==================== hblur3_stage
Fig. 1: hblur3_stage, placed standard cells
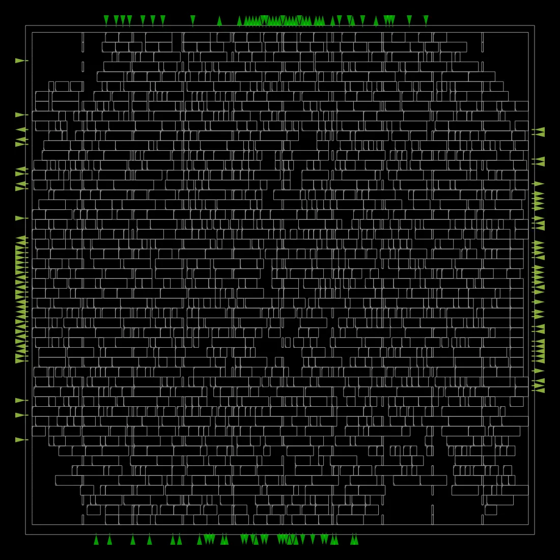

===== src/rtl/hblur3_stage.sv =====
// hblur3_stage: horizontal [1 2 1]/4 smoothing of a 3-pixel-per-beat RGB stream.
// Row edges use pixel replication; a one-beat look-ahead supplies the right neighbour.
module hblur3_stage #(
  parameter int WIDTH  = 768,
  parameter int HEIGHT = 512
) (
  input  logic       clk,
  input  logic       Reset,
  input  logic       Vsync_in,
  input  logic       Hsync_in,
  input  logic [7:0] R0_in,
  input  logic [7:0] G0_in,
  input  logic [7:0] B0_in,
  input  logic [7:0] R1_in,
  input  logic [7:0] G1_in,
  input  logic [7:0] B1_in,
  input  logic [7:0] R2_in,
  input  logic [7:0] G2_in,
  input  logic [7:0] B2_in,
  output logic       Vsync_out,
  output logic       Hsync_out,
  output logic [7:0] R0_out,
  output logic [7:0] G0_out,
  output logic [7:0] B0_out,
  output logic [7:0] R1_out,
  output logic [7:0] G1_out,
  output logic [7:0] B1_out,
  output logic [7:0] R2_out,
  output logic [7:0] G2_out,
  output logic [7:0] B2_out,
  output logic       frame_done
);

  localparam int BEATS = WIDTH / 3;
  localparam int CW    = (BEATS > 1) ? $clog2(BEATS) : 1;
  localparam int RW    = (HEIGHT > 1) ? $clog2(HEIGHT) : 1;
  localparam logic [CW-1:0] LAST_COL = CW'(BEATS - 1);
  localparam logic [RW-1:0] LAST_ROW = RW'(HEIGHT - 1);

  // Beats are packed as byte (lane*3 + channel), channel 0/1/2 = R/G/B.
  logic [71:0]   in_beat;
  logic [71:0]   prev;
  logic [71:0]   filt;
  logic [71:0]   out_beat;
  logic [23:0]   left;
  logic [23:0]   right;
  logic [CW-1:0] col;
  logic [CW-1:0] col_eff;
  logic [RW-1:0] row;
  logic          flush;
  logic          prev_valid;
  logic          load_first;
  logic          emit_beat;
  logic          emit_flush;

  function automatic logic [7:0] tap(input logic [7:0] a, input logic [7:0] b,
                                     input logic [7:0] c);
    return 8'(({2'b00, a} + {1'b0, b, 1'b0} + {2'b00, c} + 10'd2) >> 2);
  endfunction

  assign in_beat = {B2_in, G2_in, R2_in, B1_in, G1_in, R1_in, B0_in, G0_in, R0_in};

  assign {B2_out, G2_out, R2_out, B1_out, G1_out, R1_out, B0_out, G0_out, R0_out} = out_beat;

  // A flush (last beat of a row) replicates its own rightmost pixel.
  always_comb begin
    right = flush ? prev[71:48] : in_beat[23:0];
    filt  = '0;
    for (int ch = 0; ch < 3; ch++) begin
      filt[8*ch     +: 8] = tap(left[8*ch +: 8], prev[8*ch +: 8], prev[8*(3+ch) +: 8]);
      filt[8*(3+ch) +: 8] = tap(prev[8*ch +: 8], prev[8*(3+ch) +: 8], prev[8*(6+ch) +: 8]);
      filt[8*(6+ch) +: 8] = tap(prev[8*(3+ch) +: 8], prev[8*(6+ch) +: 8], right[8*ch +: 8]);
    end
  end

  assign emit_flush = !Vsync_in && flush && prev_valid;
  assign load_first = Hsync_in && (Vsync_in || flush || col == '0);
  assign emit_beat  = Hsync_in && !load_first && prev_valid;
  assign col_eff    = load_first ? '0 : col;

  always_ff @(posedge clk) begin
    if (!Reset) begin
      Vsync_out  <= 1'b0;
      Hsync_out  <= 1'b0;
      frame_done <= 1'b0;
      out_beat   <= '0;
      prev       <= '0;
      left       <= '0;
      col        <= '0;
      row        <= '0;
      flush      <= 1'b0;
      prev_valid <= 1'b0;
    end else begin
      Vsync_out  <= Vsync_in;
      Hsync_out  <= emit_flush || emit_beat;
      frame_done <= emit_flush && (row == LAST_ROW);
      if (emit_flush || emit_beat)
        out_beat <= filt;

      if (Vsync_in) begin
        col        <= '0;
        row        <= '0;
        flush      <= 1'b0;
        prev_valid <= 1'b0;
      end else if (emit_flush) begin
        flush      <= 1'b0;
        prev_valid <= 1'b0;
        row        <= (row == LAST_ROW) ? '0 : row + 1'b1;
      end

      // Later assignments here override the clears above when a new row starts on the same edge.
      if (Hsync_in) begin
        prev       <= in_beat;
        prev_valid <= 1'b1;
        left       <= load_first ? in_beat[23:0] : prev[71:48];
        if (col_eff == LAST_COL) begin
          flush <= 1'b1;
          col   <= '0;
        end else begin
          col <= col_eff + 1'b1;
        end
      end
    end
  end

endmodule


===== config.mk =====
export PLATFORM = sky130hd
export DESIGN_NAME = hblur3_stage
export DESIGN_NICKNAME = d
export VERILOG_FILES = /design/src/rtl/hblur3_stage.sv
export SDC_FILE = /design/constraint.sdc
export NUM_CORES = 1
export LEC_CHECK = 0
export CORE_MARGIN = 1.5
export CORE_UTILIZATION = 60
export DETAILED_ROUTE_END_ITERATION = 10
export GPL_TIMING_DRIVEN = 0
export MAX_ROUTING_LAYER = met4
export PLACE_DENSITY = 0.86
export SLEW_MARGIN = 20
export SYNTH_ARGS = -nofsm -noshare
export SYNTH_HDL_FRONTEND = slang
export SYNTH_SLANG_ARGS = --single-unit

===== constraint.sdc =====
create_clock -name clk -period 5.2 [get_ports clk]
set_clock_uncertainty 0.1 [all_clocks]
set_input_delay 1.04 -clock clk [delete_from_list [all_inputs] [get_ports clk]]
set_output_delay 1.04 -clock clk [all_outputs]
set_load 0.01 [all_outputs]

==================== spi_sprite_tx
File: src/rtl/spi_sprite_pkg.sv
// -----------------------------------------------------------------------------
// spi_sprite_pkg
// Shared definitions for the SPI sprite link (transmitter, receiver, videoGen).
//   PIX_W, SPRITE_W, SPRITE_H, IDX_W : default pixel/sprite geometry
//   spi_tx_state_t                   : transmitter FSM states
//   pixel_t                          : one {r,g,b} pixel at the default width
// -----------------------------------------------------------------------------
package spi_sprite_pkg;

   localparam int PIX_W    = 24;
   localparam int SPRITE_W = 64;
   localparam int SPRITE_H = 64;
   localparam int IDX_W    = $clog2(SPRITE_W * SPRITE_H);

   typedef enum logic [1:0] {IDLE, LOW, HIGH} spi_tx_state_t;

   typedef logic [PIX_W-1:0] pixel_t;

endpackage

File: src/rtl/spi_sck_gen.sv
// -----------------------------------------------------------------------------
// spi_sck_gen
// Half-period divider for the SPI transmitter. While enabled it emits a
// one-cycle tick every CLK_DIV clk cycles; the FSM advances only on ticks.
//   clk, reset_n : clock, asynchronous active-low reset
//   en           : count while high, hold at zero while low
//   clr          : restart the half-period (pixel accept)
//   tick         : last cycle of the current half-period
// -----------------------------------------------------------------------------
module spi_sck_gen
   import spi_sprite_pkg::*;
#(
   parameter int CLK_DIV = 4
) (
   input  logic clk,
   input  logic reset_n,
   input  logic en,
   input  logic clr,
   output logic tick
);

   localparam int CNT_W = $clog2(CLK_DIV);
   localparam logic [CNT_W-1:0] CNT_LAST = CNT_W'(CLK_DIV - 1);

   logic [CNT_W-1:0] cnt;

   assign tick = en && (cnt == CNT_LAST);

   always_ff @(posedge clk or negedge reset_n) begin
      if (!reset_n) begin
         cnt <= '0;
      end else if (clr || !en || tick) begin
         cnt <= '0;
      end else begin
         cnt <= cnt + 1'b1;
      end
   end

endmodule

File: src/rtl/spi_sprite_tx.sv
// -----------------------------------------------------------------------------
// spi_sprite_tx
// SPI mode-0 master that serialises 24-bit RGB sprite pixels MSB-first and
// tracks the pixel index within a SPRITE_W x SPRITE_H frame.
//   clk, reset_n         : clock, asynchronous active-low reset
//   pix_valid/pix_data   : pixel from the producer
//   pix_ready            : high in IDLE, pixel accepted on valid & ready
//   frame_sync           : restart frame (immediate in IDLE, deferred if busy)
//   sck, mosi            : SPI link; sck idles low, mosi changes with sck fall
//   busy                 : shift in progress
//   pix_idx              : index of the next pixel to be sent
//   frame_done           : one-cycle pulse when the last frame pixel completes
// Optional build macro SPI_TX_CS_EN adds cs_n, low from the accept of pixel 0
// until the frame ends (frame_done or a deferred frame_sync).
// -----------------------------------------------------------------------------
module spi_sprite_tx
   import spi_sprite_pkg::*;
#(
   parameter int CLK_DIV  = 4,
   parameter int PIX_W    = spi_sprite_pkg::PIX_W,
   parameter int SPRITE_W = spi_sprite_pkg::SPRITE_W,
   parameter int SPRITE_H = spi_sprite_pkg::SPRITE_H,
   parameter int IDX_W    = $clog2(SPRITE_W * SPRITE_H)
) (
   input  logic             clk,
   input  logic             reset_n,
   input  logic             pix_valid,
   input  logic [PIX_W-1:0] pix_data,
   output logic             pix_ready,
   input  logic             frame_sync,
   output logic             sck,
   output logic             mosi,
   output logic             busy,
   output logic [IDX_W-1:0] pix_idx,
   output logic             frame_done
`ifdef SPI_TX_CS_EN
   ,
   output logic             cs_n
`endif
);

   localparam int BC_W = $clog2(PIX_W);
   localparam logic [BC_W-1:0]  LAST_BIT = BC_W'(PIX_W - 1);
   localparam logic [IDX_W-1:0] LAST_IDX = IDX_W'(SPRITE_W * SPRITE_H - 1);

   spi_tx_state_t    state;
   logic [PIX_W-1:0] shreg;
   logic [BC_W-1:0]  bitcnt;
   logic             sync_pend;
   logic             tick;
   logic             accept;
   logic             frame_end;

   assign accept = pix_valid && pix_ready;

   // A frame ends on the last pixel, or early when a frame_sync arrived
   // (or is arriving) while this pixel was on the wire.
   assign frame_end = sync_pend || frame_sync || (pix_idx == LAST_IDX);

   spi_sck_gen #(
      .CLK_DIV (CLK_DIV)
   ) u_sck_gen (
      .clk     (clk),
      .reset_n (reset_n),
      .en      (busy),
      .clr     (accept),
      .tick    (tick)
   );

   // NOTE: every register here, including the shift register, takes the async
   // reset so an aborted transfer leaves no stale bits; all state updates use
   // non-blocking assignments so the case arms read pre-edge values.
   always_ff @(posedge clk or negedge reset_n) begin
      if (!reset_n) begin
         state      <= IDLE;
         sck        <= 1'b0;
         mosi       <= 1'b0;
         pix_ready  <= 1'b0;
         busy       <= 1'b0;
         pix_idx    <= '0;
         frame_done <= 1'b0;
         shreg      <= '0;
         bitcnt     <= '0;
         sync_pend  <= 1'b0;
`ifdef SPI_TX_CS_EN
         cs_n       <= 1'b1;
`endif
      end else begin
         frame_done <= 1'b0;
         case (state)
            IDLE: begin
               pix_ready <= 1'b1;
               if (frame_sync) pix_idx <= '0;
               if (accept) begin
                  shreg     <= pix_data;
                  mosi      <= pix_data[PIX_W-1];
                  bitcnt    <= '0;
                  busy      <= 1'b1;
                  pix_ready <= 1'b0;
                  state     <= LOW;
`ifdef SPI_TX_CS_EN
                  // A sync on the accept edge makes this pixel index 0.
                  if (frame_sync || pix_idx == '0) cs_n <= 1'b0;
`endif
               end
            end

            LOW: begin
               if (frame_sync) sync_pend <= 1'b1;
               if (tick) begin
                  sck   <= 1'b1;
                  state <= HIGH;
               end
            end

            HIGH: begin
               if (frame_sync) sync_pend <= 1'b1;
               if (tick) begin
                  sck <= 1'b0;
                  if (bitcnt == LAST_BIT) begin
                     state      <= IDLE;
                     busy       <= 1'b0;
                     pix_ready  <= 1'b1;
                     sync_pend  <= 1'b0;
                     frame_done <= (pix_idx == LAST_IDX);
                     pix_idx    <= frame_end ? '0 : pix_idx + 1'b1;
`ifdef SPI_TX_CS_EN
                     if (frame_end) cs_n <= 1'b1;
`endif
                  end else begin
                     // Next bit leaves on the sck falling edge: full half-period of setup.
                     bitcnt <= bitcnt + 1'b1;
                     shreg  <= shreg << 1;
                     mosi   <= shreg[PIX_W-2];
                     state  <= LOW;
                  end
               end
            end

            default: state <= IDLE;
         endcase
      end
   end

endmodule

File: config.mk
export PLATFORM = sky130hd
export DESIGN_NAME = spi_sprite_tx
export DESIGN_NICKNAME = d
export VERILOG_FILES = /design/src/rtl/spi_sprite_pkg.sv /design/src/rtl/spi_sck_gen.sv /design/src/rtl/spi_sprite_tx.sv
export SDC_FILE = /design/constraint.sdc
export NUM_CORES = 1
export LEC_CHECK = 0
export CORE_ASPECT_RATIO = 0.5
export CORE_UTILIZATION = 53
export CTS_CLUSTER_SIZE = 20
export DETAILED_ROUTE_END_ITERATION = 12
export HOLD_SLACK_MARGIN = 0.06
export PLACE_DENSITY_LB_ADDON = 0.05
export SYNTH_ARGS = -nofsm -noshare
export SYNTH_HDL_FRONTEND = slang
export SYNTH_SLANG_ARGS = --single-unit
export TNS_END_PERCENT = 10
File: constraint.sdc
create_clock -name clk -period 2.2 [get_ports clk]
set_input_delay 0.33 -clock clk [delete_from_list [all_inputs] [get_ports clk]]
set_output_delay 0.33 -clock clk [all_outputs]
set_load 0.01 [all_outputs]
==================== pool_engine_flat
<file path="src/rtl/pool_if.sv">
// Start/configuration, memory-read and result-write bundle for pool_engine.
interface pool_if #(
   parameter int DATA_SZ = 16,
   parameter int ADDR_SZ = 16
);
   logic                      start;
   logic                      mode;
   logic        [DATA_SZ-1:0] imgsNumber;
   logic        [DATA_SZ-1:0] imgSize;
   logic        [DATA_SZ-1:0] windowSize;
   logic        [ADDR_SZ-1:0] imgsAddress;
   logic        [ADDR_SZ-1:0] outAddress;
   logic                      rdEnable;
   logic        [ADDR_SZ-1:0] rdAddr;
   logic signed [DATA_SZ-1:0] rdData;
   logic                      wrEnable;
   logic        [ADDR_SZ-1:0] wrAddr;
   logic signed [DATA_SZ-1:0] wrData;
   logic                      busy;
   logic                      done;
   logic                      cfgErr;

   modport master (
      output start, mode, imgsNumber, imgSize, windowSize, imgsAddress, outAddress, rdData,
      input  rdEnable, rdAddr, wrEnable, wrAddr, wrData, busy, done, cfgErr
   );

   modport slave (
      input  start, mode, imgsNumber, imgSize, windowSize, imgsAddress, outAddress, rdData,
      output rdEnable, rdAddr, wrEnable, wrAddr, wrData, busy, done, cfgErr
   );
endinterface

</file>
<file path="src/rtl/pool_engine.sv">
// Max/average pooling engine streaming square windows from memory, one result word per window.
// Define POOL_AVG_EN to build the average-pooling datapath (mode=1); otherwise max pooling only.
module pool_engine #(
   parameter int DATA_SZ = 16,
   parameter int ADDR_SZ = 16,
   parameter int MAX_WIN = 8
) (
   input  logic  clk,
   input  logic  reset,
   pool_if.slave bus
);
   localparam int ACC_SZ = DATA_SZ + 6;

   typedef enum logic [2:0] {IDLE, READ, LAST, WRITE, FINISH} state_t;
   state_t state, state_nxt;

   logic        [DATA_SZ-1:0] imgs_q, img_q, win_q, n_q, i_q, j_q, colpos, rowpos;
   logic        [ADDR_SZ-1:0] out_base, img_sq, win_row, out_idx;
   logic        [ADDR_SZ-1:0] img_ptr, orow_ptr, blk_ptr, line_ptr, rd_addr, wr_addr;
   logic signed [DATA_SZ-1:0] wr_data, res;
   logic signed [ACC_SZ-1:0]  acc, acc_nxt, rd_ext;
   logic                      rd_vld, last_out, cfg_err;
   logic                      idle_like, cfg_ok, accept, reject;
   logic                      j_last, i_last, win_last, col_more, row_more, img_more;
   logic                      avg_sel, mode_in;
   logic      [2*DATA_SZ-1:0] sq_prod, wr_prod;
   logic        [DATA_SZ+1:0] col_end, row_end;
   logic        [ADDR_SZ-1:0] img_a, win_a;

   function automatic logic signed [ACC_SZ-1:0] acc_init(input logic avg);
      return avg ? '0 : {{7{1'b1}}, {(DATA_SZ-1){1'b0}}};
   endfunction

   assign idle_like = (state == IDLE) || (state == FINISH);
   assign accept    = idle_like && bus.start && cfg_ok;
   assign reject    = idle_like && bus.start && !cfg_ok;

   assign sq_prod = {{DATA_SZ{1'b0}}, bus.imgSize} * {{DATA_SZ{1'b0}}, bus.imgSize};
   assign wr_prod = {{DATA_SZ{1'b0}}, bus.windowSize} * {{DATA_SZ{1'b0}}, bus.imgSize};
   assign img_a   = ADDR_SZ'(img_q);
   assign win_a   = ADDR_SZ'(win_q);

   // Next window fits only if its far edge stays inside the image; leftovers are skipped.
   assign col_end  = {2'b00, colpos} + {1'b0, win_q, 1'b0};
   assign row_end  = {2'b00, rowpos} + {1'b0, win_q, 1'b0};
   assign col_more = col_end <= {2'b00, img_q};
   assign row_more = row_end <= {2'b00, img_q};
   assign img_more = n_q != imgs_q - DATA_SZ'(1);
   assign j_last   = j_q == win_q - DATA_SZ'(1);
   assign i_last   = i_q == win_q - DATA_SZ'(1);
   assign win_last = j_last && i_last;

   assign rd_ext = {{(ACC_SZ-DATA_SZ){bus.rdData[DATA_SZ-1]}}, bus.rdData};

`ifdef POOL_AVG_EN
   logic       avg_q, pow2_win;
   logic [2:0] sh_q, sh_in;

   always_comb begin
      sh_in    = 3'd0;
      pow2_win = 1'b1;
      case (bus.windowSize)
         DATA_SZ'(1): sh_in = 3'd0;
         DATA_SZ'(2): sh_in = 3'd2;
         DATA_SZ'(4): sh_in = 3'd4;
         DATA_SZ'(8): sh_in = 3'd6;
         default:     pow2_win = 1'b0;
      endcase
   end

   always_ff @(posedge clk) begin
      if (reset) begin
         avg_q <= 1'b0;
         sh_q  <= 3'd0;
      end else if (accept) begin
         avg_q <= bus.mode;
         sh_q  <= sh_in;
      end
   end

   assign mode_in = bus.mode;
   assign avg_sel = avg_q;
   assign acc_nxt = !rd_vld ? acc : avg_q ? acc + rd_ext : ((rd_ext > acc) ? rd_ext : acc);
   assign res     = DATA_SZ'(acc_nxt >>> sh_q);
`else
   logic unused_mode;
   assign unused_mode = bus.mode;
   assign mode_in     = 1'b0;
   assign avg_sel     = 1'b0;
   assign acc_nxt     = (rd_vld && (rd_ext > acc)) ? rd_ext : acc;
   assign res         = DATA_SZ'(acc_nxt);
`endif

   always_comb begin
      cfg_ok = (bus.windowSize != '0) && (bus.windowSize <= DATA_SZ'(MAX_WIN)) &&
               (bus.windowSize <= bus.imgSize) && (bus.imgsNumber != '0);
`ifdef POOL_AVG_EN
      if (bus.mode && !pow2_win) cfg_ok = 1'b0;
`endif
   end

   always_ff @(posedge clk) begin
      if (reset) state <= IDLE;
      else       state <= state_nxt;
   end

   always_comb begin
      state_nxt = state;
      case (state)
         IDLE, FINISH: if (bus.start) state_nxt = cfg_ok ? READ : FINISH;
         READ:         if (win_last) state_nxt = LAST;
         LAST:         state_nxt = WRITE;
         WRITE:        state_nxt = last_out ? FINISH : READ;
         default:      state_nxt = IDLE;
      endcase
   end

   always_comb begin
      bus.rdEnable = (state == READ);
      bus.wrEnable = (state == WRITE);
      bus.busy     = (state == READ) || (state == LAST) || (state == WRITE);
      bus.done     = (state == FINISH);
   end

   // Address walk is incremental: pointers to image, output row, window block and window line.
   always_ff @(posedge clk) begin
      if (reset) begin
         imgs_q <= '0; img_q <= '0; win_q <= '0; out_base <= '0; img_sq <= '0; win_row <= '0;
         n_q <= '0; i_q <= '0; j_q <= '0; colpos <= '0; rowpos <= '0; out_idx <= '0;
         img_ptr <= '0; orow_ptr <= '0; blk_ptr <= '0; line_ptr <= '0;
         rd_addr <= '0; wr_addr <= '0; wr_data <= '0; acc <= '0;
         rd_vld <= 1'b0; last_out <= 1'b0; cfg_err <= 1'b0;
      end else begin
         rd_vld <= (state == READ);
         acc    <= acc_nxt;
         if (accept) begin
            imgs_q   <= bus.imgsNumber;
            img_q    <= bus.imgSize;
            win_q    <= bus.windowSize;
            out_base <= bus.outAddress;
            img_sq   <= ADDR_SZ'(sq_prod);
            win_row  <= ADDR_SZ'(wr_prod);
            n_q <= '0; i_q <= '0; j_q <= '0; colpos <= '0; rowpos <= '0; out_idx <= '0;
            img_ptr  <= bus.imgsAddress;
            orow_ptr <= bus.imgsAddress;
            blk_ptr  <= bus.imgsAddress;
            line_ptr <= bus.imgsAddress;
            rd_addr  <= bus.imgsAddress;
            acc      <= acc_init(mode_in);
            last_out <= 1'b0;
            cfg_err  <= 1'b0;
         end else if (reject) begin
            cfg_err <= 1'b1;
         end
         case (state)
            READ: begin
               if (!j_last) begin
                  j_q     <= j_q + DATA_SZ'(1);
                  rd_addr <= rd_addr + ADDR_SZ'(1);
               end else begin
                  j_q <= '0;
                  if (!i_last) begin
                     i_q      <= i_q + DATA_SZ'(1);
                     line_ptr <= line_ptr + img_a;
                     rd_addr  <= line_ptr + img_a;
                  end else begin
                     i_q      <= '0;
                     last_out <= !col_more && !row_more && !img_more;
                     if (col_more) begin
                        colpos   <= colpos + win_q;
                        blk_ptr  <= blk_ptr + win_a;
                        line_ptr <= blk_ptr + win_a;
                        rd_addr  <= blk_ptr + win_a;
                     end else if (row_more) begin
                        colpos   <= '0;
                        rowpos   <= rowpos + win_q;
                        orow_ptr <= orow_ptr + win_row;
                        blk_ptr  <= orow_ptr + win_row;
                        line_ptr <= orow_ptr + win_row;
                        rd_addr  <= orow_ptr + win_row;
                     end else begin
                        colpos   <= '0;
                        rowpos   <= '0;
                        n_q      <= n_q + DATA_SZ'(1);
                        img_ptr  <= img_ptr + img_sq;
                        orow_ptr <= img_ptr + img_sq;
                        blk_ptr  <= img_ptr + img_sq;
                        line_ptr <= img_ptr + img_sq;
                        rd_addr  <= img_ptr + img_sq;
                     end
                  end
               end
            end
            LAST: begin
               wr_data <= res;
               wr_addr <= out_base + out_idx;
               acc     <= acc_init(avg_sel);
            end
            WRITE:   out_idx <= out_idx + ADDR_SZ'(1);
            default: ;
         endcase
      end
   end

   assign bus.rdAddr = rd_addr;
   assign bus.wrAddr = wr_addr;
   assign bus.wrData = wr_data;
   assign bus.cfgErr = cfg_err;
endmodule

</file>
<file path="src/flat_wrapper.sv">
// flat-port wrapper written by rule: the top's interface ports become plain ports
module pool_engine_flat 
#(
   parameter int DATA_SZ = 16,
   parameter int ADDR_SZ = 16,
   parameter int MAX_WIN = 8
)
  (clk, reset, bus_start, bus_mode, bus_imgsNumber, bus_imgSize, bus_windowSize, bus_imgsAddress, bus_outAddress, bus_rdData, bus_rdEnable, bus_rdAddr, bus_wrEnable, bus_wrAddr, bus_wrData, bus_busy, bus_done, bus_cfgErr);
  pool_if #(.DATA_SZ(DATA_SZ), .ADDR_SZ(ADDR_SZ)) bus_i ();
  input  logic clk;
  input  logic reset;
  input wire logic [$bits(bus_i.start)-1:0] bus_start;
  input wire logic [$bits(bus_i.mode)-1:0] bus_mode;
  input wire logic [$bits(bus_i.imgsNumber)-1:0] bus_imgsNumber;
  input wire logic [$bits(bus_i.imgSize)-1:0] bus_imgSize;
  input wire logic [$bits(bus_i.windowSize)-1:0] bus_windowSize;
  input wire logic [$bits(bus_i.imgsAddress)-1:0] bus_imgsAddress;
  input wire logic [$bits(bus_i.outAddress)-1:0] bus_outAddress;
  input wire logic [$bits(bus_i.rdData)-1:0] bus_rdData;
  output wire logic [$bits(bus_i.rdEnable)-1:0] bus_rdEnable;
  output wire logic [$bits(bus_i.rdAddr)-1:0] bus_rdAddr;
  output wire logic [$bits(bus_i.wrEnable)-1:0] bus_wrEnable;
  output wire logic [$bits(bus_i.wrAddr)-1:0] bus_wrAddr;
  output wire logic [$bits(bus_i.wrData)-1:0] bus_wrData;
  output wire logic [$bits(bus_i.busy)-1:0] bus_busy;
  output wire logic [$bits(bus_i.done)-1:0] bus_done;
  output wire logic [$bits(bus_i.cfgErr)-1:0] bus_cfgErr;
  assign bus_i.start = bus_start;
  assign bus_i.mode = bus_mode;
  assign bus_i.imgsNumber = bus_imgsNumber;
  assign bus_i.imgSize = bus_imgSize;
  assign bus_i.windowSize = bus_windowSize;
  assign bus_i.imgsAddress = bus_imgsAddress;
  assign bus_i.outAddress = bus_outAddress;
  assign bus_i.rdData = bus_rdData;
  assign bus_rdEnable = bus_i.rdEnable;
  assign bus_rdAddr = bus_i.rdAddr;
  assign bus_wrEnable = bus_i.wrEnable;
  assign bus_wrAddr = bus_i.wrAddr;
  assign bus_wrData = bus_i.wrData;
  assign bus_busy = bus_i.busy;
  assign bus_done = bus_i.done;
  assign bus_cfgErr = bus_i.cfgErr;
  pool_engine #(.DATA_SZ(DATA_SZ), .ADDR_SZ(ADDR_SZ), .MAX_WIN(MAX_WIN)) u_core (.clk(clk), .reset(reset), .bus(bus_i));
endmodule
</file>
<file path="config.mk">
export PLATFORM = sky130hd
export DESIGN_NAME = pool_engine_flat
export DESIGN_NICKNAME = d
export VERILOG_FILES = /design/src/rtl/pool_if.sv /design/src/rtl/pool_engine.sv /design/src/flat_wrapper.sv
export SDC_FILE = /design/constraint.sdc
export NUM_CORES = 2
export LEC_CHECK = 0
export CAP_MARGIN = 10
export CORE_MARGIN = 1.5
export CORE_UTILIZATION = 58
export CTS_BUF_LIST = sky130_fd_sc_hd__clkbuf_4
export CTS_CLUSTER_SIZE = 28
export DETAILED_ROUTE_END_ITERATION = 7
export GPL_TIMING_DRIVEN = 0
export PLACE_DENSITY = 0.8
export SYNTH_ARGS = -nofsm -noshare
export SYNTH_HDL_FRONTEND = slang
export SYNTH_SLANG_ARGS = --single-unit
</file>
<file path="constraint.sdc">
create_clock -name clk -period 6.39 [get_ports clk]
set_clock_uncertainty 0.15 [all_clocks]
set_input_delay 1.278 -clock clk [delete_from_list [all_inputs] [get_ports clk]]
set_output_delay 1.278 -clock clk [all_outputs]
set_load 0.05 [all_outputs]
</file>
==================== mem_arbiter
===== src/rtl/mem_arbiter.sv =====
// mem_arbiter: fetch/data arbiter for the shared single-port memory.
// Data wins over fetch unless fetch has been starved; one read in flight.
module mem_arbiter #(
  parameter int ADDR_W       = 32,
  parameter int DATA_W       = 32,
  parameter int RD_LATENCY   = 1,
  parameter int STARVE_LIMIT = 4
) (
  input  logic              clk,
  input  logic              reset,
  input  logic              i_req,
  input  logic [ADDR_W-1:0] i_addr,
  output logic              i_gnt,
  output logic              i_rvalid,
  output logic [DATA_W-1:0] i_rdata,
  input  logic              d_req,
  input  logic              d_we,
  input  logic [ADDR_W-1:0] d_addr,
  input  logic [DATA_W-1:0] d_wdata,
  input  logic [DATA_W/8-1:0] d_wmask,
  output logic              d_gnt,
  output logic              d_rvalid,
  output logic [DATA_W-1:0] d_rdata,
  output logic              mem_re,
  output logic              mem_we,
  output logic [ADDR_W-1:0] mem_addr,
  output logic [DATA_W-1:0] mem_wdata,
  output logic [DATA_W/8-1:0] mem_wmask,
  input  logic [DATA_W-1:0] mem_rdata
);

  typedef enum logic {
    IDLE,
    RD_WAIT
  } state_t;

  localparam logic [2:0] LAT = 3'(RD_LATENCY);
  localparam logic [3:0] LIM = 4'(STARVE_LIMIT);

  state_t     r_state;
  state_t     w_state_nxt;
  logic [2:0] r_wait;
  logic [2:0] w_wait_nxt;
  logic [3:0] r_starve;
  logic [3:0] w_starve_nxt;
  logic       r_owner_d;
  logic       w_owner_nxt;
  logic       w_gnt_i;
  logic       w_gnt_d;
  logic       w_rvalid;
  logic       w_rd;

  // State, countdown, starvation count and read owner registers
  always_ff @(posedge clk or posedge reset) begin
    if (reset) begin
      r_state   <= IDLE;
      r_wait    <= 3'd0;
      r_starve  <= 4'd0;
      r_owner_d <= 1'b0;
    end else begin
      r_state   <= w_state_nxt;
      r_wait    <= w_wait_nxt;
      r_starve  <= w_starve_nxt;
      r_owner_d <= w_owner_nxt;
    end
  end

  // Grant decision, read tracking and next-state logic
  always_comb begin
    w_state_nxt = r_state;
    w_wait_nxt  = r_wait;
    w_owner_nxt = r_owner_d;
    w_gnt_i     = 1'b0;
    w_gnt_d     = 1'b0;
    w_rvalid    = 1'b0;
    w_rd        = 1'b0;
    unique case (r_state)
      IDLE: begin
        if (d_req && !(i_req && r_starve == LIM)) begin
          w_gnt_d = 1'b1;
        end else if (i_req) begin
          w_gnt_i = 1'b1;
        end
        w_rd = w_gnt_i || (w_gnt_d && !d_we);
        if (w_rd) begin
          w_state_nxt = RD_WAIT;
          w_wait_nxt  = LAT;
          w_owner_nxt = w_gnt_d;
        end
      end
      RD_WAIT: begin
        w_wait_nxt = r_wait - 3'd1;
        if (r_wait == 3'd1) begin
          w_rvalid    = 1'b1;
          w_state_nxt = IDLE;
        end
      end
    endcase
  end

  // Fetch starvation count: denied fetch cycles, saturating
  always_comb begin
    w_starve_nxt = r_starve;
    if (!i_req || w_gnt_i) begin
      w_starve_nxt = 4'd0;
    end else if (r_starve != LIM) begin
      w_starve_nxt = r_starve + 4'd1;
    end
  end

  // Memory-side mux and requester responses, silenced during reset
  always_comb begin
    i_gnt     = 1'b0;
    d_gnt     = 1'b0;
    mem_re    = 1'b0;
    mem_we    = 1'b0;
    mem_addr  = '0;
    mem_wdata = '0;
    mem_wmask = '0;
    i_rvalid  = 1'b0;
    d_rvalid  = 1'b0;
    i_rdata   = '0;
    d_rdata   = '0;
    if (!reset) begin
      i_gnt  = w_gnt_i;
      d_gnt  = w_gnt_d;
      mem_re = w_rd;
      mem_we = w_gnt_d && d_we;
      if (w_gnt_d) begin
        mem_addr  = d_addr;
        mem_wdata = d_wdata;
        mem_wmask = d_wmask;
      end else if (w_gnt_i) begin
        mem_addr = i_addr;
      end
      i_rvalid = w_rvalid && !r_owner_d;
      d_rvalid = w_rvalid && r_owner_d;
      if (i_rvalid) i_rdata = mem_rdata;
      if (d_rvalid) d_rdata = mem_rdata;
    end
  end

endmodule


===== config.mk =====
export PLATFORM = sky130hd
export DESIGN_NAME = mem_arbiter
export DESIGN_NICKNAME = d
export VERILOG_FILES = /design/src/rtl/mem_arbiter.sv
export SDC_FILE = /design/constraint.sdc
export NUM_CORES = 1
export LEC_CHECK = 0
export ABC_CLOCK_PERIOD_IN_PS = 1900
export CAP_MARGIN = 20
export CORE_ASPECT_RATIO = 0.8
export CORE_MARGIN = 10
export CORE_UTILIZATION = 25
export CTS_BUF_LIST = sky130_fd_sc_hd__clkbuf_4
export CTS_CLUSTER_DIAMETER = 150
export DETAILED_ROUTE_END_ITERATION = 7
export PLACE_DENSITY = 0.84
export SYNTH_ARGS = -nofsm -noshare
export SYNTH_HDL_FRONTEND = slang
export SYNTH_SLANG_ARGS = --single-unit

===== constraint.sdc =====
create_clock -name clk -period 1.9 [get_ports clk]
set_input_delay 0.38 -clock clk [delete_from_list [all_inputs] [get_ports clk]]
set_output_delay 0.38 -clock clk [all_outputs]
set_load 0.02 [all_outputs]

Fig. 2: hblur3_stage, signal wires by layer
Scale bar: 50 um.
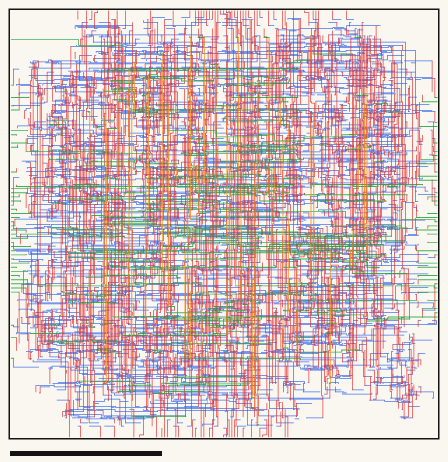
| color | layer | wire length |
|---|---|---|
| green | metal 3 | 3,750 um |
| orange | metal 4 | 2,210 um |
| red | metal 2 | 16,800 um |
| blue | metal 1 | 14,300 um |
final wirelength: 37.1 mm
via total after detailed routing: 10.6k
Global Route Usage Sum: 39.2%
drt wl/cell: 22.5 um

## Picture notes: Fig. 1
Util after Layout: 73.8%
Post-Layout Cell Count: 1,649
fill cell count: 1,389
number of rows created at floorplan: 50
core footprint: 18,600 um2

==> flow_summary_export.csv, hblur3_stage <==
group,metric,value,unit
min_path,worstHoldPathType,"flop to flop",
routing,firstDrtPassIters,7,
global_routing,global_route.peak_usage_layer,"met2",
clock_network,cts_hold_buffers,0,
synth,synthesis.nets,1450,
clock_network,clockBufferDepth,2,
power,power_combinational,880,uW
synth,xor_area_share,1.70,%
min_path,whs_path_depth,2,
final_layout,mostFrequentLayoutCell,"sky130_fd_sc_hd__dfxtp_1",
global_routing,global_route.usage.met3,8.76,%
flow_run,openroad.warnings,28,
routing,route.met2.wl,16.8,mm
synth,synthAdderAreaFrac,19.0,%
outcome,status,"complete, no violations",
power,share_seq_of_total_power,41.0,%
synth,yosysUniqueCellTypes,65,
clock_network,clkTransAtPathRegs,0.07,ns
power,power_density,281,nW/um2
final_layout,nNetsFinal,1618,
global_routing,grt_max_degree,17,
placement,place.detailed.hpwl,26.9,mm
floorplanning,initial_utilization,61.0,%
flow_run,cap_viol_max_count,0,
critical_path,crit_chain,"buf_2, buf_1, mux2_2, fa_1, ha_1, a21o_1, a21oi_1, a21boi_0, or4_1, nand3_1",
final_layout,antenna_cell_count,0,
power,switching_power,1180,uW
power,ir_worst_vdd,0.000237,V
placement,gp_routability_congestion,0.999,
sta,finalSetupViolCount,0,
synth,synth_flop_count,190,
routing,drc,0,
global_routing,grt_use_met1,47.3,%
critical_path,worst_path_max_delay_cell,"sky130_fd_sc_hd__buf_1",
routing,drt-initial-drc-count,1136,
synth,synth_cells,1234,
critical_path,worst_path_largest_cell_delay,0.85,ns
sta,grt_setup_unrepaired,"false",
sta,slew_headroom,28.3,%
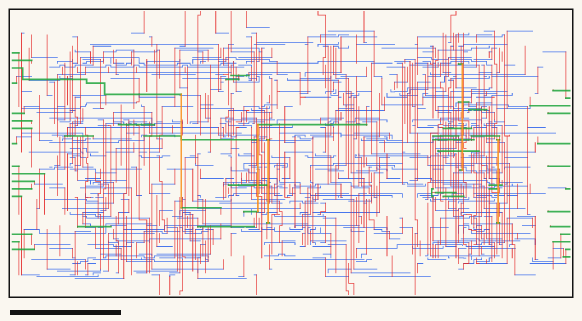
Fig. 3. Signal wires by layer (spi_sprite_tx).
Scale bar: 20 um.
| color | layer | wire length |
|---|---|---|
| blue | metal 1 | 2,820 um |
| green | metal 3 | 253 um |
| red | metal 2 | 2,950 um |
| orange | metal 4 | 85.0 um |
via total after detailed routing: 2,262
Global Route Usage Sum: 25.3%
drt wl/cell: 16.2 um
final wirelength: 6.10 mm

==> flow_summary_export.csv, spi_sprite_tx <==
group,metric,value,unit
final_layout,layout.cells.most_common_list,"sky130_fd_sc_hd__a21oi_1, sky130_fd_sc_hd__dfrtp_1, sky130_fd_sc_hd__clkdlybuf4s50_1, sky130_fd_sc_hd__mux2i_1, sky130_fd_sc_hd__buf_4",
critical_path,timing.setup.critical_path_class,"flop to flop",
power,share_seq_of_total_power,55.8,%
placement,gp_routability_congestion,0.888,
power,ir_worst_vdd,0.000359,V
global_routing,grt_pass1_vias,2126,
synth,edf_count,0,
sta,finalSetupViolCount,0,
sta,worst_clock_skew,0.00773,ns
final_layout,largest-register,"shreg",
floorplanning,floorplan.io_pins,45,
sta,grt_setup_unrepaired,"false",
final_layout,antenna_cell_count,0,
synth,async_flop_share,100,%
synth,yosys.stat.chipArea,2600,um2
final_layout,area.share.sequential,38.3,%
final_layout,post_layout_cell_count,376,
synth,synthAdderAreaFrac,3.36,%
power,power_report.internal_total,1300,uW
sta,timing.hold.ws,0.104,ns
critical_path,worst_path_max_delay_cell,"sky130_fd_sc_hd__nand4_1",
clock_network,clockBufferDepth,2,
final_layout,flop-count,50,
floorplanning,overall_chip_area,5220,um2
power,combPwrFrac,5.0,%
sta,timing.fmax,490,MHz
critical_path,crit_path_start_kind,"flop",
clock_network,clkTransAtPathRegs,0.09,ns
final_layout,combGateArea,1270,um2
sta,layout_worst_path_cycle_share,92.8,%
power,switching_power,343,uW
outcome,status,"complete, no violations",
power,power_density,503,nW/um2
critical_path,crit_chain,"ha_1, and4_1, nand4_1, nand2_2, o211ai_1",
synth,top_area_share,48.0,%
routing,highest_metal_layer_with_signal_wires,"met4",
final_layout,final_layout_size_suffix_gt1_share,10.0,%
synth,synth.area.mux_share,9.22,%
critical_path,critical_path.top_delay_family,"simple AND/OR/NAND/NOR gates",
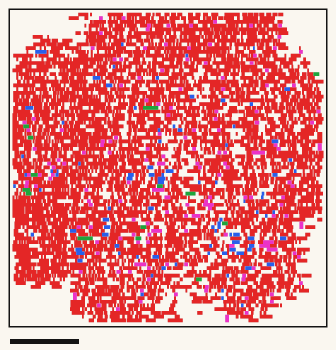
Fig. 4. Sizing map (pool_engine_flat).
Scale bar: 50 um.
| color | size | cells | share |
|---|---|---|---|
| blue | _2 cells | 90 | 2.2% |
| green | _6 and larger | 14 | 0.34% |
| magenta | _3 and _4 cells | 159 | 3.9% |
| red | _0 and _1 cells | 3,815 | 94% |
area growth from synthesis to final layout: 12.4%
least setup slack across all paths after layout: 0.124 ns
number of buffers outside the clock class in the layout: 323
Final Cell Area: 33,700 um2

==> flow_summary_export.csv, pool_engine_flat <==
group,metric,value,unit
sta,finalHoldViolCount,0,
critical_path,rr_endpoint,"u_core.rowpos[1]$_SDFF_PP0_",
floorplanning,initial_utilization,58.6,%
critical_path,worstSetupStartpoint,"bus_windowSize[5]",
final_layout,seqCellArea,6510,um2
synth,synth-cells-yosys,3769,
power,finalPower,7450,uW
synth,yosysUniqueCellTypes,90,
power,p_leak,0.0149,uW
sta,timing.fmax,160,MHz
final_layout,utilization,65.8,%
floorplanning,rows,83,
critical_path,worst_path_max_delay_cell,"sky130_fd_sc_hd__fa_1",
outcome,status,"complete, no violations",
sta,worst_slew_pin_slew,1.38,ns
power,p_seq,2030,uW
synth,synth_simple_gate_area_share,20.8,%
routing,drt-initial-drc-count,3060,
clock_network,clockBufferDepth,3,
critical_path,crit_path_frequent_cell,"sky130_fd_sc_hd__fa_1",
critical_path,timing.critical_path.buf_inv,6,
final_layout,largest-register,"u_core.acc",
clock_network,clock_latency,0.90,ns
synth,yosys.area_share.aoi,18.5,%
synth,post-synth-top-area-cell,"sky130_fd_sc_hd__dfxtp_1",
clock_network,cts_tree,"yes",
final_layout,final_layout_size_suffix_gt1_share,6.45,%
min_path,timing.hold.worst_endpoint,"u_core.bus.wrAddr[3]$_SDFFE_PP0P_",
synth,edf_count,0,
critical_path,r2r_slack,0.29,ns
global_routing,grt_pass1_vias,28000,
synth,xor_area_share,7.14,%
power,maxPowerGroup,"combinational logic",
Fig. 5: mem_arbiter, metal 3
Scale bar: 20 um.
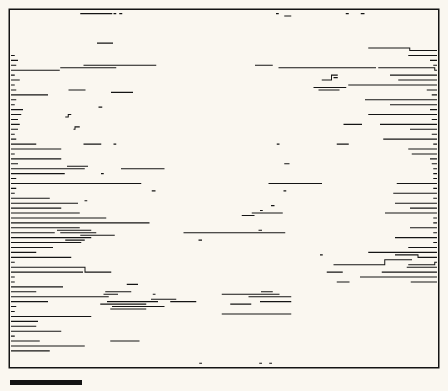
nets with wire on the layer: 156
share of all routed wire: 8.0%
wire length on this layer: 1,390 um

==> flow_summary_export.csv, mem_arbiter <==
group,metric,value,unit
global_routing,global_route.peak_usage_layer,"met2",
floorplanning,initial_utilization,25.9,%
power,maxPowerGroup,"combinational logic",
final_layout,biggestCellCategory,"buffers",
power,power_report.internal_total,2010,uW
outcome,status,"finished, violations left",
clock_network,clockBufferDepth,2,
clock_network,tritoncts.num_buffers,3,
outcome,failed_checks,"negative setup slack",
sta,timing.fmax,438,MHz
routing,wl,17.4,mm
clock_network,clkTransAtPathRegs,0.07,ns
sta,postLayoutSetupSlackWorst,-0.381,ns
final_layout,seqCellArea,225,um2
sta,finalSetupViolCount,138,
flow_run,cap_viol_max_count,0,
global_routing,grt.met2_usage,48.6,%
critical_path,rr_endpoint,"r_wait[2]$_DFFE_PP0P_",
synth,synthesis.nets,438,
floorplanning,floorplan.io_pins,275,
sta,finalHoldViolCount,0,
final_layout,signal_buffers,337,
clock_network,cts_tree,"yes",
final_layout,largest_registers,"r_starve x4, r_wait x3",
routing,vias,3728,
clock_network,postCtsSetupRepairBufs,9,
critical_path,r2r_slack,0.32,ns
synth,post-synth-top-area-cell,"sky130_fd_sc_hd__and2_1",

==================== ahb_bm_input_stage
Fig. 6: ahb_bm_input_stage, signal wires by layer
Scale bar: 20 um.
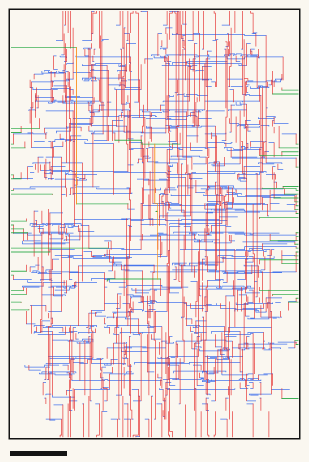

<file path="src/rtl/ahb_bm_input_stage.sv">
// Bus-matrix slave-port input stage: holds an address-phase transfer the
// target output stage cannot take yet, and stalls the master meanwhile.
module ahb_bm_input_stage #(
  parameter int ADDR_WIDTH   = 32,
  parameter int MASTER_WIDTH = 4
) (
  input  logic                    HCLK,
  input  logic                    HRESETn,
  input  logic                    HSELS,
  input  logic [ADDR_WIDTH-1:0]   HADDRS,
  input  logic [1:0]              HTRANSS,
  input  logic                    HWRITES,
  input  logic [2:0]              HSIZES,
  input  logic [2:0]              HBURSTS,
  input  logic [3:0]              HPROTS,
  input  logic [MASTER_WIDTH-1:0] HMASTERS,
  input  logic                    HMASTLOCKS,
  input  logic                    HREADYS,
  input  logic                    active_ip,
  input  logic                    readyout_ip,
  input  logic                    resp_ip,
  output logic                    HREADYOUTS,
  output logic                    HRESPS,
  output logic                    sel_ip,
  output logic [ADDR_WIDTH-1:0]   addr_ip,
  output logic [1:0]              trans_ip,
  output logic                    write_ip,
  output logic [2:0]              size_ip,
  output logic [2:0]              burst_ip,
  output logic [3:0]              prot_ip,
  output logic [MASTER_WIDTH-1:0] master_ip,
  output logic                    mastlock_ip,
  output logic                    held_tran_ip
);

  // state     | meaning
  // IDLE_PASS | nothing held, live inputs pass straight through
  // HOLD      | transfer captured, waiting for the output stage to accept it
  typedef enum logic {IDLE_PASS = 1'b0, HOLD = 1'b1} state_t;

  state_t                  state;
  logic                    pend_tran;
  logic                    data_phase;
  logic                    new_tran;
  logic                    accept;
  logic                    capture;
  logic                    break_burst;
  logic [ADDR_WIDTH-1:0]   addr_q;
  logic [1:0]              trans_q;
  logic                    write_q;
  logic [2:0]              size_q;
  logic [2:0]              burst_q;
  logic [3:0]              prot_q;
  logic [MASTER_WIDTH-1:0] master_q;
  logic                    mastlock_q;

  assign new_tran  = HSELS & HTRANSS[1] & HREADYS;
  assign accept    = active_ip & readyout_ip;
  assign pend_tran = (state == HOLD);
  assign capture   = ~pend_tran & new_tran & ~accept;
  // An ungranted SEQ beat may be re-arbitrated behind another master, so it
  // must restart as a fresh undefined-length burst.
  assign break_burst = (HTRANSS == 2'b11) & ~active_ip;

  always_ff @(posedge HCLK or negedge HRESETn) begin
    if (!HRESETn) begin
      state      <= IDLE_PASS;
      data_phase <= 1'b0;
      addr_q     <= '0;
      trans_q    <= '0;
      write_q    <= 1'b0;
      size_q     <= '0;
      burst_q    <= '0;
      prot_q     <= '0;
      master_q   <= '0;
      mastlock_q <= 1'b0;
    end else begin
      case (state)
        IDLE_PASS: if (capture) state <= HOLD;
        HOLD:      if (accept)  state <= IDLE_PASS;
        default:   state <= IDLE_PASS;
      endcase

      if (capture) begin
        addr_q     <= HADDRS;
        trans_q    <= break_burst ? 2'b10  : HTRANSS;
        write_q    <= HWRITES;
        size_q     <= HSIZES;
        burst_q    <= break_burst ? 3'b001 : HBURSTS;
        prot_q     <= HPROTS;
        master_q   <= HMASTERS;
        mastlock_q <= HMASTLOCKS;
      end

      if ((new_tran | pend_tran) & accept)
        data_phase <= 1'b1;
      else if (readyout_ip)
        data_phase <= 1'b0;
    end
  end

  assign sel_ip       = pend_tran | HSELS;
  assign addr_ip      = pend_tran ? addr_q     : HADDRS;
  assign trans_ip     = pend_tran ? trans_q    : HTRANSS;
  assign write_ip     = pend_tran ? write_q    : HWRITES;
  assign size_ip      = pend_tran ? size_q     : HSIZES;
  assign burst_ip     = pend_tran ? burst_q    : HBURSTS;
  assign prot_ip      = pend_tran ? prot_q     : HPROTS;
  assign master_ip    = pend_tran ? master_q   : HMASTERS;
  assign mastlock_ip  = pend_tran ? mastlock_q : HMASTLOCKS;
  assign held_tran_ip = pend_tran | new_tran;

  assign HREADYOUTS = pend_tran ? 1'b0 : (data_phase ? readyout_ip : 1'b1);
  assign HRESPS     = data_phase ? resp_ip : 1'b0;

endmodule

</file>
<file path="config.mk">
export PLATFORM = sky130hd
export DESIGN_NAME = ahb_bm_input_stage
export DESIGN_NICKNAME = d
export VERILOG_FILES = /design/src/rtl/ahb_bm_input_stage.sv
export SDC_FILE = /design/constraint.sdc
export NUM_CORES = 1
export LEC_CHECK = 0
export ABC_AREA = 1
export CELL_PAD_IN_SITES_DETAIL_PLACEMENT = 1
export CELL_PAD_IN_SITES_GLOBAL_PLACEMENT = 2
export CORE_AREA = 3 3 99 148
export DETAILED_ROUTE_END_ITERATION = 8
export DIE_AREA = 0 0 102 151
export GPL_TIMING_DRIVEN = 0
export PLACE_DENSITY_LB_ADDON = 0.1
export SYNTH_ARGS = -nofsm -noshare
export SYNTH_HDL_FRONTEND = slang
export SYNTH_SLANG_ARGS = --single-unit
</file>
<file path="constraint.sdc">
create_clock -name HCLK -period 1.15 [get_ports HCLK]
set_input_delay 0.1725 -clock HCLK [delete_from_list [all_inputs] [get_ports HCLK]]
set_output_delay 0.1725 -clock HCLK [all_outputs]
set_load 0.02 [all_outputs]
</file>
==================== ps2_key_receiver
===== config.mk =====
export PLATFORM = sky130hd
export DESIGN_NAME = ps2_key_receiver
export DESIGN_NICKNAME = d
export VERILOG_FILES = /design/src/rtl/ps2_pkg.sv /design/src/rtl/key_fifo.sv /design/src/rtl/ps2_key_receiver.sv
export SDC_FILE = /design/constraint.sdc
export NUM_CORES = 1
export LEC_CHECK = 0
export CORE_ASPECT_RATIO = 0.7
export CORE_MARGIN = 2
export CORE_UTILIZATION = 63
export CTS_BUF_LIST = sky130_fd_sc_hd__clkbuf_2 sky130_fd_sc_hd__clkbuf_4 sky130_fd_sc_hd__clkbuf_8
export CTS_CLUSTER_DIAMETER = 60
export CTS_CLUSTER_SIZE = 12
export DETAILED_ROUTE_END_ITERATION = 12
export PLACE_DENSITY = 0.9
export SKIP_LAST_GASP = 1
export SYNTH_ARGS = -nofsm -noshare
export SYNTH_HDL_FRONTEND = slang
export SYNTH_HIERARCHICAL = 1
export SYNTH_SLANG_ARGS = --single-unit
export TNS_END_PERCENT = 10

===== constraint.sdc =====
create_clock -name clk -period 3.68 [get_ports clk]
set_clock_uncertainty 0.2 [all_clocks]
set_input_delay 0.368 -clock clk [delete_from_list [all_inputs] [get_ports clk]]
set_output_delay 0.368 -clock clk [all_outputs]
set_load 0.005 [all_outputs]

===== src/rtl/ps2_pkg.sv =====
// rtl/ps2_pkg.sv - shared constants and state encoding for the PS/2 key receiver
package ps2_pkg;

  // Receiver states; START is kept in the encoding even though the start bit
  // is consumed directly in IDLE.
  typedef enum logic [2:0] {
    ST_IDLE   = 3'd0,
    ST_START  = 3'd1,
    ST_DATA   = 3'd2,
    ST_PARITY = 3'd3,
    ST_STOP   = 3'd4
  } ps2_state_e;

  localparam int PS2_FRAME_BITS         = 11;
  localparam int DEFAULT_TIMEOUT_CYCLES = 50000;

endpackage


===== src/rtl/key_fifo.sv =====
// rtl/key_fifo.sv - first-word-fall-through byte FIFO for received scan codes
module key_fifo #(
  parameter int WIDTH = 8,
  parameter int DEPTH = 8
) (
  input  logic             clk,
  input  logic             rst_n,
  input  logic             push,
  input  logic             pop,
  input  logic [WIDTH-1:0] din,
  output logic [WIDTH-1:0] dout,
  output logic             empty,
  output logic             full
);

  localparam int AW = $clog2(DEPTH);

  logic [WIDTH-1:0] mem [DEPTH];
  logic [AW-1:0]    wr_ptr;
  logic [AW-1:0]    rd_ptr;
  logic [AW:0]      count;
  logic             pop_ok;
  logic             push_ok;

  assign empty   = (count == '0);
  assign full    = (count == (AW+1)'(DEPTH));
  // A pop on an empty FIFO is ignored; a push into a full FIFO only succeeds
  // when a pop frees the head slot in the same cycle.
  assign pop_ok  = pop & ~empty;
  assign push_ok = push & (~full | pop_ok);
  assign dout    = empty ? '0 : mem[rd_ptr];

  // Storage array; contents are only visible through dout when non-empty.
  always_ff @(posedge clk) begin
    if (push_ok) mem[wr_ptr] <= din;
  end

  // Pointers wrap naturally at their width; count tracks occupancy.
  always_ff @(posedge clk or negedge rst_n) begin
    if (!rst_n) begin
      wr_ptr <= '0;
      rd_ptr <= '0;
      count  <= '0;
    end else begin
      if (push_ok) wr_ptr <= wr_ptr + 1'b1;
      if (pop_ok)  rd_ptr <= rd_ptr + 1'b1;
      case ({push_ok, pop_ok})
        2'b10:   count <= count + 1'b1;
        2'b01:   count <= count - 1'b1;
        default: count <= count;
      endcase
    end
  end

endmodule


===== src/rtl/ps2_key_receiver.sv =====
// rtl/ps2_key_receiver.sv - PS/2 frame deserialiser feeding a scan-code FIFO
module ps2_key_receiver
  import ps2_pkg::*;
#(
  parameter int FIFO_DEPTH     = 8,
  parameter int TIMEOUT_CYCLES = DEFAULT_TIMEOUT_CYCLES
) (
  input  logic       clk,
  input  logic       rst_n,
  input  logic       ps2_clk,
  input  logic       ps2_data,
  input  logic       key_rd,
  output logic [7:0] key_code,
  output logic       key_ready,
  output logic       overflow,
  output logic       parity_err,
  input  logic       err_clr
);

  localparam int TW = $clog2(TIMEOUT_CYCLES);

  ps2_state_e  state;
  ps2_state_e  state_nxt;
  logic        clk_meta;
  logic        sync_clk;
  logic        sync_clk_d;
  logic        data_meta;
  logic        sync_data;
  logic        fall;
  logic [7:0]  sr;
  logic [2:0]  bit_cnt;
  logic        par;
  logic [TW-1:0] timer;
  logic        timed_out;
  logic        push;
  logic        err_set;
  logic        shift_en;
  logic        par_en;
  logic        clr_cnt;
  logic        fifo_empty;
  logic        fifo_full;
  logic        ovf_set;

  // Two-flop synchronisers plus one delay stage on the clock for edge detect.
  always_ff @(posedge clk or negedge rst_n) begin
    if (!rst_n) begin
      clk_meta   <= 1'b1;
      sync_clk   <= 1'b1;
      sync_clk_d <= 1'b1;
      data_meta  <= 1'b1;
      sync_data  <= 1'b1;
    end else begin
      clk_meta   <= ps2_clk;
      sync_clk   <= clk_meta;
      sync_clk_d <= sync_clk;
      data_meta  <= ps2_data;
      sync_data  <= data_meta;
    end
  end

  assign fall      = sync_clk_d & ~sync_clk;
  // A falling edge keeps the frame alive even on the cycle the timer expires.
  assign timed_out = (state != ST_IDLE) && !fall && (timer == TW'(TIMEOUT_CYCLES - 1));

  // Receiver state register.
  always_ff @(posedge clk or negedge rst_n) begin
    if (!rst_n) state <= ST_IDLE;
    else        state <= state_nxt;
  end

  // Next-state and per-edge control strobes.
  always_comb begin
    state_nxt = state;
    push      = 1'b0;
    err_set   = 1'b0;
    shift_en  = 1'b0;
    par_en    = 1'b0;
    clr_cnt   = 1'b0;
    case (state)
      ST_IDLE: begin
        if (fall && !sync_data) begin
          clr_cnt   = 1'b1;
          state_nxt = ST_DATA;
        end
      end
      ST_START: begin
        clr_cnt   = 1'b1;
        state_nxt = ST_DATA;
      end
      ST_DATA: begin
        if (fall) begin
          shift_en = 1'b1;
          if (bit_cnt == 3'd7) state_nxt = ST_PARITY;
        end
      end
      ST_PARITY: begin
        if (fall) begin
          par_en    = 1'b1;
          state_nxt = ST_STOP;
        end
      end
      ST_STOP: begin
        if (fall) begin
          if (sync_data && ((^sr ^ par) == 1'b1)) push = 1'b1;
          else                                     err_set = 1'b1;
          state_nxt = ST_IDLE;
        end
      end
      default: state_nxt = ST_IDLE;
    endcase
    if (timed_out) begin
      state_nxt = ST_IDLE;
      push      = 1'b0;
      err_set   = 1'b0;
      shift_en  = 1'b0;
      par_en    = 1'b0;
    end
  end

  // Shift register, bit counter, parity capture and inactivity timer.
  always_ff @(posedge clk or negedge rst_n) begin
    if (!rst_n) begin
      sr      <= '0;
      bit_cnt <= '0;
      par     <= 1'b0;
      timer   <= '0;
    end else begin
      if (state == ST_IDLE || fall) timer <= '0;
      else                          timer <= timer + 1'b1;
      if (clr_cnt) bit_cnt <= '0;
      if (shift_en) begin
        sr      <= {sync_data, sr[7:1]};
        bit_cnt <= bit_cnt + 1'b1;
      end
      if (par_en) par <= sync_data;
    end
  end

  // With the FIFO full it is non-empty, so key_rd alone means a real pop.
  assign ovf_set = push & fifo_full & ~key_rd;

  // Sticky error flags; a new error in the same cycle beats err_clr.
  always_ff @(posedge clk or negedge rst_n) begin
    if (!rst_n) begin
      parity_err <= 1'b0;
      overflow   <= 1'b0;
    end else begin
      if (err_set)      parity_err <= 1'b1;
      else if (err_clr) parity_err <= 1'b0;
      if (ovf_set)      overflow   <= 1'b1;
      else if (err_clr) overflow   <= 1'b0;
    end
  end

  key_fifo #(
    .WIDTH (8),
    .DEPTH (FIFO_DEPTH)
  ) u_fifo (
    .clk   (clk),
    .rst_n (rst_n),
    .push  (push),
    .pop   (key_rd),
    .din   (sr),
    .dout  (key_code),
    .empty (fifo_empty),
    .full  (fifo_full)
  );

  assign key_ready = ~fifo_empty;

endmodule

==================== pipe_ctrl
[src/rtl/pipe_ctrl.sv]
// -----------------------------------------------------------------------------
// pipe_ctrl
//   Pipeline sequencer for the 4-stage 8-bit core. It decodes the instruction
//   held in the IF/ID register and produces the PC enable/load, the IF/ID
//   write-enable/flush and the ID/EX bubble request. It also sequences the
//   post-reset pipeline fill, the one-cycle RAW stall and external holds.
//
//   Instruction format: [7:6] op (00 MOV rd,rs / 01 ADD rd,rs / 10 NOP /
//   11 JMP addr[5:0]), [5:3] rd, [2:0] rs.
//
// Parameters
//   FILL_CYCLES  cycles after reset release before pipe_ready_o asserts
//   FWD_EN       1 = EX forwarding exists (no RAW stall), 0 = 1-cycle RAW stall
//   MAX_HOLD     ext_stall_i cycles tolerated in HOLD before hold_timeout_o
//
// Ports
//   clk_i          clock, rising edge
//   rst_ni         asynchronous reset, active low
//   id_instr_i     instruction currently in the IF/ID register
//   ex_rd_i        destination register of the instruction in EX
//   ex_wr_en_i     EX instruction writes ex_rd_i
//   ext_stall_i    external hold request (memory/debug)
//   pc_en_o        PC increments this cycle
//   pc_load_o      PC loads pc_target_o this cycle
//   pc_target_o    jump target, id_instr_i[5:0]
//   if_id_en_o     IF/ID register captures a new instruction
//   if_id_flush_o  IF/ID register loads NOP (8'h80) on the next edge
//   id_ex_bubble_o ID/EX loads a bubble instead of the decoded instruction
//   pipe_ready_o   fill complete, pipeline valid
//   hold_timeout_o sticky: ext_stall_i held longer than MAX_HOLD
//   jump_count_o   saturating count of taken jumps
//   state_o        current FSM state (debug): 0 FILL, 1 RUN, 2 HAZ, 3 HOLD
//
// Handshake: there is no valid/ready pair here. pc_en_o/if_id_en_o are
//   qualifiers sampled by the PC and IF/ID register on the same rising edge;
//   every output is combinational from the registered state plus the current
//   inputs, and is forced to 0 while rst_ni is low.
// -----------------------------------------------------------------------------
module pipe_ctrl #(
   parameter int FILL_CYCLES = 3,
   parameter int FWD_EN      = 0,
   parameter int MAX_HOLD    = 15
) (
   input  logic       clk_i,
   input  logic       rst_ni,
   input  logic [7:0] id_instr_i,
   input  logic [2:0] ex_rd_i,
   input  logic       ex_wr_en_i,
   input  logic       ext_stall_i,
   output logic       pc_en_o,
   output logic       pc_load_o,
   output logic [5:0] pc_target_o,
   output logic       if_id_en_o,
   output logic       if_id_flush_o,
   output logic       id_ex_bubble_o,
   output logic       pipe_ready_o,
   output logic       hold_timeout_o,
   output logic [7:0] jump_count_o,
   output logic [1:0] state_o
);

   localparam logic [1:0] S_FILL = 2'd0;
   localparam logic [1:0] S_RUN  = 2'd1;
   localparam logic [1:0] S_HAZ  = 2'd2;
   localparam logic [1:0] S_HOLD = 2'd3;

   localparam logic [7:0] FILL_LAST = 8'(FILL_CYCLES - 1);
   localparam logic [7:0] HOLD_MAX  = 8'(MAX_HOLD);

   localparam logic [1:0] OP_MOV = 2'b00;
   localparam logic [1:0] OP_ADD = 2'b01;
   localparam logic [1:0] OP_JMP = 2'b11;

   logic [1:0] state_q,    state_d;
   logic [7:0] fill_cnt_q, fill_cnt_d;
   logic [7:0] hold_cnt_q, hold_cnt_d;
   logic [7:0] jump_cnt_q, jump_cnt_d;
   logic       hold_to_q,  hold_to_d;

   // ---------------------------------------------------------------- decode
   logic [1:0] op;
   logic [2:0] rd;
   logic [2:0] rs;
   logic       is_jmp;
   logic       is_alu;
   logic       raw_hit;
   logic       hold_set;

   assign op     = id_instr_i[7:6];
   assign rd     = id_instr_i[5:3];
   assign rs     = id_instr_i[2:0];
   assign is_jmp = (op == OP_JMP);
   assign is_alu = (op == OP_MOV) || (op == OP_ADD);

   // MOV only reads rs; ADD reads both rd and rs.
   assign raw_hit = (FWD_EN == 0) && ex_wr_en_i && is_alu &&
                    ((ex_rd_i == rs) || ((op == OP_ADD) && (ex_rd_i == rd)));

   // Timeout condition in the current HOLD cycle; shown on the output in the
   // same cycle and latched into the sticky flag on the next edge.
   assign hold_set = (state_q == S_HOLD) && ext_stall_i && (hold_cnt_q == HOLD_MAX);

   // ------------------------------------------------------- state register
   always_ff @(posedge clk_i or negedge rst_ni) begin
      if (!rst_ni) begin
         state_q    <= S_FILL;
         fill_cnt_q <= 8'd0;
         hold_cnt_q <= 8'd0;
         jump_cnt_q <= 8'd0;
         hold_to_q  <= 1'b0;
      end else begin
         state_q    <= state_d;
         fill_cnt_q <= fill_cnt_d;
         hold_cnt_q <= hold_cnt_d;
         jump_cnt_q <= jump_cnt_d;
         hold_to_q  <= hold_to_d;
      end
   end

   // ------------------------------------------------------------ next state
   always_comb begin
      state_d    = state_q;
      fill_cnt_d = fill_cnt_q;
      hold_cnt_d = hold_cnt_q;
      jump_cnt_d = jump_cnt_q;
      hold_to_d  = hold_to_q | hold_set;

      case (state_q)
         S_FILL: begin
            // ext_stall_i is deliberately ignored while the pipe fills.
            fill_cnt_d = fill_cnt_q + 8'd1;
            if (fill_cnt_q == FILL_LAST) begin
               state_d = S_RUN;
            end
         end
         S_RUN: begin
            if (ext_stall_i) begin
               state_d    = S_HOLD;
               hold_cnt_d = 8'd1;
            end else if (is_jmp) begin
               // Flushed slot decodes as NOP next cycle, so RUN continues.
               if (jump_cnt_q != 8'hFF) begin
                  jump_cnt_d = jump_cnt_q + 8'd1;
               end
            end else if (raw_hit) begin
               state_d = S_HAZ;
            end
         end
         S_HAZ: begin
            // The single stall cycle is already spent; RAW is not re-checked.
            if (ext_stall_i) begin
               state_d    = S_HOLD;
               hold_cnt_d = 8'd1;
            end else begin
               state_d = S_RUN;
            end
         end
         S_HOLD: begin
            if (ext_stall_i) begin
               if (hold_cnt_q != 8'hFF) begin
                  hold_cnt_d = hold_cnt_q + 8'd1;
               end
            end else begin
               // Pending JMP/RAW is re-evaluated by RUN on the next cycle.
               state_d    = S_RUN;
               hold_cnt_d = 8'd0;
            end
         end
         default: begin
            state_d = S_FILL;
         end
      endcase
   end

   // ---------------------------------------------------------------- outputs
   always_comb begin
      pc_en_o        = 1'b0;
      pc_load_o      = 1'b0;
      pc_target_o    = 6'd0;
      if_id_en_o     = 1'b0;
      if_id_flush_o  = 1'b0;
      id_ex_bubble_o = 1'b0;
      pipe_ready_o   = 1'b0;

      if (rst_ni) begin
         pc_target_o = id_instr_i[5:0];
         case (state_q)
            S_FILL: begin
               pc_en_o        = 1'b1;
               if_id_en_o     = 1'b1;
               id_ex_bubble_o = 1'b1;
            end
            S_RUN: begin
               pipe_ready_o = 1'b1;
               if (ext_stall_i) begin
                  id_ex_bubble_o = 1'b1;
               end else if (is_jmp) begin
                  pc_load_o     = 1'b1;
                  if_id_flush_o = 1'b1;
                  if_id_en_o    = 1'b1;
               end else if (raw_hit) begin
                  id_ex_bubble_o = 1'b1;
               end else begin
                  pc_en_o    = 1'b1;
                  if_id_en_o = 1'b1;
               end
            end
            S_HAZ: begin
               pipe_ready_o = 1'b1;
               if (ext_stall_i) begin
                  id_ex_bubble_o = 1'b1;
               end else begin
                  pc_en_o    = 1'b1;
                  if_id_en_o = 1'b1;
               end
            end
            S_HOLD: begin
               pipe_ready_o   = 1'b1;
               id_ex_bubble_o = 1'b1;
            end
            default: begin
               pipe_ready_o = 1'b0;
            end
         endcase
      end
   end

   assign hold_timeout_o = hold_to_q | (rst_ni & hold_set);
   assign jump_count_o   = jump_cnt_q;
   assign state_o        = state_q;

endmodule

[config.mk]
export PLATFORM = sky130hd
export DESIGN_NAME = pipe_ctrl
export DESIGN_NICKNAME = d
export VERILOG_FILES = /design/src/rtl/pipe_ctrl.sv
export SDC_FILE = /design/constraint.sdc
export NUM_CORES = 1
export LEC_CHECK = 0
export CORE_UTILIZATION = 54
export DETAILED_ROUTE_END_ITERATION = 7
export PLACE_DENSITY = 0.85
export SLEW_MARGIN = 20
export SYNTH_ARGS = -nofsm -noshare
export SYNTH_HDL_FRONTEND = slang
export SYNTH_SLANG_ARGS = --single-unit
[constraint.sdc]
create_clock -name clk_i -period 3.35 [get_ports clk_i]
set_input_delay 0.67 -clock clk_i [delete_from_list [all_inputs] [get_ports clk_i]]
set_output_delay 0.67 -clock clk_i [all_outputs]
set_load 0.005 [all_outputs]

==> gallery <==
Metal 3.
Scale bar: 20 um.
(a)
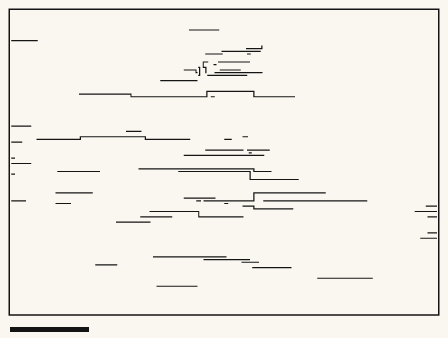
(b)
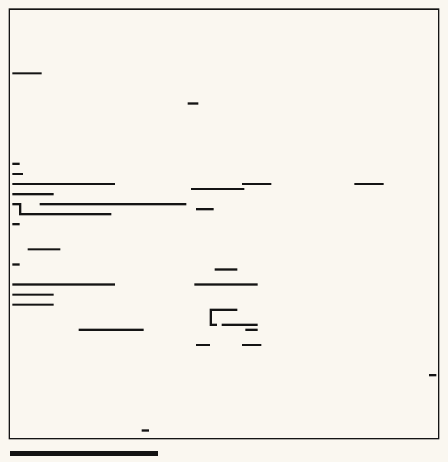
(c)
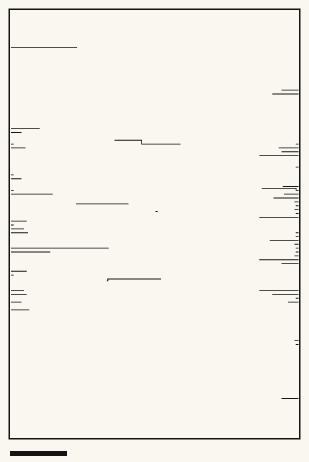
- smallest die: (b)
- largest die: (c)
(a): ps2_key_receiver
(c): ahb_bm_input_stage
(b): pipe_ctrl

Key to (c):
longest straight run: 34.3 um
wire length on this layer: 373 um
main direction: horizontal

Fig. 7: ahb_bm_input_stage, placed standard cells
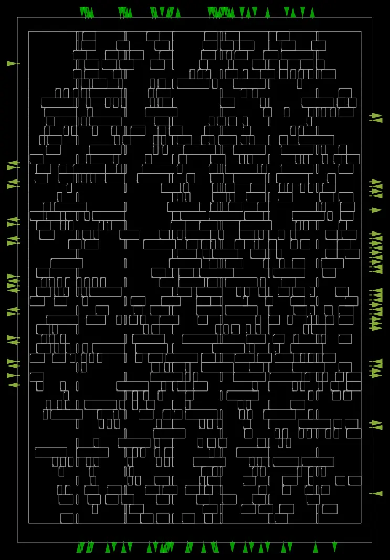
fill cell count: 1,605
Post-Layout Cell Count: 698

## Picture notes: Fig. 6
| color | layer | wire length |
|---|---|---|
| orange | metal 4 | 104 um |
| red | metal 2 | 5,560 um |
| blue | metal 1 | 4,240 um |
| green | metal 3 | 373 um |

==> flow_summary_export.csv, ahb_bm_input_stage <==
group,metric,value,unit
power,finalPower,6880,uW
synth,synth_area,2650,um2
final_layout,area.share.sequential,25.8,%
power,power_density,1360,nW/um2
routing,ant_nets,0,
critical_path,timing.critical_path.buf_inv,4,
final_layout,utilization,37.4,%
sta,layout_min_cycle_time,1.53,ns
clock_network,cts_tree,"yes",
flow_run,openroad.warnings,29,
final_layout,largest_register_ffs,32,
power,p_leak,0.00260,uW
synth,synthTopCellsByCount,"sky130_fd_sc_hd__nand2_1, sky130_fd_sc_hd__dfrtp_1, sky130_fd_sc_hd__buf_2",
outcome,status,"finished, violations left",
sta,finalSetupViolCount,103,
global_routing,global_route.usage.met3,2.35,%
sta,postLayoutSetupSlackWorst,-0.383,ns
final_layout,antenna_cell_count,0,
synth,yosys.stat.chipArea,2650,um2
final_layout,non_clock_inverter_count,12,
synth,post-synth-top-area-cell,"sky130_fd_sc_hd__dfrtp_1",
placement,gp_routability_congestion,0.712,
sta,grt_setup_unrepaired,"true",
final_layout,flop-count,52,
placement,postPlaceCellArea,4000,um2
global_routing,grt_max_degree,29,
routing,vias,2932,
clock_network,clkTransAtPathRegs,0.07,ns
routing,routed_metal_1_wire_length,4.24,mm
final_layout,layout.buffer.nonclock.area_share,35.2,%
clock_network,cts-htree-levels,2,
outcome,failed_checks,"negative setup slack",
sta,timing_max_transition_violations_final,0,
floorplanning,floorplan.io_pins,111,
clock_network,cts_hold_buffers,1,
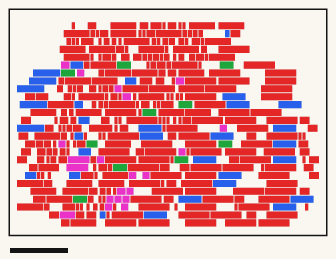
Fig. 8. Sizing map (ps2_key_receiver).
Scale bar: 20 um.
| color | size | cells | share |
|---|---|---|---|
| red | _0 and _1 cells | 313 | 83% |
| green | _6 and larger | 10 | 2.7% |
| magenta | _3 and _4 cells | 21 | 5.6% |
| blue | _2 cells | 31 | 8.3% |
least setup slack across all paths after layout: 0.380 ns
Final Cell Area: 5360 um2
area growth from synthesis to final layout: 10.2%
number of buffers outside the clock class in the layout: 29

==> flow_summary_export.csv, ps2_key_receiver <==
group,metric,value,unit
outcome,status,"complete, no violations",
final_layout,post_layout_cell_count,473,
synth,synthesis.nets,357,
synth,synth_cells,343,
power,share_seq_of_total_power,50.4,%
placement,gp_routability_congestion,0.776,
critical_path,critical_path.max_fanout,11,
sta,finalSetupViolCount,0,
min_path,whs_path_depth,0,
routing,highest_metal_layer_with_signal_wires,"met4",
clock_network,tritoncts.num_buffers,9,
min_path,timing.hold.worst_endpoint,"sync_clk$_DFF_PN1_",
synth,yosysUniqueCellTypes,49,
synth,synthesis.yosys.warnings,6,
critical_path,worst_path_largest_cell_delay,0.54,ns
power,netSwitchingFraction,32.3,%
clock_network,clkTransAtPathRegs,0.10,ns
critical_path,critical_path.top_delay_family,"XOR/XNOR gates",
clock_network,clockBufferDepth,2,
final_layout,largest_registers,"u_fifo/mem x64, timer x16, sr x8",
power,maxPowerGroup,"sequential cells",
sta,timing_max_transition_violations_final,0,
sta,layout_worst_path_cycle_share,89.7,%
sta,timing.fmax,303,MHz
clock_network,cts-htree-levels,3,
power,p_seq,1800,uW
synth,synth-cells-yosys,343,
final_layout,combGateArea,1610,um2
floorplanning,floorplan.die.width,109,um
critical_path,crit_chain,"xor2_1, xnor3_1, xnor2_1, nor2_1, inv_1, nand2b_1, inv_1, ha_1, a211oi_1, or3_1, o211ai_1, o221ai_1",
global_routing,global_route_wire_length_before_repair,14.7,mm
routing,vias_per_cell,6.01,
critical_path,timing.critical_path.to,"u_fifo/count[3]$_DFFE_PN0P_",
power,power_report.internal_total,2420,uW
synth,synth_area,4860,um2
final_layout,final_layout_size_suffix_gt1_share,16.5,%
global_routing,grt_max_degree,49,
final_layout,mostFrequentLayoutCell,"sky130_fd_sc_hd__edfxtp_1",
power,power_combinational,1100,uW
final_layout,clockNetworkAreaShare,3.45,%
synth,yosys.area_share.aoi,4.19,%
synth,top_area_share,39.5,%
placement,place.detailed.hpwl,6.12,mm
critical_path,crit_path_frequent_cell,"sky130_fd_sc_hd__inv_1",
final_layout,non_clock_inverter_count,16,
synth,xor_area_share,5.15,%
synth,yosys.stat.chipArea,4860,um2
routing,drt-initial-drc-count,287,
critical_path,rr_endpoint,"u_fifo/count[3]$_DFFE_PN0P_",
power,power_density,667,nW/um2
global_routing,grt.overflow.total,0,
final_layout,largest_register_ffs,64,
final_layout,comb_cells,202,
flow_run,openroad.warnings,26,
power,finalPower,3580,uW
critical_path,timing.setup.critical_path_class,"flop to flop",
sta,slew_headroom,30.2,%
sta,final.setup.tns,0,ns
global_routing,grt_use_met1,32.0,%
critical_path,r2r_slack,0.38,ns
power,ir_worst_vdd,0.000422,V
synth,synth-main-ff-cell,"sky130_fd_sc_hd__edfxtp_1",
critical_path,timing.critical_path.buf_inv,2,
synth,post-synth-top-area-cell,"sky130_fd_sc_hd__edfxtp_1",
Fig. 9: pipe_ctrl, sizing map
Scale bar: 20 um.
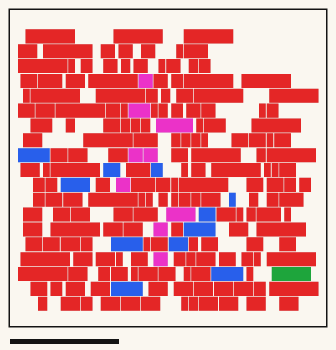
| color | size | cells | share |
|---|---|---|---|
| green | _6 and larger | 1 | 0.49% |
| magenta | _3 and _4 cells | 9 | 4.4% |
| red | _0 and _1 cells | 182 | 90% |
| blue | _2 cells | 11 | 5.4% |

==> flow_summary_export.csv, pipe_ctrl <==
group,metric,value,unit
outcome,status,"complete, no violations",
final_layout,non_clock_inverter_count,8,
clock_network,tritoncts.num_buffers,3,
synth,yosysUniqueCellTypes,47,
sta,slew_headroom,70.3,%
power,p_clk,151,uW
synth,synth_flop_count,27,
placement,postPlaceCellArea,2090,um2
placement,numPortBuffers,37,
global_routing,global_route.usage.met3,4.24,%
routing,vias,1386,
synth,yosys_top_cell_by_instances,"sky130_fd_sc_hd__dfrtp_1",
synth,yosys.stat.chipArea,1690,um2
floorplanning,die_span_in_y,57.9,um
power,power_density,590,nW/um2
critical_path,r2r-start,"state_o[1]$_DFFE_PN0P_",
power,netSwitchingFraction,40.1,%
power,finalPower,1250,uW
min_path,min-delay-start,"fill_cnt_q[7]$_DFFE_PN0P_",
floorplanning,tapCellCount,31,
final_layout,comb_cells,124,
critical_path,ff2ff_path_depth,6,
routing,drc,0,
final_layout,flop-count,27,
final_layout,layout.buffer.nonclock.area_share,19.1,%
final_layout,seqCellArea,676,um2
floorplanning,floorplan.die.width,57.9,um
synth,edf_count,0,
floorplanning,rows,19,
clock_network,clockBufferDepth,2,
critical_path,crit_chain,"clkdlybuf4s50_1, and3b_1, a41oi_2, nand3_1, a21oi_1, clkdlybuf4s50_1",
final_layout,final_layout_size_suffix_gt1_share,10.3,%
min_path,worstHoldPathType,"flop to flop",
clock_network,clock_latency,0.34,ns
power,ir_worst_vdd,0.000451,V
synth,yosys.area_share.aoi,12.7,%

==================== hazard_unit
Fig. 10: hazard_unit, placed standard cells
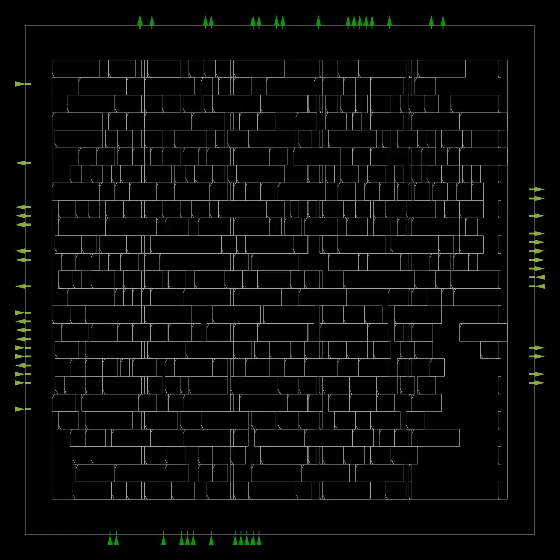

**config.mk**
```make
export PLATFORM = sky130hd
export DESIGN_NAME = hazard_unit
export DESIGN_NICKNAME = d
export VERILOG_FILES = /design/src/rtl/hazard_unit_pkg.sv /design/src/rtl/flopenrc.sv /design/src/rtl/hazard_sat_counter.sv /design/src/rtl/hazard_unit.sv
export SDC_FILE = /design/constraint.sdc
export NUM_CORES = 1
export LEC_CHECK = 0
export ABC_CLOCK_PERIOD_IN_PS = 2000
export CAP_MARGIN = 20
export CORE_MARGIN = 4
export CORE_UTILIZATION = 56
export CTS_CLUSTER_DIAMETER = 60
export DETAILED_ROUTE_END_ITERATION = 10
export DONT_BUFFER_PORTS = 1
export PLACE_DENSITY = 0.79
export SYNTH_ARGS = -nofsm -noshare
export SYNTH_HDL_FRONTEND = slang
export SYNTH_SLANG_ARGS = --single-unit
```
**constraint.sdc**
```tcl
create_clock -name clk -period 2 [get_ports clk]
set_input_delay 0.2 -clock clk [delete_from_list [all_inputs] [get_ports clk]]
set_output_delay 0.2 -clock clk [all_outputs]
set_load 0.01 [all_outputs]
```
**src/rtl/hazard_unit_pkg.sv**
```systemverilog
// Shared encodings for the RV32I hazard unit: result-source selects and
// ALU operand forwarding selects.
package hazard_unit_pkg;

  localparam logic [1:0] RES_ALU = 2'b00;
  localparam logic [1:0] RES_MEM = 2'b01;
  localparam logic [1:0] RES_PC4 = 2'b10;
  localparam logic [1:0] RES_IMM = 2'b11;

  localparam logic [1:0] FWD_RF = 2'b00;
  localparam logic [1:0] FWD_W  = 2'b01;
  localparam logic [1:0] FWD_M  = 2'b10;

  // Memory stage holds the youngest value, so it wins over Writeback.
  function automatic logic [1:0] fwdSel(input logic hitM, input logic hitW);
    if (hitM)      return FWD_M;
    else if (hitW) return FWD_W;
    else           return FWD_RF;
  endfunction

endpackage

```
**src/rtl/flopenrc.sv**
```systemverilog
// Resettable flop with enable and synchronous clear, used for pipeline registers.
module flopenrc #(
  parameter int WIDTH = 8
) (
  input  logic             clk,
  input  logic             reset,
  input  logic             en,
  input  logic             clear,
  input  logic [WIDTH-1:0] d,
  output logic [WIDTH-1:0] q
);

  always_ff @(posedge clk) begin
    if (reset)      q <= '0;
    else if (en) begin
      if (clear)    q <= '0;
      else          q <= d;
    end
  end

endmodule

```
**src/rtl/hazard_sat_counter.sv**
```systemverilog
// Event counter that sticks at its all-ones value instead of wrapping.
module hazard_sat_counter #(
  parameter int CNT_W = 16
) (
  input  logic             clk,
  input  logic             reset,
  input  logic             inc,
  output logic [CNT_W-1:0] count
);

  always_ff @(posedge clk) begin
    if (reset)                     count <= '0;
    else if (inc && (count != '1)) count <= count + 1'b1;
  end

endmodule

```
**src/rtl/hazard_unit.sv**
```systemverilog
// Hazard control for the 5-stage core: tracks in-flight destination registers
// to produce load-use stalls, branch flushes, forwarding selects and perf counters.
module hazard_unit
  import hazard_unit_pkg::*;
#(
  parameter int         REG_AW   = 5,
  parameter int         CNT_W    = 16,
  parameter logic [1:0] LOAD_SRC = RES_MEM
) (
  input  logic              clk,
  input  logic              reset,
  input  logic [REG_AW-1:0] Rs1D,
  input  logic [REG_AW-1:0] Rs2D,
  input  logic [REG_AW-1:0] RdD,
  input  logic              RegWriteD,
  input  logic [1:0]        ResultSrcD,
  input  logic              PCSrcE,
  output logic              StallF,
  output logic              StallD,
  output logic              FlushD,
  output logic              FlushE,
  output logic [1:0]        ForwardAE,
  output logic [1:0]        ForwardBE,
  output logic [CNT_W-1:0]  StallCnt,
  output logic [CNT_W-1:0]  FlushCnt
);

  localparam int EW = 3 * REG_AW + 2;
  localparam int MW = REG_AW + 1;

  logic [EW-1:0]     eD, eQ;
  logic [MW-1:0]     mQ, wQ;
  logic [REG_AW-1:0] Rs1E, Rs2E, RdE, RdM, RdW;
  logic              RegWriteE, LoadE, RegWriteM, RegWriteW;
  logic              lwStall, flushEvt;

  assign eD = {Rs1D, Rs2D, RdD, RegWriteD, (ResultSrcD == LOAD_SRC)};

  // A flushed Execute stage becomes a bubble that writes nothing.
  flopenrc #(.WIDTH(EW)) eReg (
    .clk(clk), .reset(reset), .en(1'b1), .clear(FlushE), .d(eD), .q(eQ)
  );
  flopenrc #(.WIDTH(MW)) mReg (
    .clk(clk), .reset(reset), .en(1'b1), .clear(1'b0), .d({RdE, RegWriteE}), .q(mQ)
  );
  flopenrc #(.WIDTH(MW)) wReg (
    .clk(clk), .reset(reset), .en(1'b1), .clear(1'b0), .d({RdM, RegWriteM}), .q(wQ)
  );

  assign {Rs1E, Rs2E, RdE, RegWriteE, LoadE} = eQ;
  assign {RdM, RegWriteM} = mQ;
  assign {RdW, RegWriteW} = wQ;

  // While reset is held the scoreboard may still show stale state, so gate it.
  always_comb begin
    lwStall  = !reset && LoadE && (RdE != '0) &&
               ((Rs1D == RdE) || (Rs2D == RdE)) && !PCSrcE;
    flushEvt = !reset && PCSrcE;
    StallF   = lwStall;
    StallD   = lwStall;
    FlushD   = reset || PCSrcE;
    FlushE   = reset || lwStall || PCSrcE;
    ForwardAE = FWD_RF;
    ForwardBE = FWD_RF;
    if (!reset) begin
      ForwardAE = fwdSel((Rs1E != '0) && RegWriteM && (Rs1E == RdM),
                         (Rs1E != '0) && RegWriteW && (Rs1E == RdW));
      ForwardBE = fwdSel((Rs2E != '0) && RegWriteM && (Rs2E == RdM),
                         (Rs2E != '0) && RegWriteW && (Rs2E == RdW));
    end
  end

  hazard_sat_counter #(.CNT_W(CNT_W)) stallCounter (
    .clk(clk), .reset(reset), .inc(lwStall), .count(StallCnt)
  );
  hazard_sat_counter #(.CNT_W(CNT_W)) flushCounter (
    .clk(clk), .reset(reset), .inc(flushEvt), .count(FlushCnt)
  );

endmodule

```
==================== frame_phase_timer
$ cat config.mk
export PLATFORM = sky130hd
export DESIGN_NAME = frame_phase_timer
export DESIGN_NICKNAME = d
export VERILOG_FILES = /design/src/rtl/frame_timer_pkg.sv /design/src/rtl/phase_window.sv /design/src/rtl/frame_phase_timer.sv
export SDC_FILE = /design/constraint.sdc
export NUM_CORES = 1
export LEC_CHECK = 0
export CAP_MARGIN = 40
export CORE_ASPECT_RATIO = 0.5
export CORE_UTILIZATION = 53
export DETAILED_ROUTE_END_ITERATION = 7
export GPL_ROUTABILITY_DRIVEN = 0
export HOLD_SLACK_MARGIN = 0.15
export PLACE_DENSITY = 0.84
export RECOVER_POWER = 50
export SLEW_MARGIN = 20
export SYNTH_ARGS = -nofsm -noshare
export SYNTH_HDL_FRONTEND = slang
export SYNTH_SLANG_ARGS = --single-unit
export TNS_END_PERCENT = 30
$ cat constraint.sdc
create_clock -name clk -period 4.55 [get_ports clk]
set_input_delay 1.1375 -clock clk [delete_from_list [all_inputs] [get_ports clk]]
set_output_delay 1.1375 -clock clk [all_outputs]
set_load 0.02 [all_outputs]
$ cat src/rtl/frame_timer_pkg.sv
// Shared types and constants for the frame phase timer.
// Latency: n/a. Backpressure: n/a.
package frame_timer_pkg;

    typedef enum logic {IDLE, RUN} state_t;

    localparam int DEF_PERIOD_16MS = 800000;
    localparam int MIN_PERIOD      = 2;

endpackage

$ cat src/rtl/phase_window.sv
// One phase-window channel: set on the on-count, clear on the off-count, off has priority.
// Latency: 1 cycle from counter match to win. Backpressure: none, free-running strobe.
module phase_window #(
    parameter int CNT_W = 32
) (
    input  logic             clk,
    input  logic             rst_n,
    input  logic             eval,
    input  logic             clr,
    input  logic [CNT_W-1:0] cnt,
    input  logic [CNT_W-1:0] period,
    input  logic [CNT_W-1:0] on_val,
    input  logic [CNT_W-1:0] off_val,
    output logic             win
);

    logic on_hit;
    logic off_hit;

    // Compare values outside the frame can never be reached by cnt; gate them explicitly anyway.
    assign on_hit  = (cnt == on_val)  && (on_val  < period);
    assign off_hit = (cnt == off_val) && (off_val < period);

    always_ff @(posedge clk or negedge rst_n) begin
        if (!rst_n) begin
            win <= 1'b0;
        end else if (clr) begin
            win <= 1'b0;
        end else if (eval) begin
            if (off_hit) begin
                win <= 1'b0;
            end else if (on_hit) begin
                win <= 1'b1;
            end
        end
    end

endmodule

$ cat src/rtl/frame_phase_timer.sv
// Frame-period generator with runtime period, free-run/one-shot, resync and N phase windows.
// Latency: outputs registered, 1 cycle after the counter event. Backpressure: none.
module frame_phase_timer
    import frame_timer_pkg::*;
#(
    parameter int CNT_W      = 32,
    parameter int N_CH       = 4,
    parameter int DEF_PERIOD = DEF_PERIOD_16MS,
    parameter int FCNT_W     = 16
) (
    input  logic                  clk,
    input  logic                  rst_n,
    input  logic                  en,
    input  logic                  mode,
    input  logic                  trig,
    input  logic                  period_ld,
    input  logic [CNT_W-1:0]      period_in,
    input  logic [N_CH*CNT_W-1:0] ch_on,
    input  logic [N_CH*CNT_W-1:0] ch_off,
    output logic [N_CH-1:0]       ch_out,
    output logic                  frame_tick,
    output logic                  busy,
    output logic [FCNT_W-1:0]     frame_cnt,
    output logic [CNT_W-1:0]      cur_cnt
);

    state_t           state;
    logic [CNT_W-1:0] cnt;
    logic [CNT_W-1:0] period_reg;
    logic [CNT_W-1:0] pend;
    logic             pend_v;
    logic [CNT_W-1:0] ld_val;

    logic run;
    logic wrap;
    logic resync;
    logic start;
    logic ch_clr;

    assign ld_val = (period_in < CNT_W'(MIN_PERIOD)) ? CNT_W'(MIN_PERIOD) : period_in;

    // A trig landing on the wrap cycle is absorbed by the wrap, so resync excludes it.
    always_comb begin
        run    = (state == RUN);
        wrap   = run && en && (cnt == period_reg - CNT_W'(1));
        resync = run && en && !mode && trig && !wrap;
        start  = !run && en && (!mode || trig);
        ch_clr = !en || !run || resync || (wrap && mode);
    end

    always_ff @(posedge clk or negedge rst_n) begin
        if (!rst_n) begin
            state      <= IDLE;
            cnt        <= '0;
            period_reg <= CNT_W'(DEF_PERIOD);
            pend       <= CNT_W'(DEF_PERIOD);
            pend_v     <= 1'b0;
            frame_cnt  <= '0;
            frame_tick <= 1'b0;
            busy       <= 1'b0;
        end else if (!en) begin
            state      <= IDLE;
            cnt        <= '0;
            frame_tick <= 1'b0;
            busy       <= 1'b0;
        end else begin
            if (period_ld) begin
                pend   <= ld_val;
                pend_v <= 1'b1;
            end
            if (state == IDLE) begin
                if (start) begin
                    state      <= RUN;
                    cnt        <= '0;
                    frame_tick <= 1'b1;
                    busy       <= 1'b1;
                end else begin
                    frame_tick <= 1'b0;
                end
            end else if (wrap || resync) begin
                // A load in this very cycle takes effect at this boundary.
                if (period_ld) begin
                    period_reg <= ld_val;
                end else if (pend_v) begin
                    period_reg <= pend;
                end
                pend_v <= 1'b0;
                cnt    <= '0;
                if (wrap) begin
                    frame_cnt <= frame_cnt + FCNT_W'(1);
                end
                if (wrap && mode) begin
                    state      <= IDLE;
                    frame_tick <= 1'b0;
                    busy       <= 1'b0;
                end else begin
                    frame_tick <= 1'b1;
                end
            end else begin
                cnt        <= cnt + CNT_W'(1);
                frame_tick <= 1'b0;
            end
        end
    end

    assign cur_cnt = cnt;

    for (genvar i = 0; i < N_CH; i++) begin : g_ch
        phase_window #(.CNT_W(CNT_W)) u_win (
            .clk     (clk),
            .rst_n   (rst_n),
            .eval    (run),
            .clr     (ch_clr),
            .cnt     (cnt),
            .period  (period_reg),
            .on_val  (ch_on[i*CNT_W +: CNT_W]),
            .off_val (ch_off[i*CNT_W +: CNT_W]),
            .win     (ch_out[i])
        );
    end

endmodule

==================== seq_bit_serializer_flat
==> config.mk <==
export PLATFORM = sky130hd
export DESIGN_NAME = seq_bit_serializer_flat
export DESIGN_NICKNAME = d
export VERILOG_FILES = /design/src/rtl/seq_bit_serializer_if.sv /design/src/rtl/seq_bit_serializer.sv /design/src/flat_wrapper.sv
export SDC_FILE = /design/constraint.sdc
export NUM_CORES = 1
export LEC_CHECK = 0
export CAP_MARGIN = 20
export CORE_UTILIZATION = 38
export CTS_CLUSTER_SIZE = 24
export DETAILED_ROUTE_END_ITERATION = 8
export HOLD_SLACK_MARGIN = 0.1
export PLACE_DENSITY = 0.67
export RECOVER_POWER = 50
export SLEW_MARGIN = 20
export SYNTH_ARGS = -nofsm -noshare
export SYNTH_HDL_FRONTEND = slang
export SYNTH_SLANG_ARGS = --single-unit
==> constraint.sdc <==
create_clock -name clk -period 2.6 [get_ports clk]
set_clock_uncertainty 0.05 [all_clocks]
set_input_delay 0.65 -clock clk [delete_from_list [all_inputs] [get_ports clk]]
set_output_delay 0.65 -clock clk [all_outputs]
set_load 0.005 [all_outputs]
==> src/rtl/seq_bit_serializer_if.sv <==
// Word-in / bit-out bus for the bit serializer: parallel handshake, stream
// controls and the serial output side.
interface seq_bit_serializer_if #(
  parameter int unsigned WIDTH = 8
);
  logic             flush;
  logic             en;
  logic [WIDTH-1:0] in_data;
  logic             in_valid;
  logic             in_ready;
  logic             ser_bit;
  logic             ser_valid;
  logic             last_bit;
  logic             busy;

  // Source / controller side
  modport master (
    output flush, en, in_data, in_valid,
    input  in_ready, ser_bit, ser_valid, last_bit, busy
  );

  // Serializer side
  modport slave (
    input  flush, en, in_data, in_valid,
    output in_ready, ser_bit, ser_valid, last_bit, busy
  );
endinterface

==> src/rtl/seq_bit_serializer.sv <==
// Parallel-to-serial converter with a one-word holding register so that a
// continuously fed stream has no idle bit between consecutive words.
module seq_bit_serializer #(
  parameter int unsigned WIDTH     = 8,
  parameter bit          MSB_FIRST = 1'b1
) (
  input logic                  clk,
  input logic                  rst_n,
  seq_bit_serializer_if.slave  io_bus
);

  localparam int unsigned CntW = (WIDTH > 2) ? $clog2(WIDTH) : 1;
  localparam logic [CntW-1:0] LastCnt = CntW'(WIDTH - 1);

  typedef enum logic [0:0] {StIdle, StShift} state_e;

  state_e            r_state, w_state_d;
  logic [WIDTH-1:0]  r_shift, w_shift_d;
  logic [CntW-1:0]   r_cnt, w_cnt_d;
  logic [WIDTH-1:0]  r_hold, w_hold_d;
  logic              r_hold_full, w_hold_full_d;

  logic              w_accept;
  logic              w_end_of_word;
  logic [WIDTH-1:0]  w_shifted;

  // Handshake and shift helpers
  always_comb begin
    io_bus.in_ready = !r_hold_full && !io_bus.flush;
    w_accept        = io_bus.in_valid && io_bus.in_ready;
    w_end_of_word   = (r_state == StShift) && io_bus.en && (r_cnt == LastCnt);
    if (MSB_FIRST) begin
      w_shifted = {r_shift[WIDTH-2:0], 1'b0};
    end else begin
      w_shifted = {1'b0, r_shift[WIDTH-1:1]};
    end
  end

  // Next-state logic for state, shifter, counter and holding register
  always_comb begin
    w_state_d     = r_state;
    w_shift_d     = r_shift;
    w_cnt_d       = r_cnt;
    w_hold_d      = r_hold;
    w_hold_full_d = r_hold_full;

    if (io_bus.flush) begin
      w_state_d     = StIdle;
      w_shift_d     = '0;
      w_cnt_d       = '0;
      w_hold_full_d = 1'b0;
    end else begin
      unique case (r_state)
        StIdle: begin
          if (w_accept) begin
            w_shift_d = io_bus.in_data;
            w_cnt_d   = '0;
            w_state_d = StShift;
          end
        end
        StShift: begin
          if (w_end_of_word) begin
            if (r_hold_full) begin
              w_shift_d     = r_hold;
              w_cnt_d       = '0;
              w_hold_full_d = 1'b0;
            end else if (w_accept) begin
              // Bypass the holding register to avoid a one-bit gap
              w_shift_d = io_bus.in_data;
              w_cnt_d   = '0;
            end else begin
              // Clear the shifter so ser_bit reads 0 while idle
              w_state_d = StIdle;
              w_shift_d = '0;
              w_cnt_d   = '0;
            end
          end else begin
            if (io_bus.en) begin
              w_shift_d = w_shifted;
              w_cnt_d   = r_cnt + 1'b1;
            end
            // in_ready is low while hold is full, so this never overwrites it
            if (w_accept) begin
              w_hold_d      = io_bus.in_data;
              w_hold_full_d = 1'b1;
            end
          end
        end
        default: w_state_d = StIdle;
      endcase
    end
  end

  // State registers with asynchronous active-low reset
  always_ff @(posedge clk or negedge rst_n) begin
    if (!rst_n) begin
      r_state     <= StIdle;
      r_shift     <= '0;
      r_cnt       <= '0;
      r_hold      <= '0;
      r_hold_full <= 1'b0;
    end else begin
      r_state     <= w_state_d;
      r_shift     <= w_shift_d;
      r_cnt       <= w_cnt_d;
      r_hold      <= w_hold_d;
      r_hold_full <= w_hold_full_d;
    end
  end

  // Serial outputs decoded straight from the registers
  always_comb begin
    io_bus.ser_valid = (r_state == StShift);
    io_bus.ser_bit   = MSB_FIRST ? r_shift[WIDTH-1] : r_shift[0];
    io_bus.last_bit  = (r_state == StShift) && (r_cnt == LastCnt);
    io_bus.busy      = (r_state == StShift) || r_hold_full;
  end

endmodule

==> src/flat_wrapper.sv <==
// flat-port wrapper written by rule: the top's interface ports become plain ports
module seq_bit_serializer_flat 
#(
  parameter int unsigned WIDTH     = 8,
  parameter bit          MSB_FIRST = 1'b1
)
  (clk, rst_n, io_bus_flush, io_bus_en, io_bus_in_data, io_bus_in_valid, io_bus_in_ready, io_bus_ser_bit, io_bus_ser_valid, io_bus_last_bit, io_bus_busy);
  seq_bit_serializer_if #(.WIDTH(WIDTH)) io_bus_i ();
  input logic clk;
  input logic rst_n;
  input wire logic [$bits(io_bus_i.flush)-1:0] io_bus_flush;
  input wire logic [$bits(io_bus_i.en)-1:0] io_bus_en;
  input wire logic [$bits(io_bus_i.in_data)-1:0] io_bus_in_data;
  input wire logic [$bits(io_bus_i.in_valid)-1:0] io_bus_in_valid;
  output wire logic [$bits(io_bus_i.in_ready)-1:0] io_bus_in_ready;
  output wire logic [$bits(io_bus_i.ser_bit)-1:0] io_bus_ser_bit;
  output wire logic [$bits(io_bus_i.ser_valid)-1:0] io_bus_ser_valid;
  output wire logic [$bits(io_bus_i.last_bit)-1:0] io_bus_last_bit;
  output wire logic [$bits(io_bus_i.busy)-1:0] io_bus_busy;
  assign io_bus_i.flush = io_bus_flush;
  assign io_bus_i.en = io_bus_en;
  assign io_bus_i.in_data = io_bus_in_data;
  assign io_bus_i.in_valid = io_bus_in_valid;
  assign io_bus_in_ready = io_bus_i.in_ready;
  assign io_bus_ser_bit = io_bus_i.ser_bit;
  assign io_bus_ser_valid = io_bus_i.ser_valid;
  assign io_bus_last_bit = io_bus_i.last_bit;
  assign io_bus_busy = io_bus_i.busy;
  seq_bit_serializer #(.WIDTH(WIDTH), .MSB_FIRST(MSB_FIRST)) u_core (.clk(clk), .rst_n(rst_n), .io_bus(io_bus_i));
endmodule
==================== des_key_sched_flat
### src/rtl/des_key_pkg.sv
// Shared types and constants for the DES key scheduler: FSM states,
// key width, default settle latency and the key-table entry layout.
package des_key_pkg;

  typedef enum logic [1:0] {
    ST_IDLE,
    ST_LOAD,
    ST_SETTLE,
    ST_RUN
  } state_e;

  localparam int unsigned DES_SETTLE = 17;
  localparam int unsigned KEY_W      = 64;

  typedef struct packed {
    logic             mode;
    logic [KEY_W-1:0] key;
  } key_entry_t;

endpackage

### src/rtl/des_key_sched_if.sv
// Host-config and DES-core signal bundle for des_key_sched; master drives
// configuration/control, slave is the scheduler.
interface des_key_sched_if
  import des_key_pkg::*;
#(
  parameter int unsigned NKEYS = 4,
  parameter int unsigned ROT_W = 16
);

  logic                     cfg_wr;
  logic [$clog2(NKEYS)-1:0] cfg_idx;
  logic [KEY_W-1:0]         cfg_key;
  logic                     cfg_mode;
  logic [ROT_W-1:0]         rot_period;
  logic                     ctrl_start;
  logic                     boundary;

  logic [KEY_W-1:0]         key_in;
  logic                     mode_in;
  logic                     key_en;
  logic                     des_hold;
  logic [$clog2(NKEYS)-1:0] active_idx;
  logic                     key_loaded;
  logic [31:0]              key_switch_cnt;

  modport master (
    output cfg_wr, cfg_idx, cfg_key, cfg_mode, rot_period, ctrl_start, boundary,
    input  key_in, mode_in, key_en, des_hold, active_idx, key_loaded, key_switch_cnt
  );

  modport slave (
    input  cfg_wr, cfg_idx, cfg_key, cfg_mode, rot_period, ctrl_start, boundary,
    output key_in, mode_in, key_en, des_hold, active_idx, key_loaded, key_switch_cnt
  );

endinterface

### src/rtl/des_key_table.sv
// NKEYS x {mode,key} register file, one write port, one read port with
// write-through so a same-cycle write is seen by the read.
module des_key_table
  import des_key_pkg::*;
#(
  parameter int unsigned NKEYS = 4
) (
  input  logic                     clk,
  input  logic                     rst_n,
  input  logic                     wr_i,
  input  logic [$clog2(NKEYS)-1:0] wr_idx_i,
  input  key_entry_t               wr_data_i,
  input  logic [$clog2(NKEYS)-1:0] rd_idx_i,
  output key_entry_t               rd_data_o
);

  key_entry_t mem_q [NKEYS];

  always_ff @(posedge clk or negedge rst_n) begin
    if (!rst_n) begin
      for (int unsigned i = 0; i < NKEYS; i++) begin
        mem_q[i] <= '0;
      end
    end else if (wr_i) begin
      mem_q[wr_idx_i] <= wr_data_i;
    end
  end

  always_comb begin
    rd_data_o = mem_q[rd_idx_i];
    if (wr_i && (wr_idx_i == rd_idx_i)) begin
      rd_data_o = wr_data_i;
    end
  end

endmodule

### src/rtl/des_key_sched.sv
// DES key scheduler: loads table keys into the DES core with a one-cycle
// key_en, stalls the datapath through settle, rotates keys on slice boundaries.
module des_key_sched
  import des_key_pkg::*;
#(
  parameter int unsigned NKEYS  = 4,
  parameter int unsigned ROT_W  = 16,
  parameter int unsigned SETTLE = DES_SETTLE
) (
  input  logic              clk2x,
  input  logic              rst_n_300,
  des_key_sched_if.slave    bus
);

  localparam int unsigned IW = $clog2(NKEYS);
  localparam int unsigned SW = (SETTLE > 1) ? $clog2(SETTLE) : 1;

  state_e           state_q;
  logic [KEY_W-1:0] key_in_q;
  logic             mode_in_q;
  logic             key_en_q;
  logic             des_hold_q;
  logic             key_loaded_q;
  logic [IW-1:0]    active_idx_q;
  logic [31:0]      sw_cnt_q;
  logic [ROT_W-1:0] bnd_cnt_q;
  logic [SW-1:0]    settle_cnt_q;

  logic             rot_hit_d;
  logic             load_go_d;
  logic [IW-1:0]    next_idx_d;
  key_entry_t       wr_entry;
  key_entry_t       rd_entry;

  // The table is always read at the index a load would use, so the entry is
  // ready on the same edge that enters LOAD.
  always_comb begin
    rot_hit_d  = (state_q == ST_RUN) && bus.boundary && (bus.rot_period != '0) &&
                 (bnd_cnt_q == bus.rot_period - ROT_W'(1));
    load_go_d  = bus.ctrl_start || rot_hit_d;
    next_idx_d = bus.ctrl_start ? '0 : active_idx_q + IW'(1);
  end

  assign wr_entry = '{mode: bus.cfg_mode, key: bus.cfg_key};

  des_key_table #(
    .NKEYS (NKEYS)
  ) u_table (
    .clk       (clk2x),
    .rst_n     (rst_n_300),
    .wr_i      (bus.cfg_wr),
    .wr_idx_i  (bus.cfg_idx),
    .wr_data_i (wr_entry),
    .rd_idx_i  (next_idx_d),
    .rd_data_o (rd_entry)
  );

  always_ff @(posedge clk2x or negedge rst_n_300) begin
    if (!rst_n_300) begin
      state_q      <= ST_IDLE;
      key_in_q     <= '0;
      mode_in_q    <= 1'b0;
      key_en_q     <= 1'b0;
      des_hold_q   <= 1'b0;
      key_loaded_q <= 1'b0;
      active_idx_q <= '0;
      sw_cnt_q     <= '0;
      bnd_cnt_q    <= '0;
      settle_cnt_q <= '0;
    end else begin
      key_en_q <= 1'b0;
      if (load_go_d) begin
        state_q      <= ST_LOAD;
        key_in_q     <= rd_entry.key;
        mode_in_q    <= rd_entry.mode;
        active_idx_q <= next_idx_d;
        key_en_q     <= 1'b1;
        des_hold_q   <= 1'b1;
        key_loaded_q <= 1'b0;
        sw_cnt_q     <= sw_cnt_q + 32'd1;
      end else begin
        unique case (state_q)
          ST_IDLE: ;
          ST_LOAD: begin
            state_q      <= ST_SETTLE;
            settle_cnt_q <= '0;
          end
          ST_SETTLE: begin
            if (settle_cnt_q == SW'(SETTLE - 1)) begin
              state_q      <= ST_RUN;
              des_hold_q   <= 1'b0;
              key_loaded_q <= 1'b1;
              bnd_cnt_q    <= '0;
            end else begin
              settle_cnt_q <= settle_cnt_q + SW'(1);
            end
          end
          ST_RUN: begin
            if (bus.boundary) begin
              bnd_cnt_q <= bnd_cnt_q + ROT_W'(1);
            end
          end
          default: state_q <= ST_IDLE;
        endcase
      end
    end
  end

  assign bus.key_in         = key_in_q;
  assign bus.mode_in        = mode_in_q;
  assign bus.key_en         = key_en_q;
  assign bus.des_hold       = des_hold_q;
  assign bus.active_idx     = active_idx_q;
  assign bus.key_loaded     = key_loaded_q;
  assign bus.key_switch_cnt = sw_cnt_q;

endmodule

### src/flat_wrapper.sv
// flat-port wrapper written by rule: the top's interface ports become plain ports
module des_key_sched_flat import des_key_pkg::*;
#(
  parameter int unsigned NKEYS  = 4,
  parameter int unsigned ROT_W  = 16,
  parameter int unsigned SETTLE = DES_SETTLE
)
  (clk2x, rst_n_300, bus_cfg_wr, bus_cfg_idx, bus_cfg_key, bus_cfg_mode, bus_rot_period, bus_ctrl_start, bus_boundary, bus_key_in, bus_mode_in, bus_key_en, bus_des_hold, bus_active_idx, bus_key_loaded, bus_key_switch_cnt);
  des_key_sched_if #(.NKEYS(NKEYS), .ROT_W(ROT_W)) bus_i ();
  input  logic clk2x;
  input  logic rst_n_300;
  input wire logic [$bits(bus_i.cfg_wr)-1:0] bus_cfg_wr;
  input wire logic [$bits(bus_i.cfg_idx)-1:0] bus_cfg_idx;
  input wire logic [$bits(bus_i.cfg_key)-1:0] bus_cfg_key;
  input wire logic [$bits(bus_i.cfg_mode)-1:0] bus_cfg_mode;
  input wire logic [$bits(bus_i.rot_period)-1:0] bus_rot_period;
  input wire logic [$bits(bus_i.ctrl_start)-1:0] bus_ctrl_start;
  input wire logic [$bits(bus_i.boundary)-1:0] bus_boundary;
  output wire logic [$bits(bus_i.key_in)-1:0] bus_key_in;
  output wire logic [$bits(bus_i.mode_in)-1:0] bus_mode_in;
  output wire logic [$bits(bus_i.key_en)-1:0] bus_key_en;
  output wire logic [$bits(bus_i.des_hold)-1:0] bus_des_hold;
  output wire logic [$bits(bus_i.active_idx)-1:0] bus_active_idx;
  output wire logic [$bits(bus_i.key_loaded)-1:0] bus_key_loaded;
  output wire logic [$bits(bus_i.key_switch_cnt)-1:0] bus_key_switch_cnt;
  assign bus_i.cfg_wr = bus_cfg_wr;
  assign bus_i.cfg_idx = bus_cfg_idx;
  assign bus_i.cfg_key = bus_cfg_key;
  assign bus_i.cfg_mode = bus_cfg_mode;
  assign bus_i.rot_period = bus_rot_period;
  assign bus_i.ctrl_start = bus_ctrl_start;
  assign bus_i.boundary = bus_boundary;
  assign bus_key_in = bus_i.key_in;
  assign bus_mode_in = bus_i.mode_in;
  assign bus_key_en = bus_i.key_en;
  assign bus_des_hold = bus_i.des_hold;
  assign bus_active_idx = bus_i.active_idx;
  assign bus_key_loaded = bus_i.key_loaded;
  assign bus_key_switch_cnt = bus_i.key_switch_cnt;
  des_key_sched #(.NKEYS(NKEYS), .ROT_W(ROT_W), .SETTLE(SETTLE)) u_core (.clk2x(clk2x), .rst_n_300(rst_n_300), .bus(bus_i));
endmodule
### config.mk
export PLATFORM = sky130hd
export DESIGN_NAME = des_key_sched_flat
export DESIGN_NICKNAME = d
export VERILOG_FILES = /design/src/rtl/des_key_pkg.sv /design/src/rtl/des_key_sched_if.sv /design/src/rtl/des_key_table.sv /design/src/rtl/des_key_sched.sv /design/src/flat_wrapper.sv
export SDC_FILE = /design/constraint.sdc
export NUM_CORES = 1
export LEC_CHECK = 0
export CAP_MARGIN = 20
export CORE_AREA = 4 4 230 142
export CTS_CLUSTER_SIZE = 28
export DETAILED_ROUTE_END_ITERATION = 6
export DIE_AREA = 0 0 234 146
export PLACE_DENSITY = 0.94
export SLEW_MARGIN = 25
export SYNTH_ARGS = -nofsm -noshare
export SYNTH_HDL_FRONTEND = slang
export SYNTH_HIERARCHICAL = 1
export SYNTH_SLANG_ARGS = --single-unit
### constraint.sdc
create_clock -name clk2x -period 6 [get_ports clk2x]
set_input_delay 1.2 -clock clk2x [delete_from_list [all_inputs] [get_ports clk2x]]
set_output_delay 1.2 -clock clk2x [all_outputs]
set_load 0.01 [all_outputs]
Fig. 11: hazard_unit, signal wires by layer
Scale bar: 20 um.
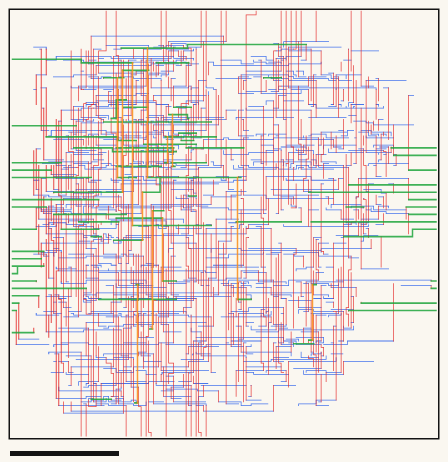
| color | layer | wire length |
|---|---|---|
| green | metal 3 | 619 um |
| orange | metal 4 | 205 um |
| blue | metal 1 | 3,140 um |
| red | metal 2 | 3,950 um |
Global Route Usage Sum: 24.1%
drt wl/cell: 18.6 um
final wirelength: 7.91 mm
via total after detailed routing: 2,514

Fig. 12: hazard_unit, metal 3
Scale bar: 20 um.
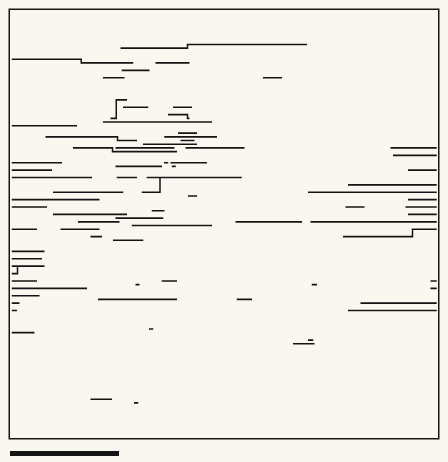
share of all routed wire: 7.8%
wire length on this layer: 619 um
nets with wire on the layer: 57
main direction: horizontal

Notes on Fig. 10 above:
number of well taps: 67
core footprint: 4790 um2

==> flow_summary_export.csv, hazard_unit <==
group,metric,value,unit
critical_path,critical_path.top_delay_family,"simple AND/OR/NAND/NOR gates",
synth,xor_area_share,13.1,%
critical_path,rr_endpoint,"stallCounter.count[5]$_SDFFE_PP0P_",
routing,routed_metal_1_wire_length,3.14,mm
global_routing,grt_use_met1,27.2,%
synth,topCombFamilyByArea,"simple AND/OR/NAND/NOR gates",
clock_network,cts_tree,"yes",
final_layout,comb_cells,226,
synth,yosys.stat.chipArea,2800,um2
power,ir_worst_vdd,0.000595,V
sta,finalHoldViolCount,0,
synth,synth_flop_count,61,
outcome,failed_checks,"negative setup slack",
global_routing,grt.met2_usage,41.3,%
sta,postLayoutSetupSlackWorst,-0.0144,ns
clock_network,ctsResizeCount,21,
synth,async_flop_share,0,%
routing,route.met2.wl,3.95,mm
final_layout,clockNetworkAreaShare,7.00,%
clock_network,cts_hold_buffers,6,
sta,finalSetupViolCount,2,
floorplanning,rows,25,
outcome,status,"finished, violations left",
critical_path,crit_chain,"xnor2_2, nand3_2, o22ai_4, o211ai_4, buf_4, or4_1, a21oi_1",
placement,place.detailed.hpwl,4.39,mm
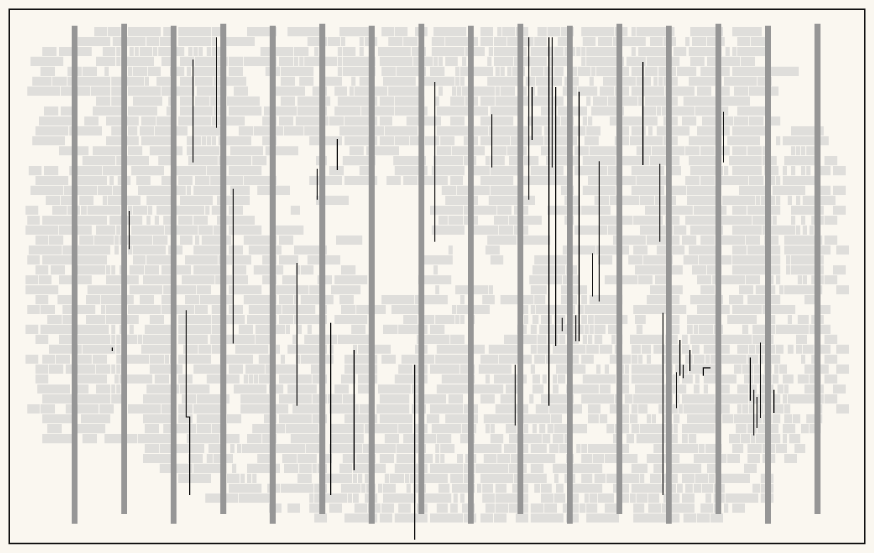
Fig. 13. Metal 4 (des_key_sched_flat).
Supply wires on this layer in gray.
wire length on this layer: 1,010 um
share of all routed wire: 2.4%
main direction: vertical
longest straight run: 101 um
via total after detailed routing: 11.8k
final wirelength: 41.9 mm

==> flow_summary_export.csv, des_key_sched_flat <==
group,metric,value,unit
outcome,status,"complete, no violations",
global_routing,grt_max_degree,134,
critical_path,critical_path.max_fanout,73,
final_layout,combAreaFraction,37.6,%
critical_path,worst_path_max_delay_cell,"sky130_fd_sc_hd__nor4_2",
clock_network,cts-htree-levels,2,
power,ir_worst_vdd,0.000204,V
min_path,worstHoldPathType,"flop to flop",
critical_path,worstSetupEndpointType,"flop",
clock_network,cts_hold_buffers,0,
power,power_density,333,nW/um2
floorplanning,rows,50,
min_path,min-delay-start,"u_core/bus.key_in[60]$_DFFE_PN0P_",
sta,final.setup.tns,0,ns
power,p_leak,0.00925,uW
sta,timing.hold.ws,0.465,ns
critical_path,timing.critical_path.arrival,4.92,ns
clock_network,clock_latency,0.53,ns
synth,top_area_share,53.0,%
final_layout,biggestCellCategory,"sequential cells",
floorplanning,initial_utilization,59.2,%
routing,routed_metal_1_wire_length,17.8,mm
global_routing,global_route.usage.met3,4.50,%
routing,firstDrtPassIters,5,
sta,finalSetupViolCount,0,
power,power_report.internal_total,5270,uW
power,share_seq_of_total_power,47.3,%
final_layout,largest-register,"u_core/u_table/mem_q",
placement,postPlaceCellArea,20400,um2
synth,yosysUniqueCellTypes,64,
global_routing,global_route_wire_length_before_repair,68.6,mm
final_layout,layout.buffer.nonclock.area_share,9.57,%
synth,synthesis.nets,1457,
floorplanning,floorplan.die.width,234,um
critical_path,ff2ff_path_depth,10,
synth,synth-main-ff-cell,"sky130_fd_sc_hd__dfrtp_1",
power,combPwrFrac,20.6,%
final_layout,area.share.sequential,44.6,%
sta,slew_headroom,27.6,%
critical_path,crit_chain,"clkdlybuf4s50_1, nor4_2, a21oi_1, o211ai_1, o21ai_0, a41oi_4, buf_12, clkinv_2, a21oi_1, o221ai_1",
routing,drc,0,
placement,dpl.cell_count,1902,
routing,route.met2.wl,20.8,mm
final_layout,utilization,70.2,%
synth,yosys.stat.chipArea,18200,um2
global_routing,grt.overflow.total,0,
critical_path,timing.setup.critical_path_class,"primary input to flop",
clock_network,postCtsSetupRepairBufs,0,
power,p_seq,3400,uW
placement,post-place-ws,0.977,ns
synth,post_synth.cell_area_avg,13.3,um2
critical_path,r2r_slack,2.73,ns
power,power.share.clock,32.2,%
final_layout,comb_cells,887,
power,finalPower,7190,uW
sta,layout_min_cycle_time,4.56,ns
synth,synth.area.mux_share,28.8,%
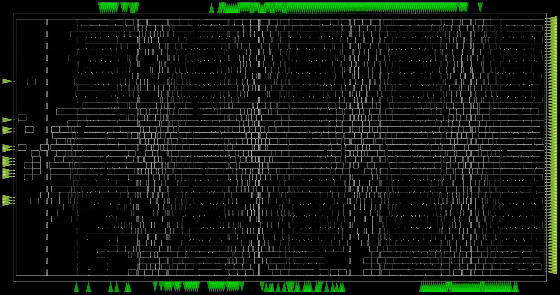
Fig. 14. Placed standard cells (frame_phase_timer).
sequential share of cell area: 15.1%
Post-Layout Cell Count: 2,526
number of sequential cells: 120

==> flow_summary_export.csv, frame_phase_timer <==
group,metric,value,unit
min_path,worstHoldPathType,"flop to flop",
power,power.share.clock,25.8,%
synth,synth_area,15400,um2
clock_network,cts_root_buf,"sky130_fd_sc_hd__clkbuf_16",
outcome,status,"finished, violations left",
placement,numPortBuffers,347,
sta,worst_clock_skew,0.0114,ns
power,combPwrFrac,49.6,%
final_layout,signal_buffers,405,
flow_run,cap_viol_max_count,3,
routing,highest_metal_layer_with_signal_wires,"met4",
sta,layout_worst_path_cycle_share,95.9,%
critical_path,worst_path_max_delay_cell,"sky130_fd_sc_hd__or4_2",
placement,place.detailed.hpwl,49.2,mm
flow_run,openroad.warnings,26,
critical_path,timing.critical_path.to,"cur_cnt[3]$_DFFE_PN0P_",
final_layout,biggestCellCategory,"logic gates",
synth,topCombFamilyByArea,"adder cells",
sta,timing_max_transition_violations_final,139,
critical_path,timing.critical_path.depth,12,
final_layout,mostFrequentLayoutCell,"sky130_fd_sc_hd__clkdlybuf4s50_1",
sta,worst_slew_pin_slew,2.54,ns
clock_network,cts-htree-levels,4,
final_layout,flow.area_growth_from_synthesis,30.2,%
floorplanning,die_span_in_y,122,um
synth,yosysUniqueCellTypes,77,
outcome,failed_checks,"max-capacitance violations, max-slew violations",
routing,ant_nets,0,
final_layout,layout.buffer.nonclock.area_share,19.6,%
floorplanning,initial_utilization,54.7,%
sta,layout_min_cycle_time,4.36,ns
final_layout,combGateArea,11800,um2
floorplanning,floorplan.die.width,243,um
synth,post-synth-top-area-cell,"sky130_fd_sc_hd__ha_1",
power,finalPower,5600,uW
synth,top_area_share,20.4,%
final_layout,layout.cells.most_common_list,"sky130_fd_sc_hd__clkdlybuf4s50_1, sky130_fd_sc_hd__ha_1, sky130_fd_sc_hd__xor2_1, sky130_fd_sc_hd__xnor2_1, sky130_fd_sc_hd__a21oi_1",
power,power_report.internal_total,3370,uW
power,power_combinational,2780,uW
floorplanning,overall_chip_area,29800,um2
synth,synth_cells,1799,
synth,xor_area_share,17.4,%
power,share_seq_of_total_power,24.6,%
Fig. 15: seq_bit_serializer_flat, placed standard cells
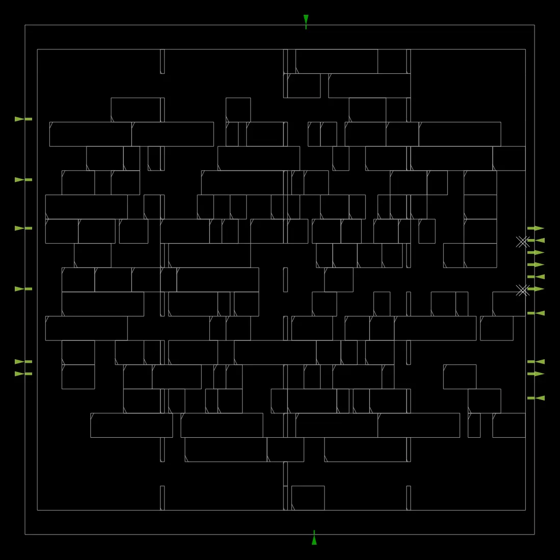
Post-Layout Cell Count: 156
core footprint: 2830 um2
Util after Layout: 49.0%

==> flow_summary_export.csv, seq_bit_serializer_flat <==
group,metric,value,unit
outcome,status,"finished, violations left",
outcome,failed_checks,"design-rule violations",
power,netSwitchingFraction,26.7,%
clock_network,ctsResizeCount,0,
final_layout,antenna_cell_count,0,
critical_path,timing.critical_path.buf_inv,1,
critical_path,r2r-start,"u_core.r_hold_full$_DFFE_PN0P_",
synth,synthesis.yosys.warnings,0,
clock_network,postCtsSetupRepairBufs,0,
synth,synthTopCellsByCount,"sky130_fd_sc_hd__dfrtp_1, sky130_fd_sc_hd__o21ai_0, sky130_fd_sc_hd__mux2_2",
floorplanning,rows,19,
sta,grt_setup_unrepaired,"false",
critical_path,worst_path_max_delay_cell,"sky130_fd_sc_hd__clkdlybuf4s50_1",
critical_path,rr_endpoint,"u_core.r_hold[6]$_DFFE_PN0P_",
critical_path,timing.critical_path.to,"io_bus_last_bit",
synth,async_flop_share,100,%
sta,layout_worst_path_cycle_share,95.1,%
clock_network,cts_sinks,21,
synth,post_synth_main_area_contributors,"sky130_fd_sc_hd__dfrtp_1, sky130_fd_sc_hd__a221oi_2, sky130_fd_sc_hd__mux2_2, sky130_fd_sc_hd__o21ai_0, sky130_fd_sc_hd__a221oi_1",
clock_network,clockBufferDepth,2,
final_layout,signal_buffers,23,
synth,post-synth-top-area-cell,"sky130_fd_sc_hd__dfrtp_1",
placement,gp_routability_congestion,0.766,
synth,topCombFamilyByArea,"AND-OR/OR-AND gates",
critical_path,timing.setup.critical_path_class,"flop to primary output",
synth,synth_area,1150,um2
synth,synth_flop_count,21,
floorplanning,initial_utilization,40.8,%
routing,drc,4,
global_routing,global_route_wire_length_before_repair,4.04,mm
power,switching_power,191,uW
power,finalPower,715,uW
final_layout,combGateArea,556,um2
synth,xor_area_share,0,%
power,maxPowerGroup,"sequential cells",
synth,synth_simple_gate_area_share,11.1,%
min_path,worstHoldPathType,"flop to flop",
final_layout,biggestCellCategory,"logic gates",
floorplanning,die_span_in_y,57.1,um
critical_path,critical_path.max_fanout,6,
floorplanning,floorplan.die.width,57.1,um
synth,post_synth.cell_area_avg,11.0,um2
critical_path,worst_path_largest_cell_delay,0.44,ns
routing,wl,2.36,mm
sta,worst_slew_pin_slew,1.12,ns
floorplanning,tapCellCount,31,
sta,final.setup.tns,0,ns
sta,layout_min_cycle_time,2.47,ns
final_layout,fillers,265,
critical_path,r2r_slack,0.84,ns
critical_path,crit_path_frequent_cell,"sky130_fd_sc_hd__ha_1",
power,combPwrFrac,21.3,%
final_layout,post-route-cell-area,1390,um2
min_path,whs_path_depth,1,

==================== crank_event_scheduler
Fig. 16: crank_event_scheduler, metal 4
Supply wires on this layer in gray.
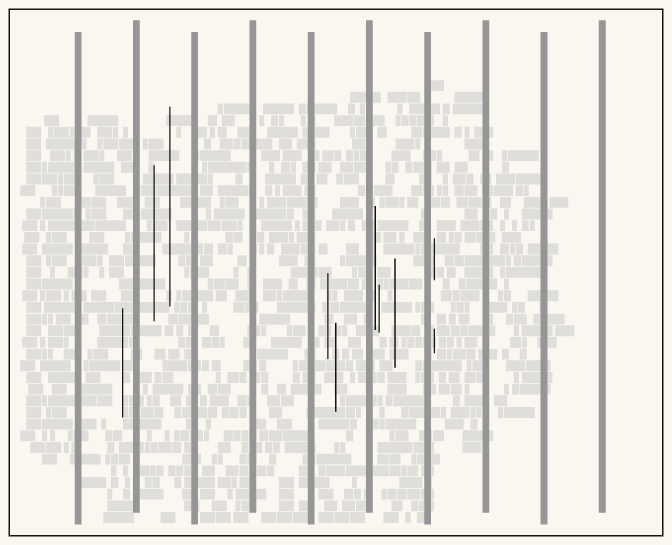
Fig. 17: crank_event_scheduler, signal wires by layer
Scale bar: 50 um.
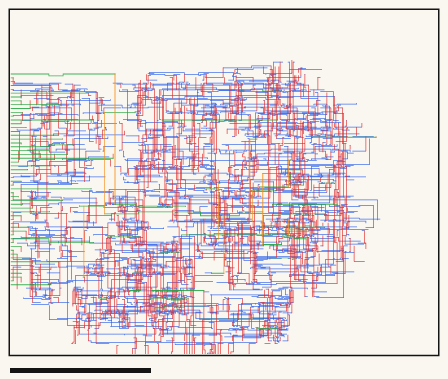
### config.mk
export PLATFORM = sky130hd
export DESIGN_NAME = crank_event_scheduler
export DESIGN_NICKNAME = d
export VERILOG_FILES = /design/src/rtl/crank_event_scheduler.sv
export SDC_FILE = /design/constraint.sdc
export NUM_CORES = 1
export LEC_CHECK = 0
export CORE_ASPECT_RATIO = 0.8
export CORE_MARGIN = 2
export CORE_UTILIZATION = 35
export DETAILED_ROUTE_END_ITERATION = 12
export PLACE_DENSITY = 0.67
export REMOVE_ABC_BUFFERS = 1
export SETUP_SLACK_MARGIN = 0.1
export SYNTH_ARGS = -nofsm -noshare
export SYNTH_HDL_FRONTEND = slang
export SYNTH_SLANG_ARGS = --single-unit
### constraint.sdc
create_clock -name clk -period 6.39 [get_ports clk]
set_input_delay 0.9585 -clock clk [delete_from_list [all_inputs] [get_ports clk]]
set_output_delay 0.9585 -clock clk [all_outputs]
set_load 0.01 [all_outputs]
### src/rtl/crank_event_scheduler.sv
// Missing-tooth crank decoder: finds the gap, tracks the tooth index and emits a
// one-cycle trigger with its latched delay when the programmed event tooth passes.
module crank_event_scheduler #(
  parameter int unsigned TOOTH_BITS  = 8,
  parameter int unsigned PERIOD_BITS = 24,
  parameter int unsigned DELAY_BITS  = 24
) (
  input  logic                  clk,
  input  logic                  reset_n,
  input  logic                  tooth_in,
  input  logic [TOOTH_BITS-1:0] teeth_per_rev,
  input  logic [TOOTH_BITS-1:0] event_tooth,
  input  logic [DELAY_BITS-1:0] event_delay,
  input  logic                  arm,
  output logic                  trigger,
  output logic [DELAY_BITS-1:0] trigger_delay,
  output logic [TOOTH_BITS-1:0] tooth_index,
  output logic                  synced,
  output logic                  sync_loss
);

  typedef enum logic [1:0] {
    ST_UNSYNC  = 2'd0,
    ST_SYNCING = 2'd1,
    ST_SYNCED  = 2'd2
  } state_e;

  state_e                  state_q, state_d;
  logic                    s1_q, s2_q, s3_q;
  logic [PERIOD_BITS-1:0]  cnt_q, cnt_d;
  logic [PERIOD_BITS-1:0]  prev_q, prev_d;
  logic [TOOTH_BITS-1:0]   idx_q, idx_d;
  logic                    trig_q, trig_d;
  logic                    loss_q, loss_d;
  logic                    synced_q, synced_d;
  logic [DELAY_BITS-1:0]   tdly_q, tdly_d;

  logic                    edge_det;
  logic                    stall;
  logic                    gap;
  logic                    last_tooth;
  logic [PERIOD_BITS:0]    gap_limit;

  assign edge_det   = s2_q & ~s3_q;
  assign stall      = &cnt_q;
  // One extra bit so 1.5x the previous period cannot wrap.
  assign gap_limit  = {1'b0, prev_q} + {2'b00, prev_q[PERIOD_BITS-1:1]};
  assign gap        = (prev_q != '0) && ({1'b0, cnt_q} > gap_limit);
  assign last_tooth = (idx_q == teeth_per_rev - TOOTH_BITS'(1));

  always_ff @(posedge clk) begin
    if (!reset_n) begin
      state_q  <= ST_UNSYNC;
      s1_q     <= 1'b0;
      s2_q     <= 1'b0;
      s3_q     <= 1'b0;
      cnt_q    <= '0;
      prev_q   <= '0;
      idx_q    <= '0;
      trig_q   <= 1'b0;
      loss_q   <= 1'b0;
      synced_q <= 1'b0;
      tdly_q   <= '0;
    end else begin
      state_q  <= state_d;
      s1_q     <= tooth_in;
      s2_q     <= s1_q;
      s3_q     <= s2_q;
      cnt_q    <= cnt_d;
      prev_q   <= prev_d;
      idx_q    <= idx_d;
      trig_q   <= trig_d;
      loss_q   <= loss_d;
      synced_q <= synced_d;
      tdly_q   <= tdly_d;
    end
  end

  always_comb begin
    state_d = state_q;
    unique case (state_q)
      ST_UNSYNC: begin
        if (edge_det) state_d = ST_SYNCING;
      end
      ST_SYNCING: begin
        if (stall)                state_d = ST_UNSYNC;
        else if (edge_det && gap) state_d = ST_SYNCED;
      end
      ST_SYNCED: begin
        // A gap must coincide with the last tooth; either alone means lost position.
        if (stall)                            state_d = ST_UNSYNC;
        else if (edge_det && (gap ^ last_tooth)) state_d = ST_SYNCING;
      end
      default: state_d = ST_UNSYNC;
    endcase
  end

  always_comb begin
    cnt_d    = stall ? cnt_q : cnt_q + PERIOD_BITS'(1);
    prev_d   = prev_q;
    idx_d    = idx_q;
    trig_d   = 1'b0;
    tdly_d   = tdly_q;
    loss_d   = (state_q == ST_SYNCED) && (state_d != ST_SYNCED);
    synced_d = (state_d == ST_SYNCED);

    if (edge_det) begin
      cnt_d  = PERIOD_BITS'(1);
      prev_d = (state_q == ST_UNSYNC) ? '0 : cnt_q;
    end

    if ((state_q == ST_SYNCING) && (state_d == ST_SYNCED)) begin
      idx_d = '0;
    end else if (edge_det && (state_q == ST_SYNCED) && (state_d == ST_SYNCED)) begin
      idx_d = gap ? '0 : idx_q + TOOTH_BITS'(1);
      if (arm && (idx_d == event_tooth)) begin
        trig_d = 1'b1;
        tdly_d = event_delay;
      end
    end
  end

  assign trigger       = trig_q;
  assign trigger_delay = tdly_q;
  assign tooth_index   = idx_q;
  assign synced        = synced_q;
  assign sync_loss     = loss_q;

endmodule

==> flow_summary_export.csv <==
group,metric,value,unit
sta,grt_setup_unrepaired,"false",
final_layout,num-clock-buffers,10,
synth,yosys.stat.chipArea,6130,um2
power,power_report.internal_total,875,uW
final_layout,post_layout_cell_count,1053,
routing,firstDrtPassIters,5,
synth,top_area_share,28.8,%
power,ir_worst_vdd,0.000132,V
final_layout,flop-count,88,
critical_path,r2r_slack,0.92,ns
synth,synth-main-ff-cell,"sky130_fd_sc_hd__dfxtp_1",
critical_path,worstSetupEndpointType,"flop",
sta,layout_worst_path_cycle_share,85.5,%
placement,dpl.cell_count,1037,
sta,worst_slew_pin_slew,1.03,ns
final_layout,final_layout_size_suffix_gt1_share,3.74,%
synth,xor_area_share,8.60,%
outcome,status,"complete, no violations",
flow_run,cap_viol_max_count,0,
flow_run,openroad.warnings,39,
synth,synth_cells,760,
clock_network,clockBufferDepth,2,
sta,postLayoutSetupSlackWorst,0.925,ns
power,p_clk,520,uW
power,p_seq,554,uW
sta,finalHoldViolCount,0,
global_routing,antenna_found_initial,0,
synth,synth_area,6130,um2
floorplanning,floorplan.io_pins,79,
power,power_combinational,84.5,uW
synth,synthAdderAreaFrac,13.4,%
synth,async_flop_share,0,%
sta,timing.hold.ws,0.435,ns
clock_network,postCtsSetupRepairBufs,0,
final_layout,combAreaFraction,55.1,%
sta,layout_min_cycle_time,5.47,ns
placement,place.detailed.hpwl,11.2,mm
synth,post-synth-top-area-cell,"sky130_fd_sc_hd__dfxtp_1",
critical_path,ff2ff_path_depth,21,
routing,dr_wl_met3,1.16,mm
final_layout,post-route-cell-area,7380,um2
min_path,min-delay-start,"s1_q$_SDFF_PN0_",
floorplanning,die_span_in_y,122,um
synth,synth.area.mux_share,4.41,%
final_layout,combGateArea,4070,um2
critical_path,r2r-start,"prev_q[1]$_SDFFE_PN0P_",
routing,vias,5535,
Notes on Fig. 16 above:
nets with wire on the layer: 7
share of all routed wire: 1.5%
main direction: vertical

Notes on Fig. 17 above:
| color | layer | wire length |
|---|---|---|
| green | metal 3 | 1,160 um |
| blue | metal 1 | 7,810 um |
| red | metal 2 | 5,980 um |
| orange | metal 4 | 227 um |



==> layout pictures side by side <==
Placed standard cells.
image #1
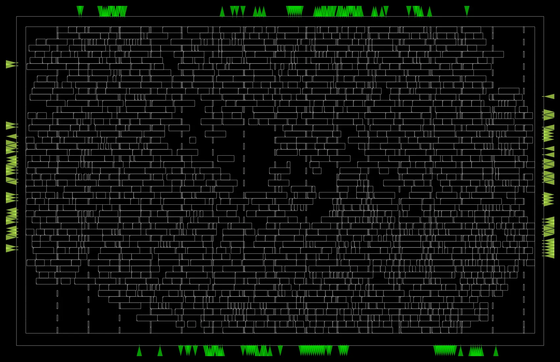
image #2
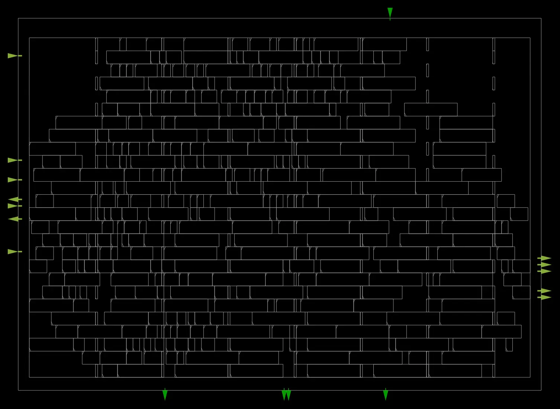
image #3
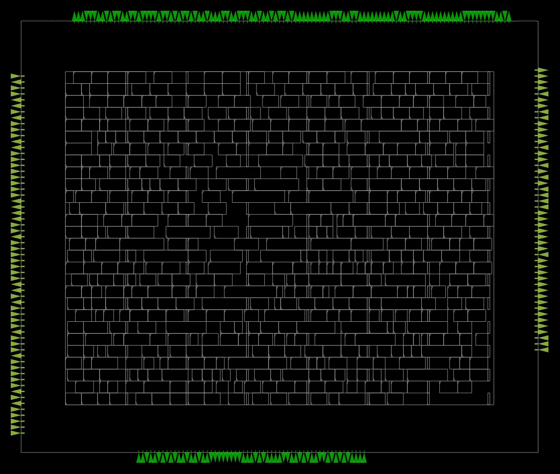
image #4
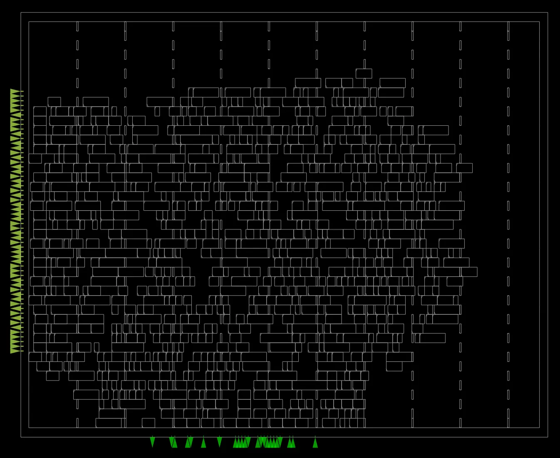
image #5
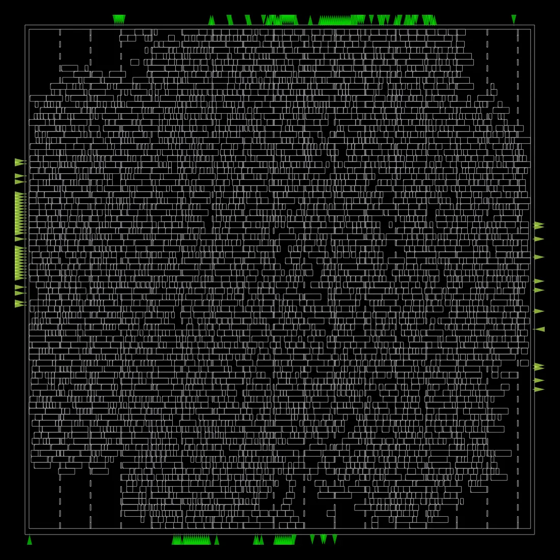
image #6
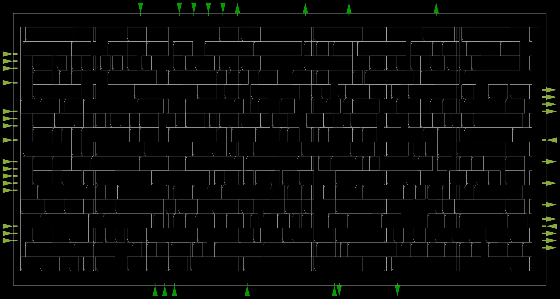
ps2_key_receiver -> image #2
spi_sprite_tx -> image #6
pool_engine_flat -> image #5
crank_event_scheduler -> image #4
des_key_sched_flat -> image #1
mem_arbiter -> image #3
- most cells: image #5


## Gallery

Metal 4.
Supply wires on this layer in gray.
picture 1
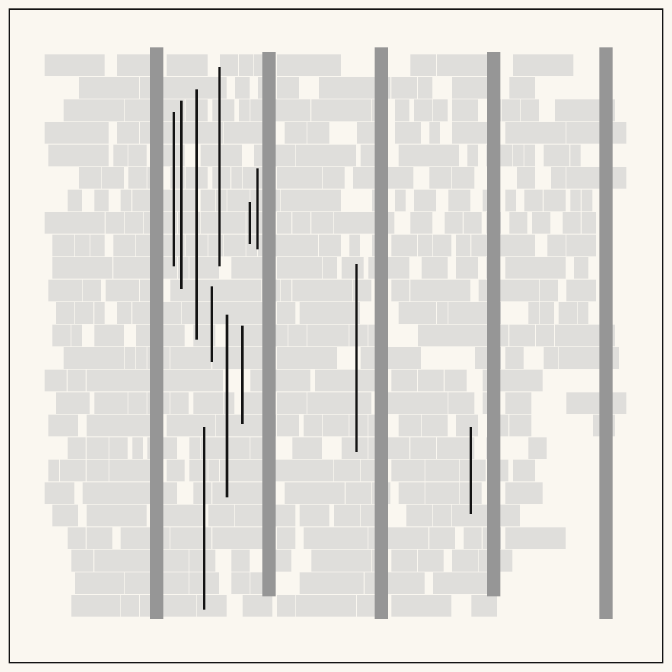
picture 2
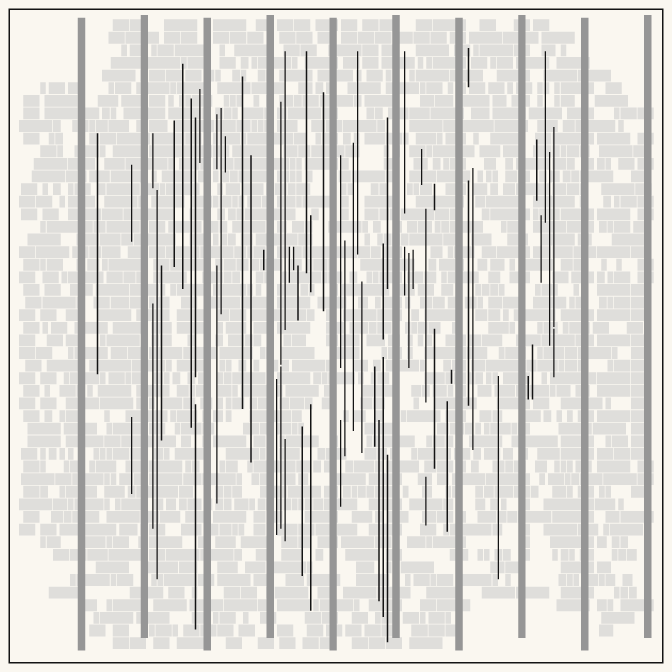
picture 3
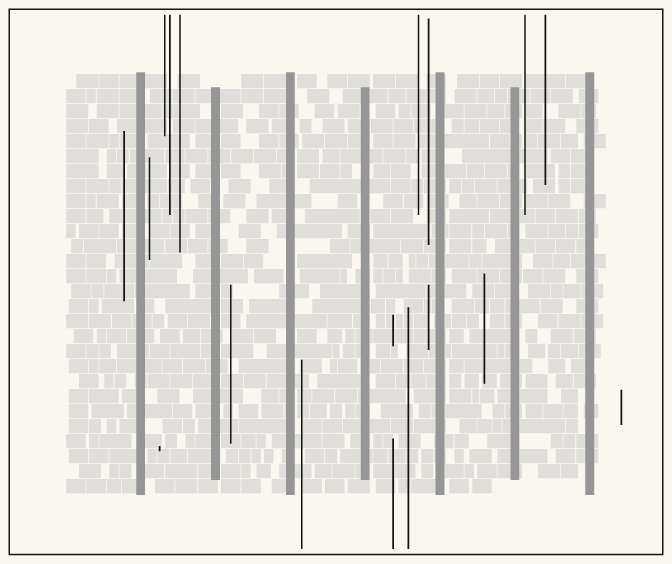
- picture 2 = hblur3_stage
- picture 3 = mem_arbiter
- picture 1 = hazard_unit

Key to picture 3:
main direction: vertical
longest straight run: 43.5 um
nets with wire on the layer: 18
wire length on this layer: 462 um

Power is estimated from default activity; no workload was simulated.
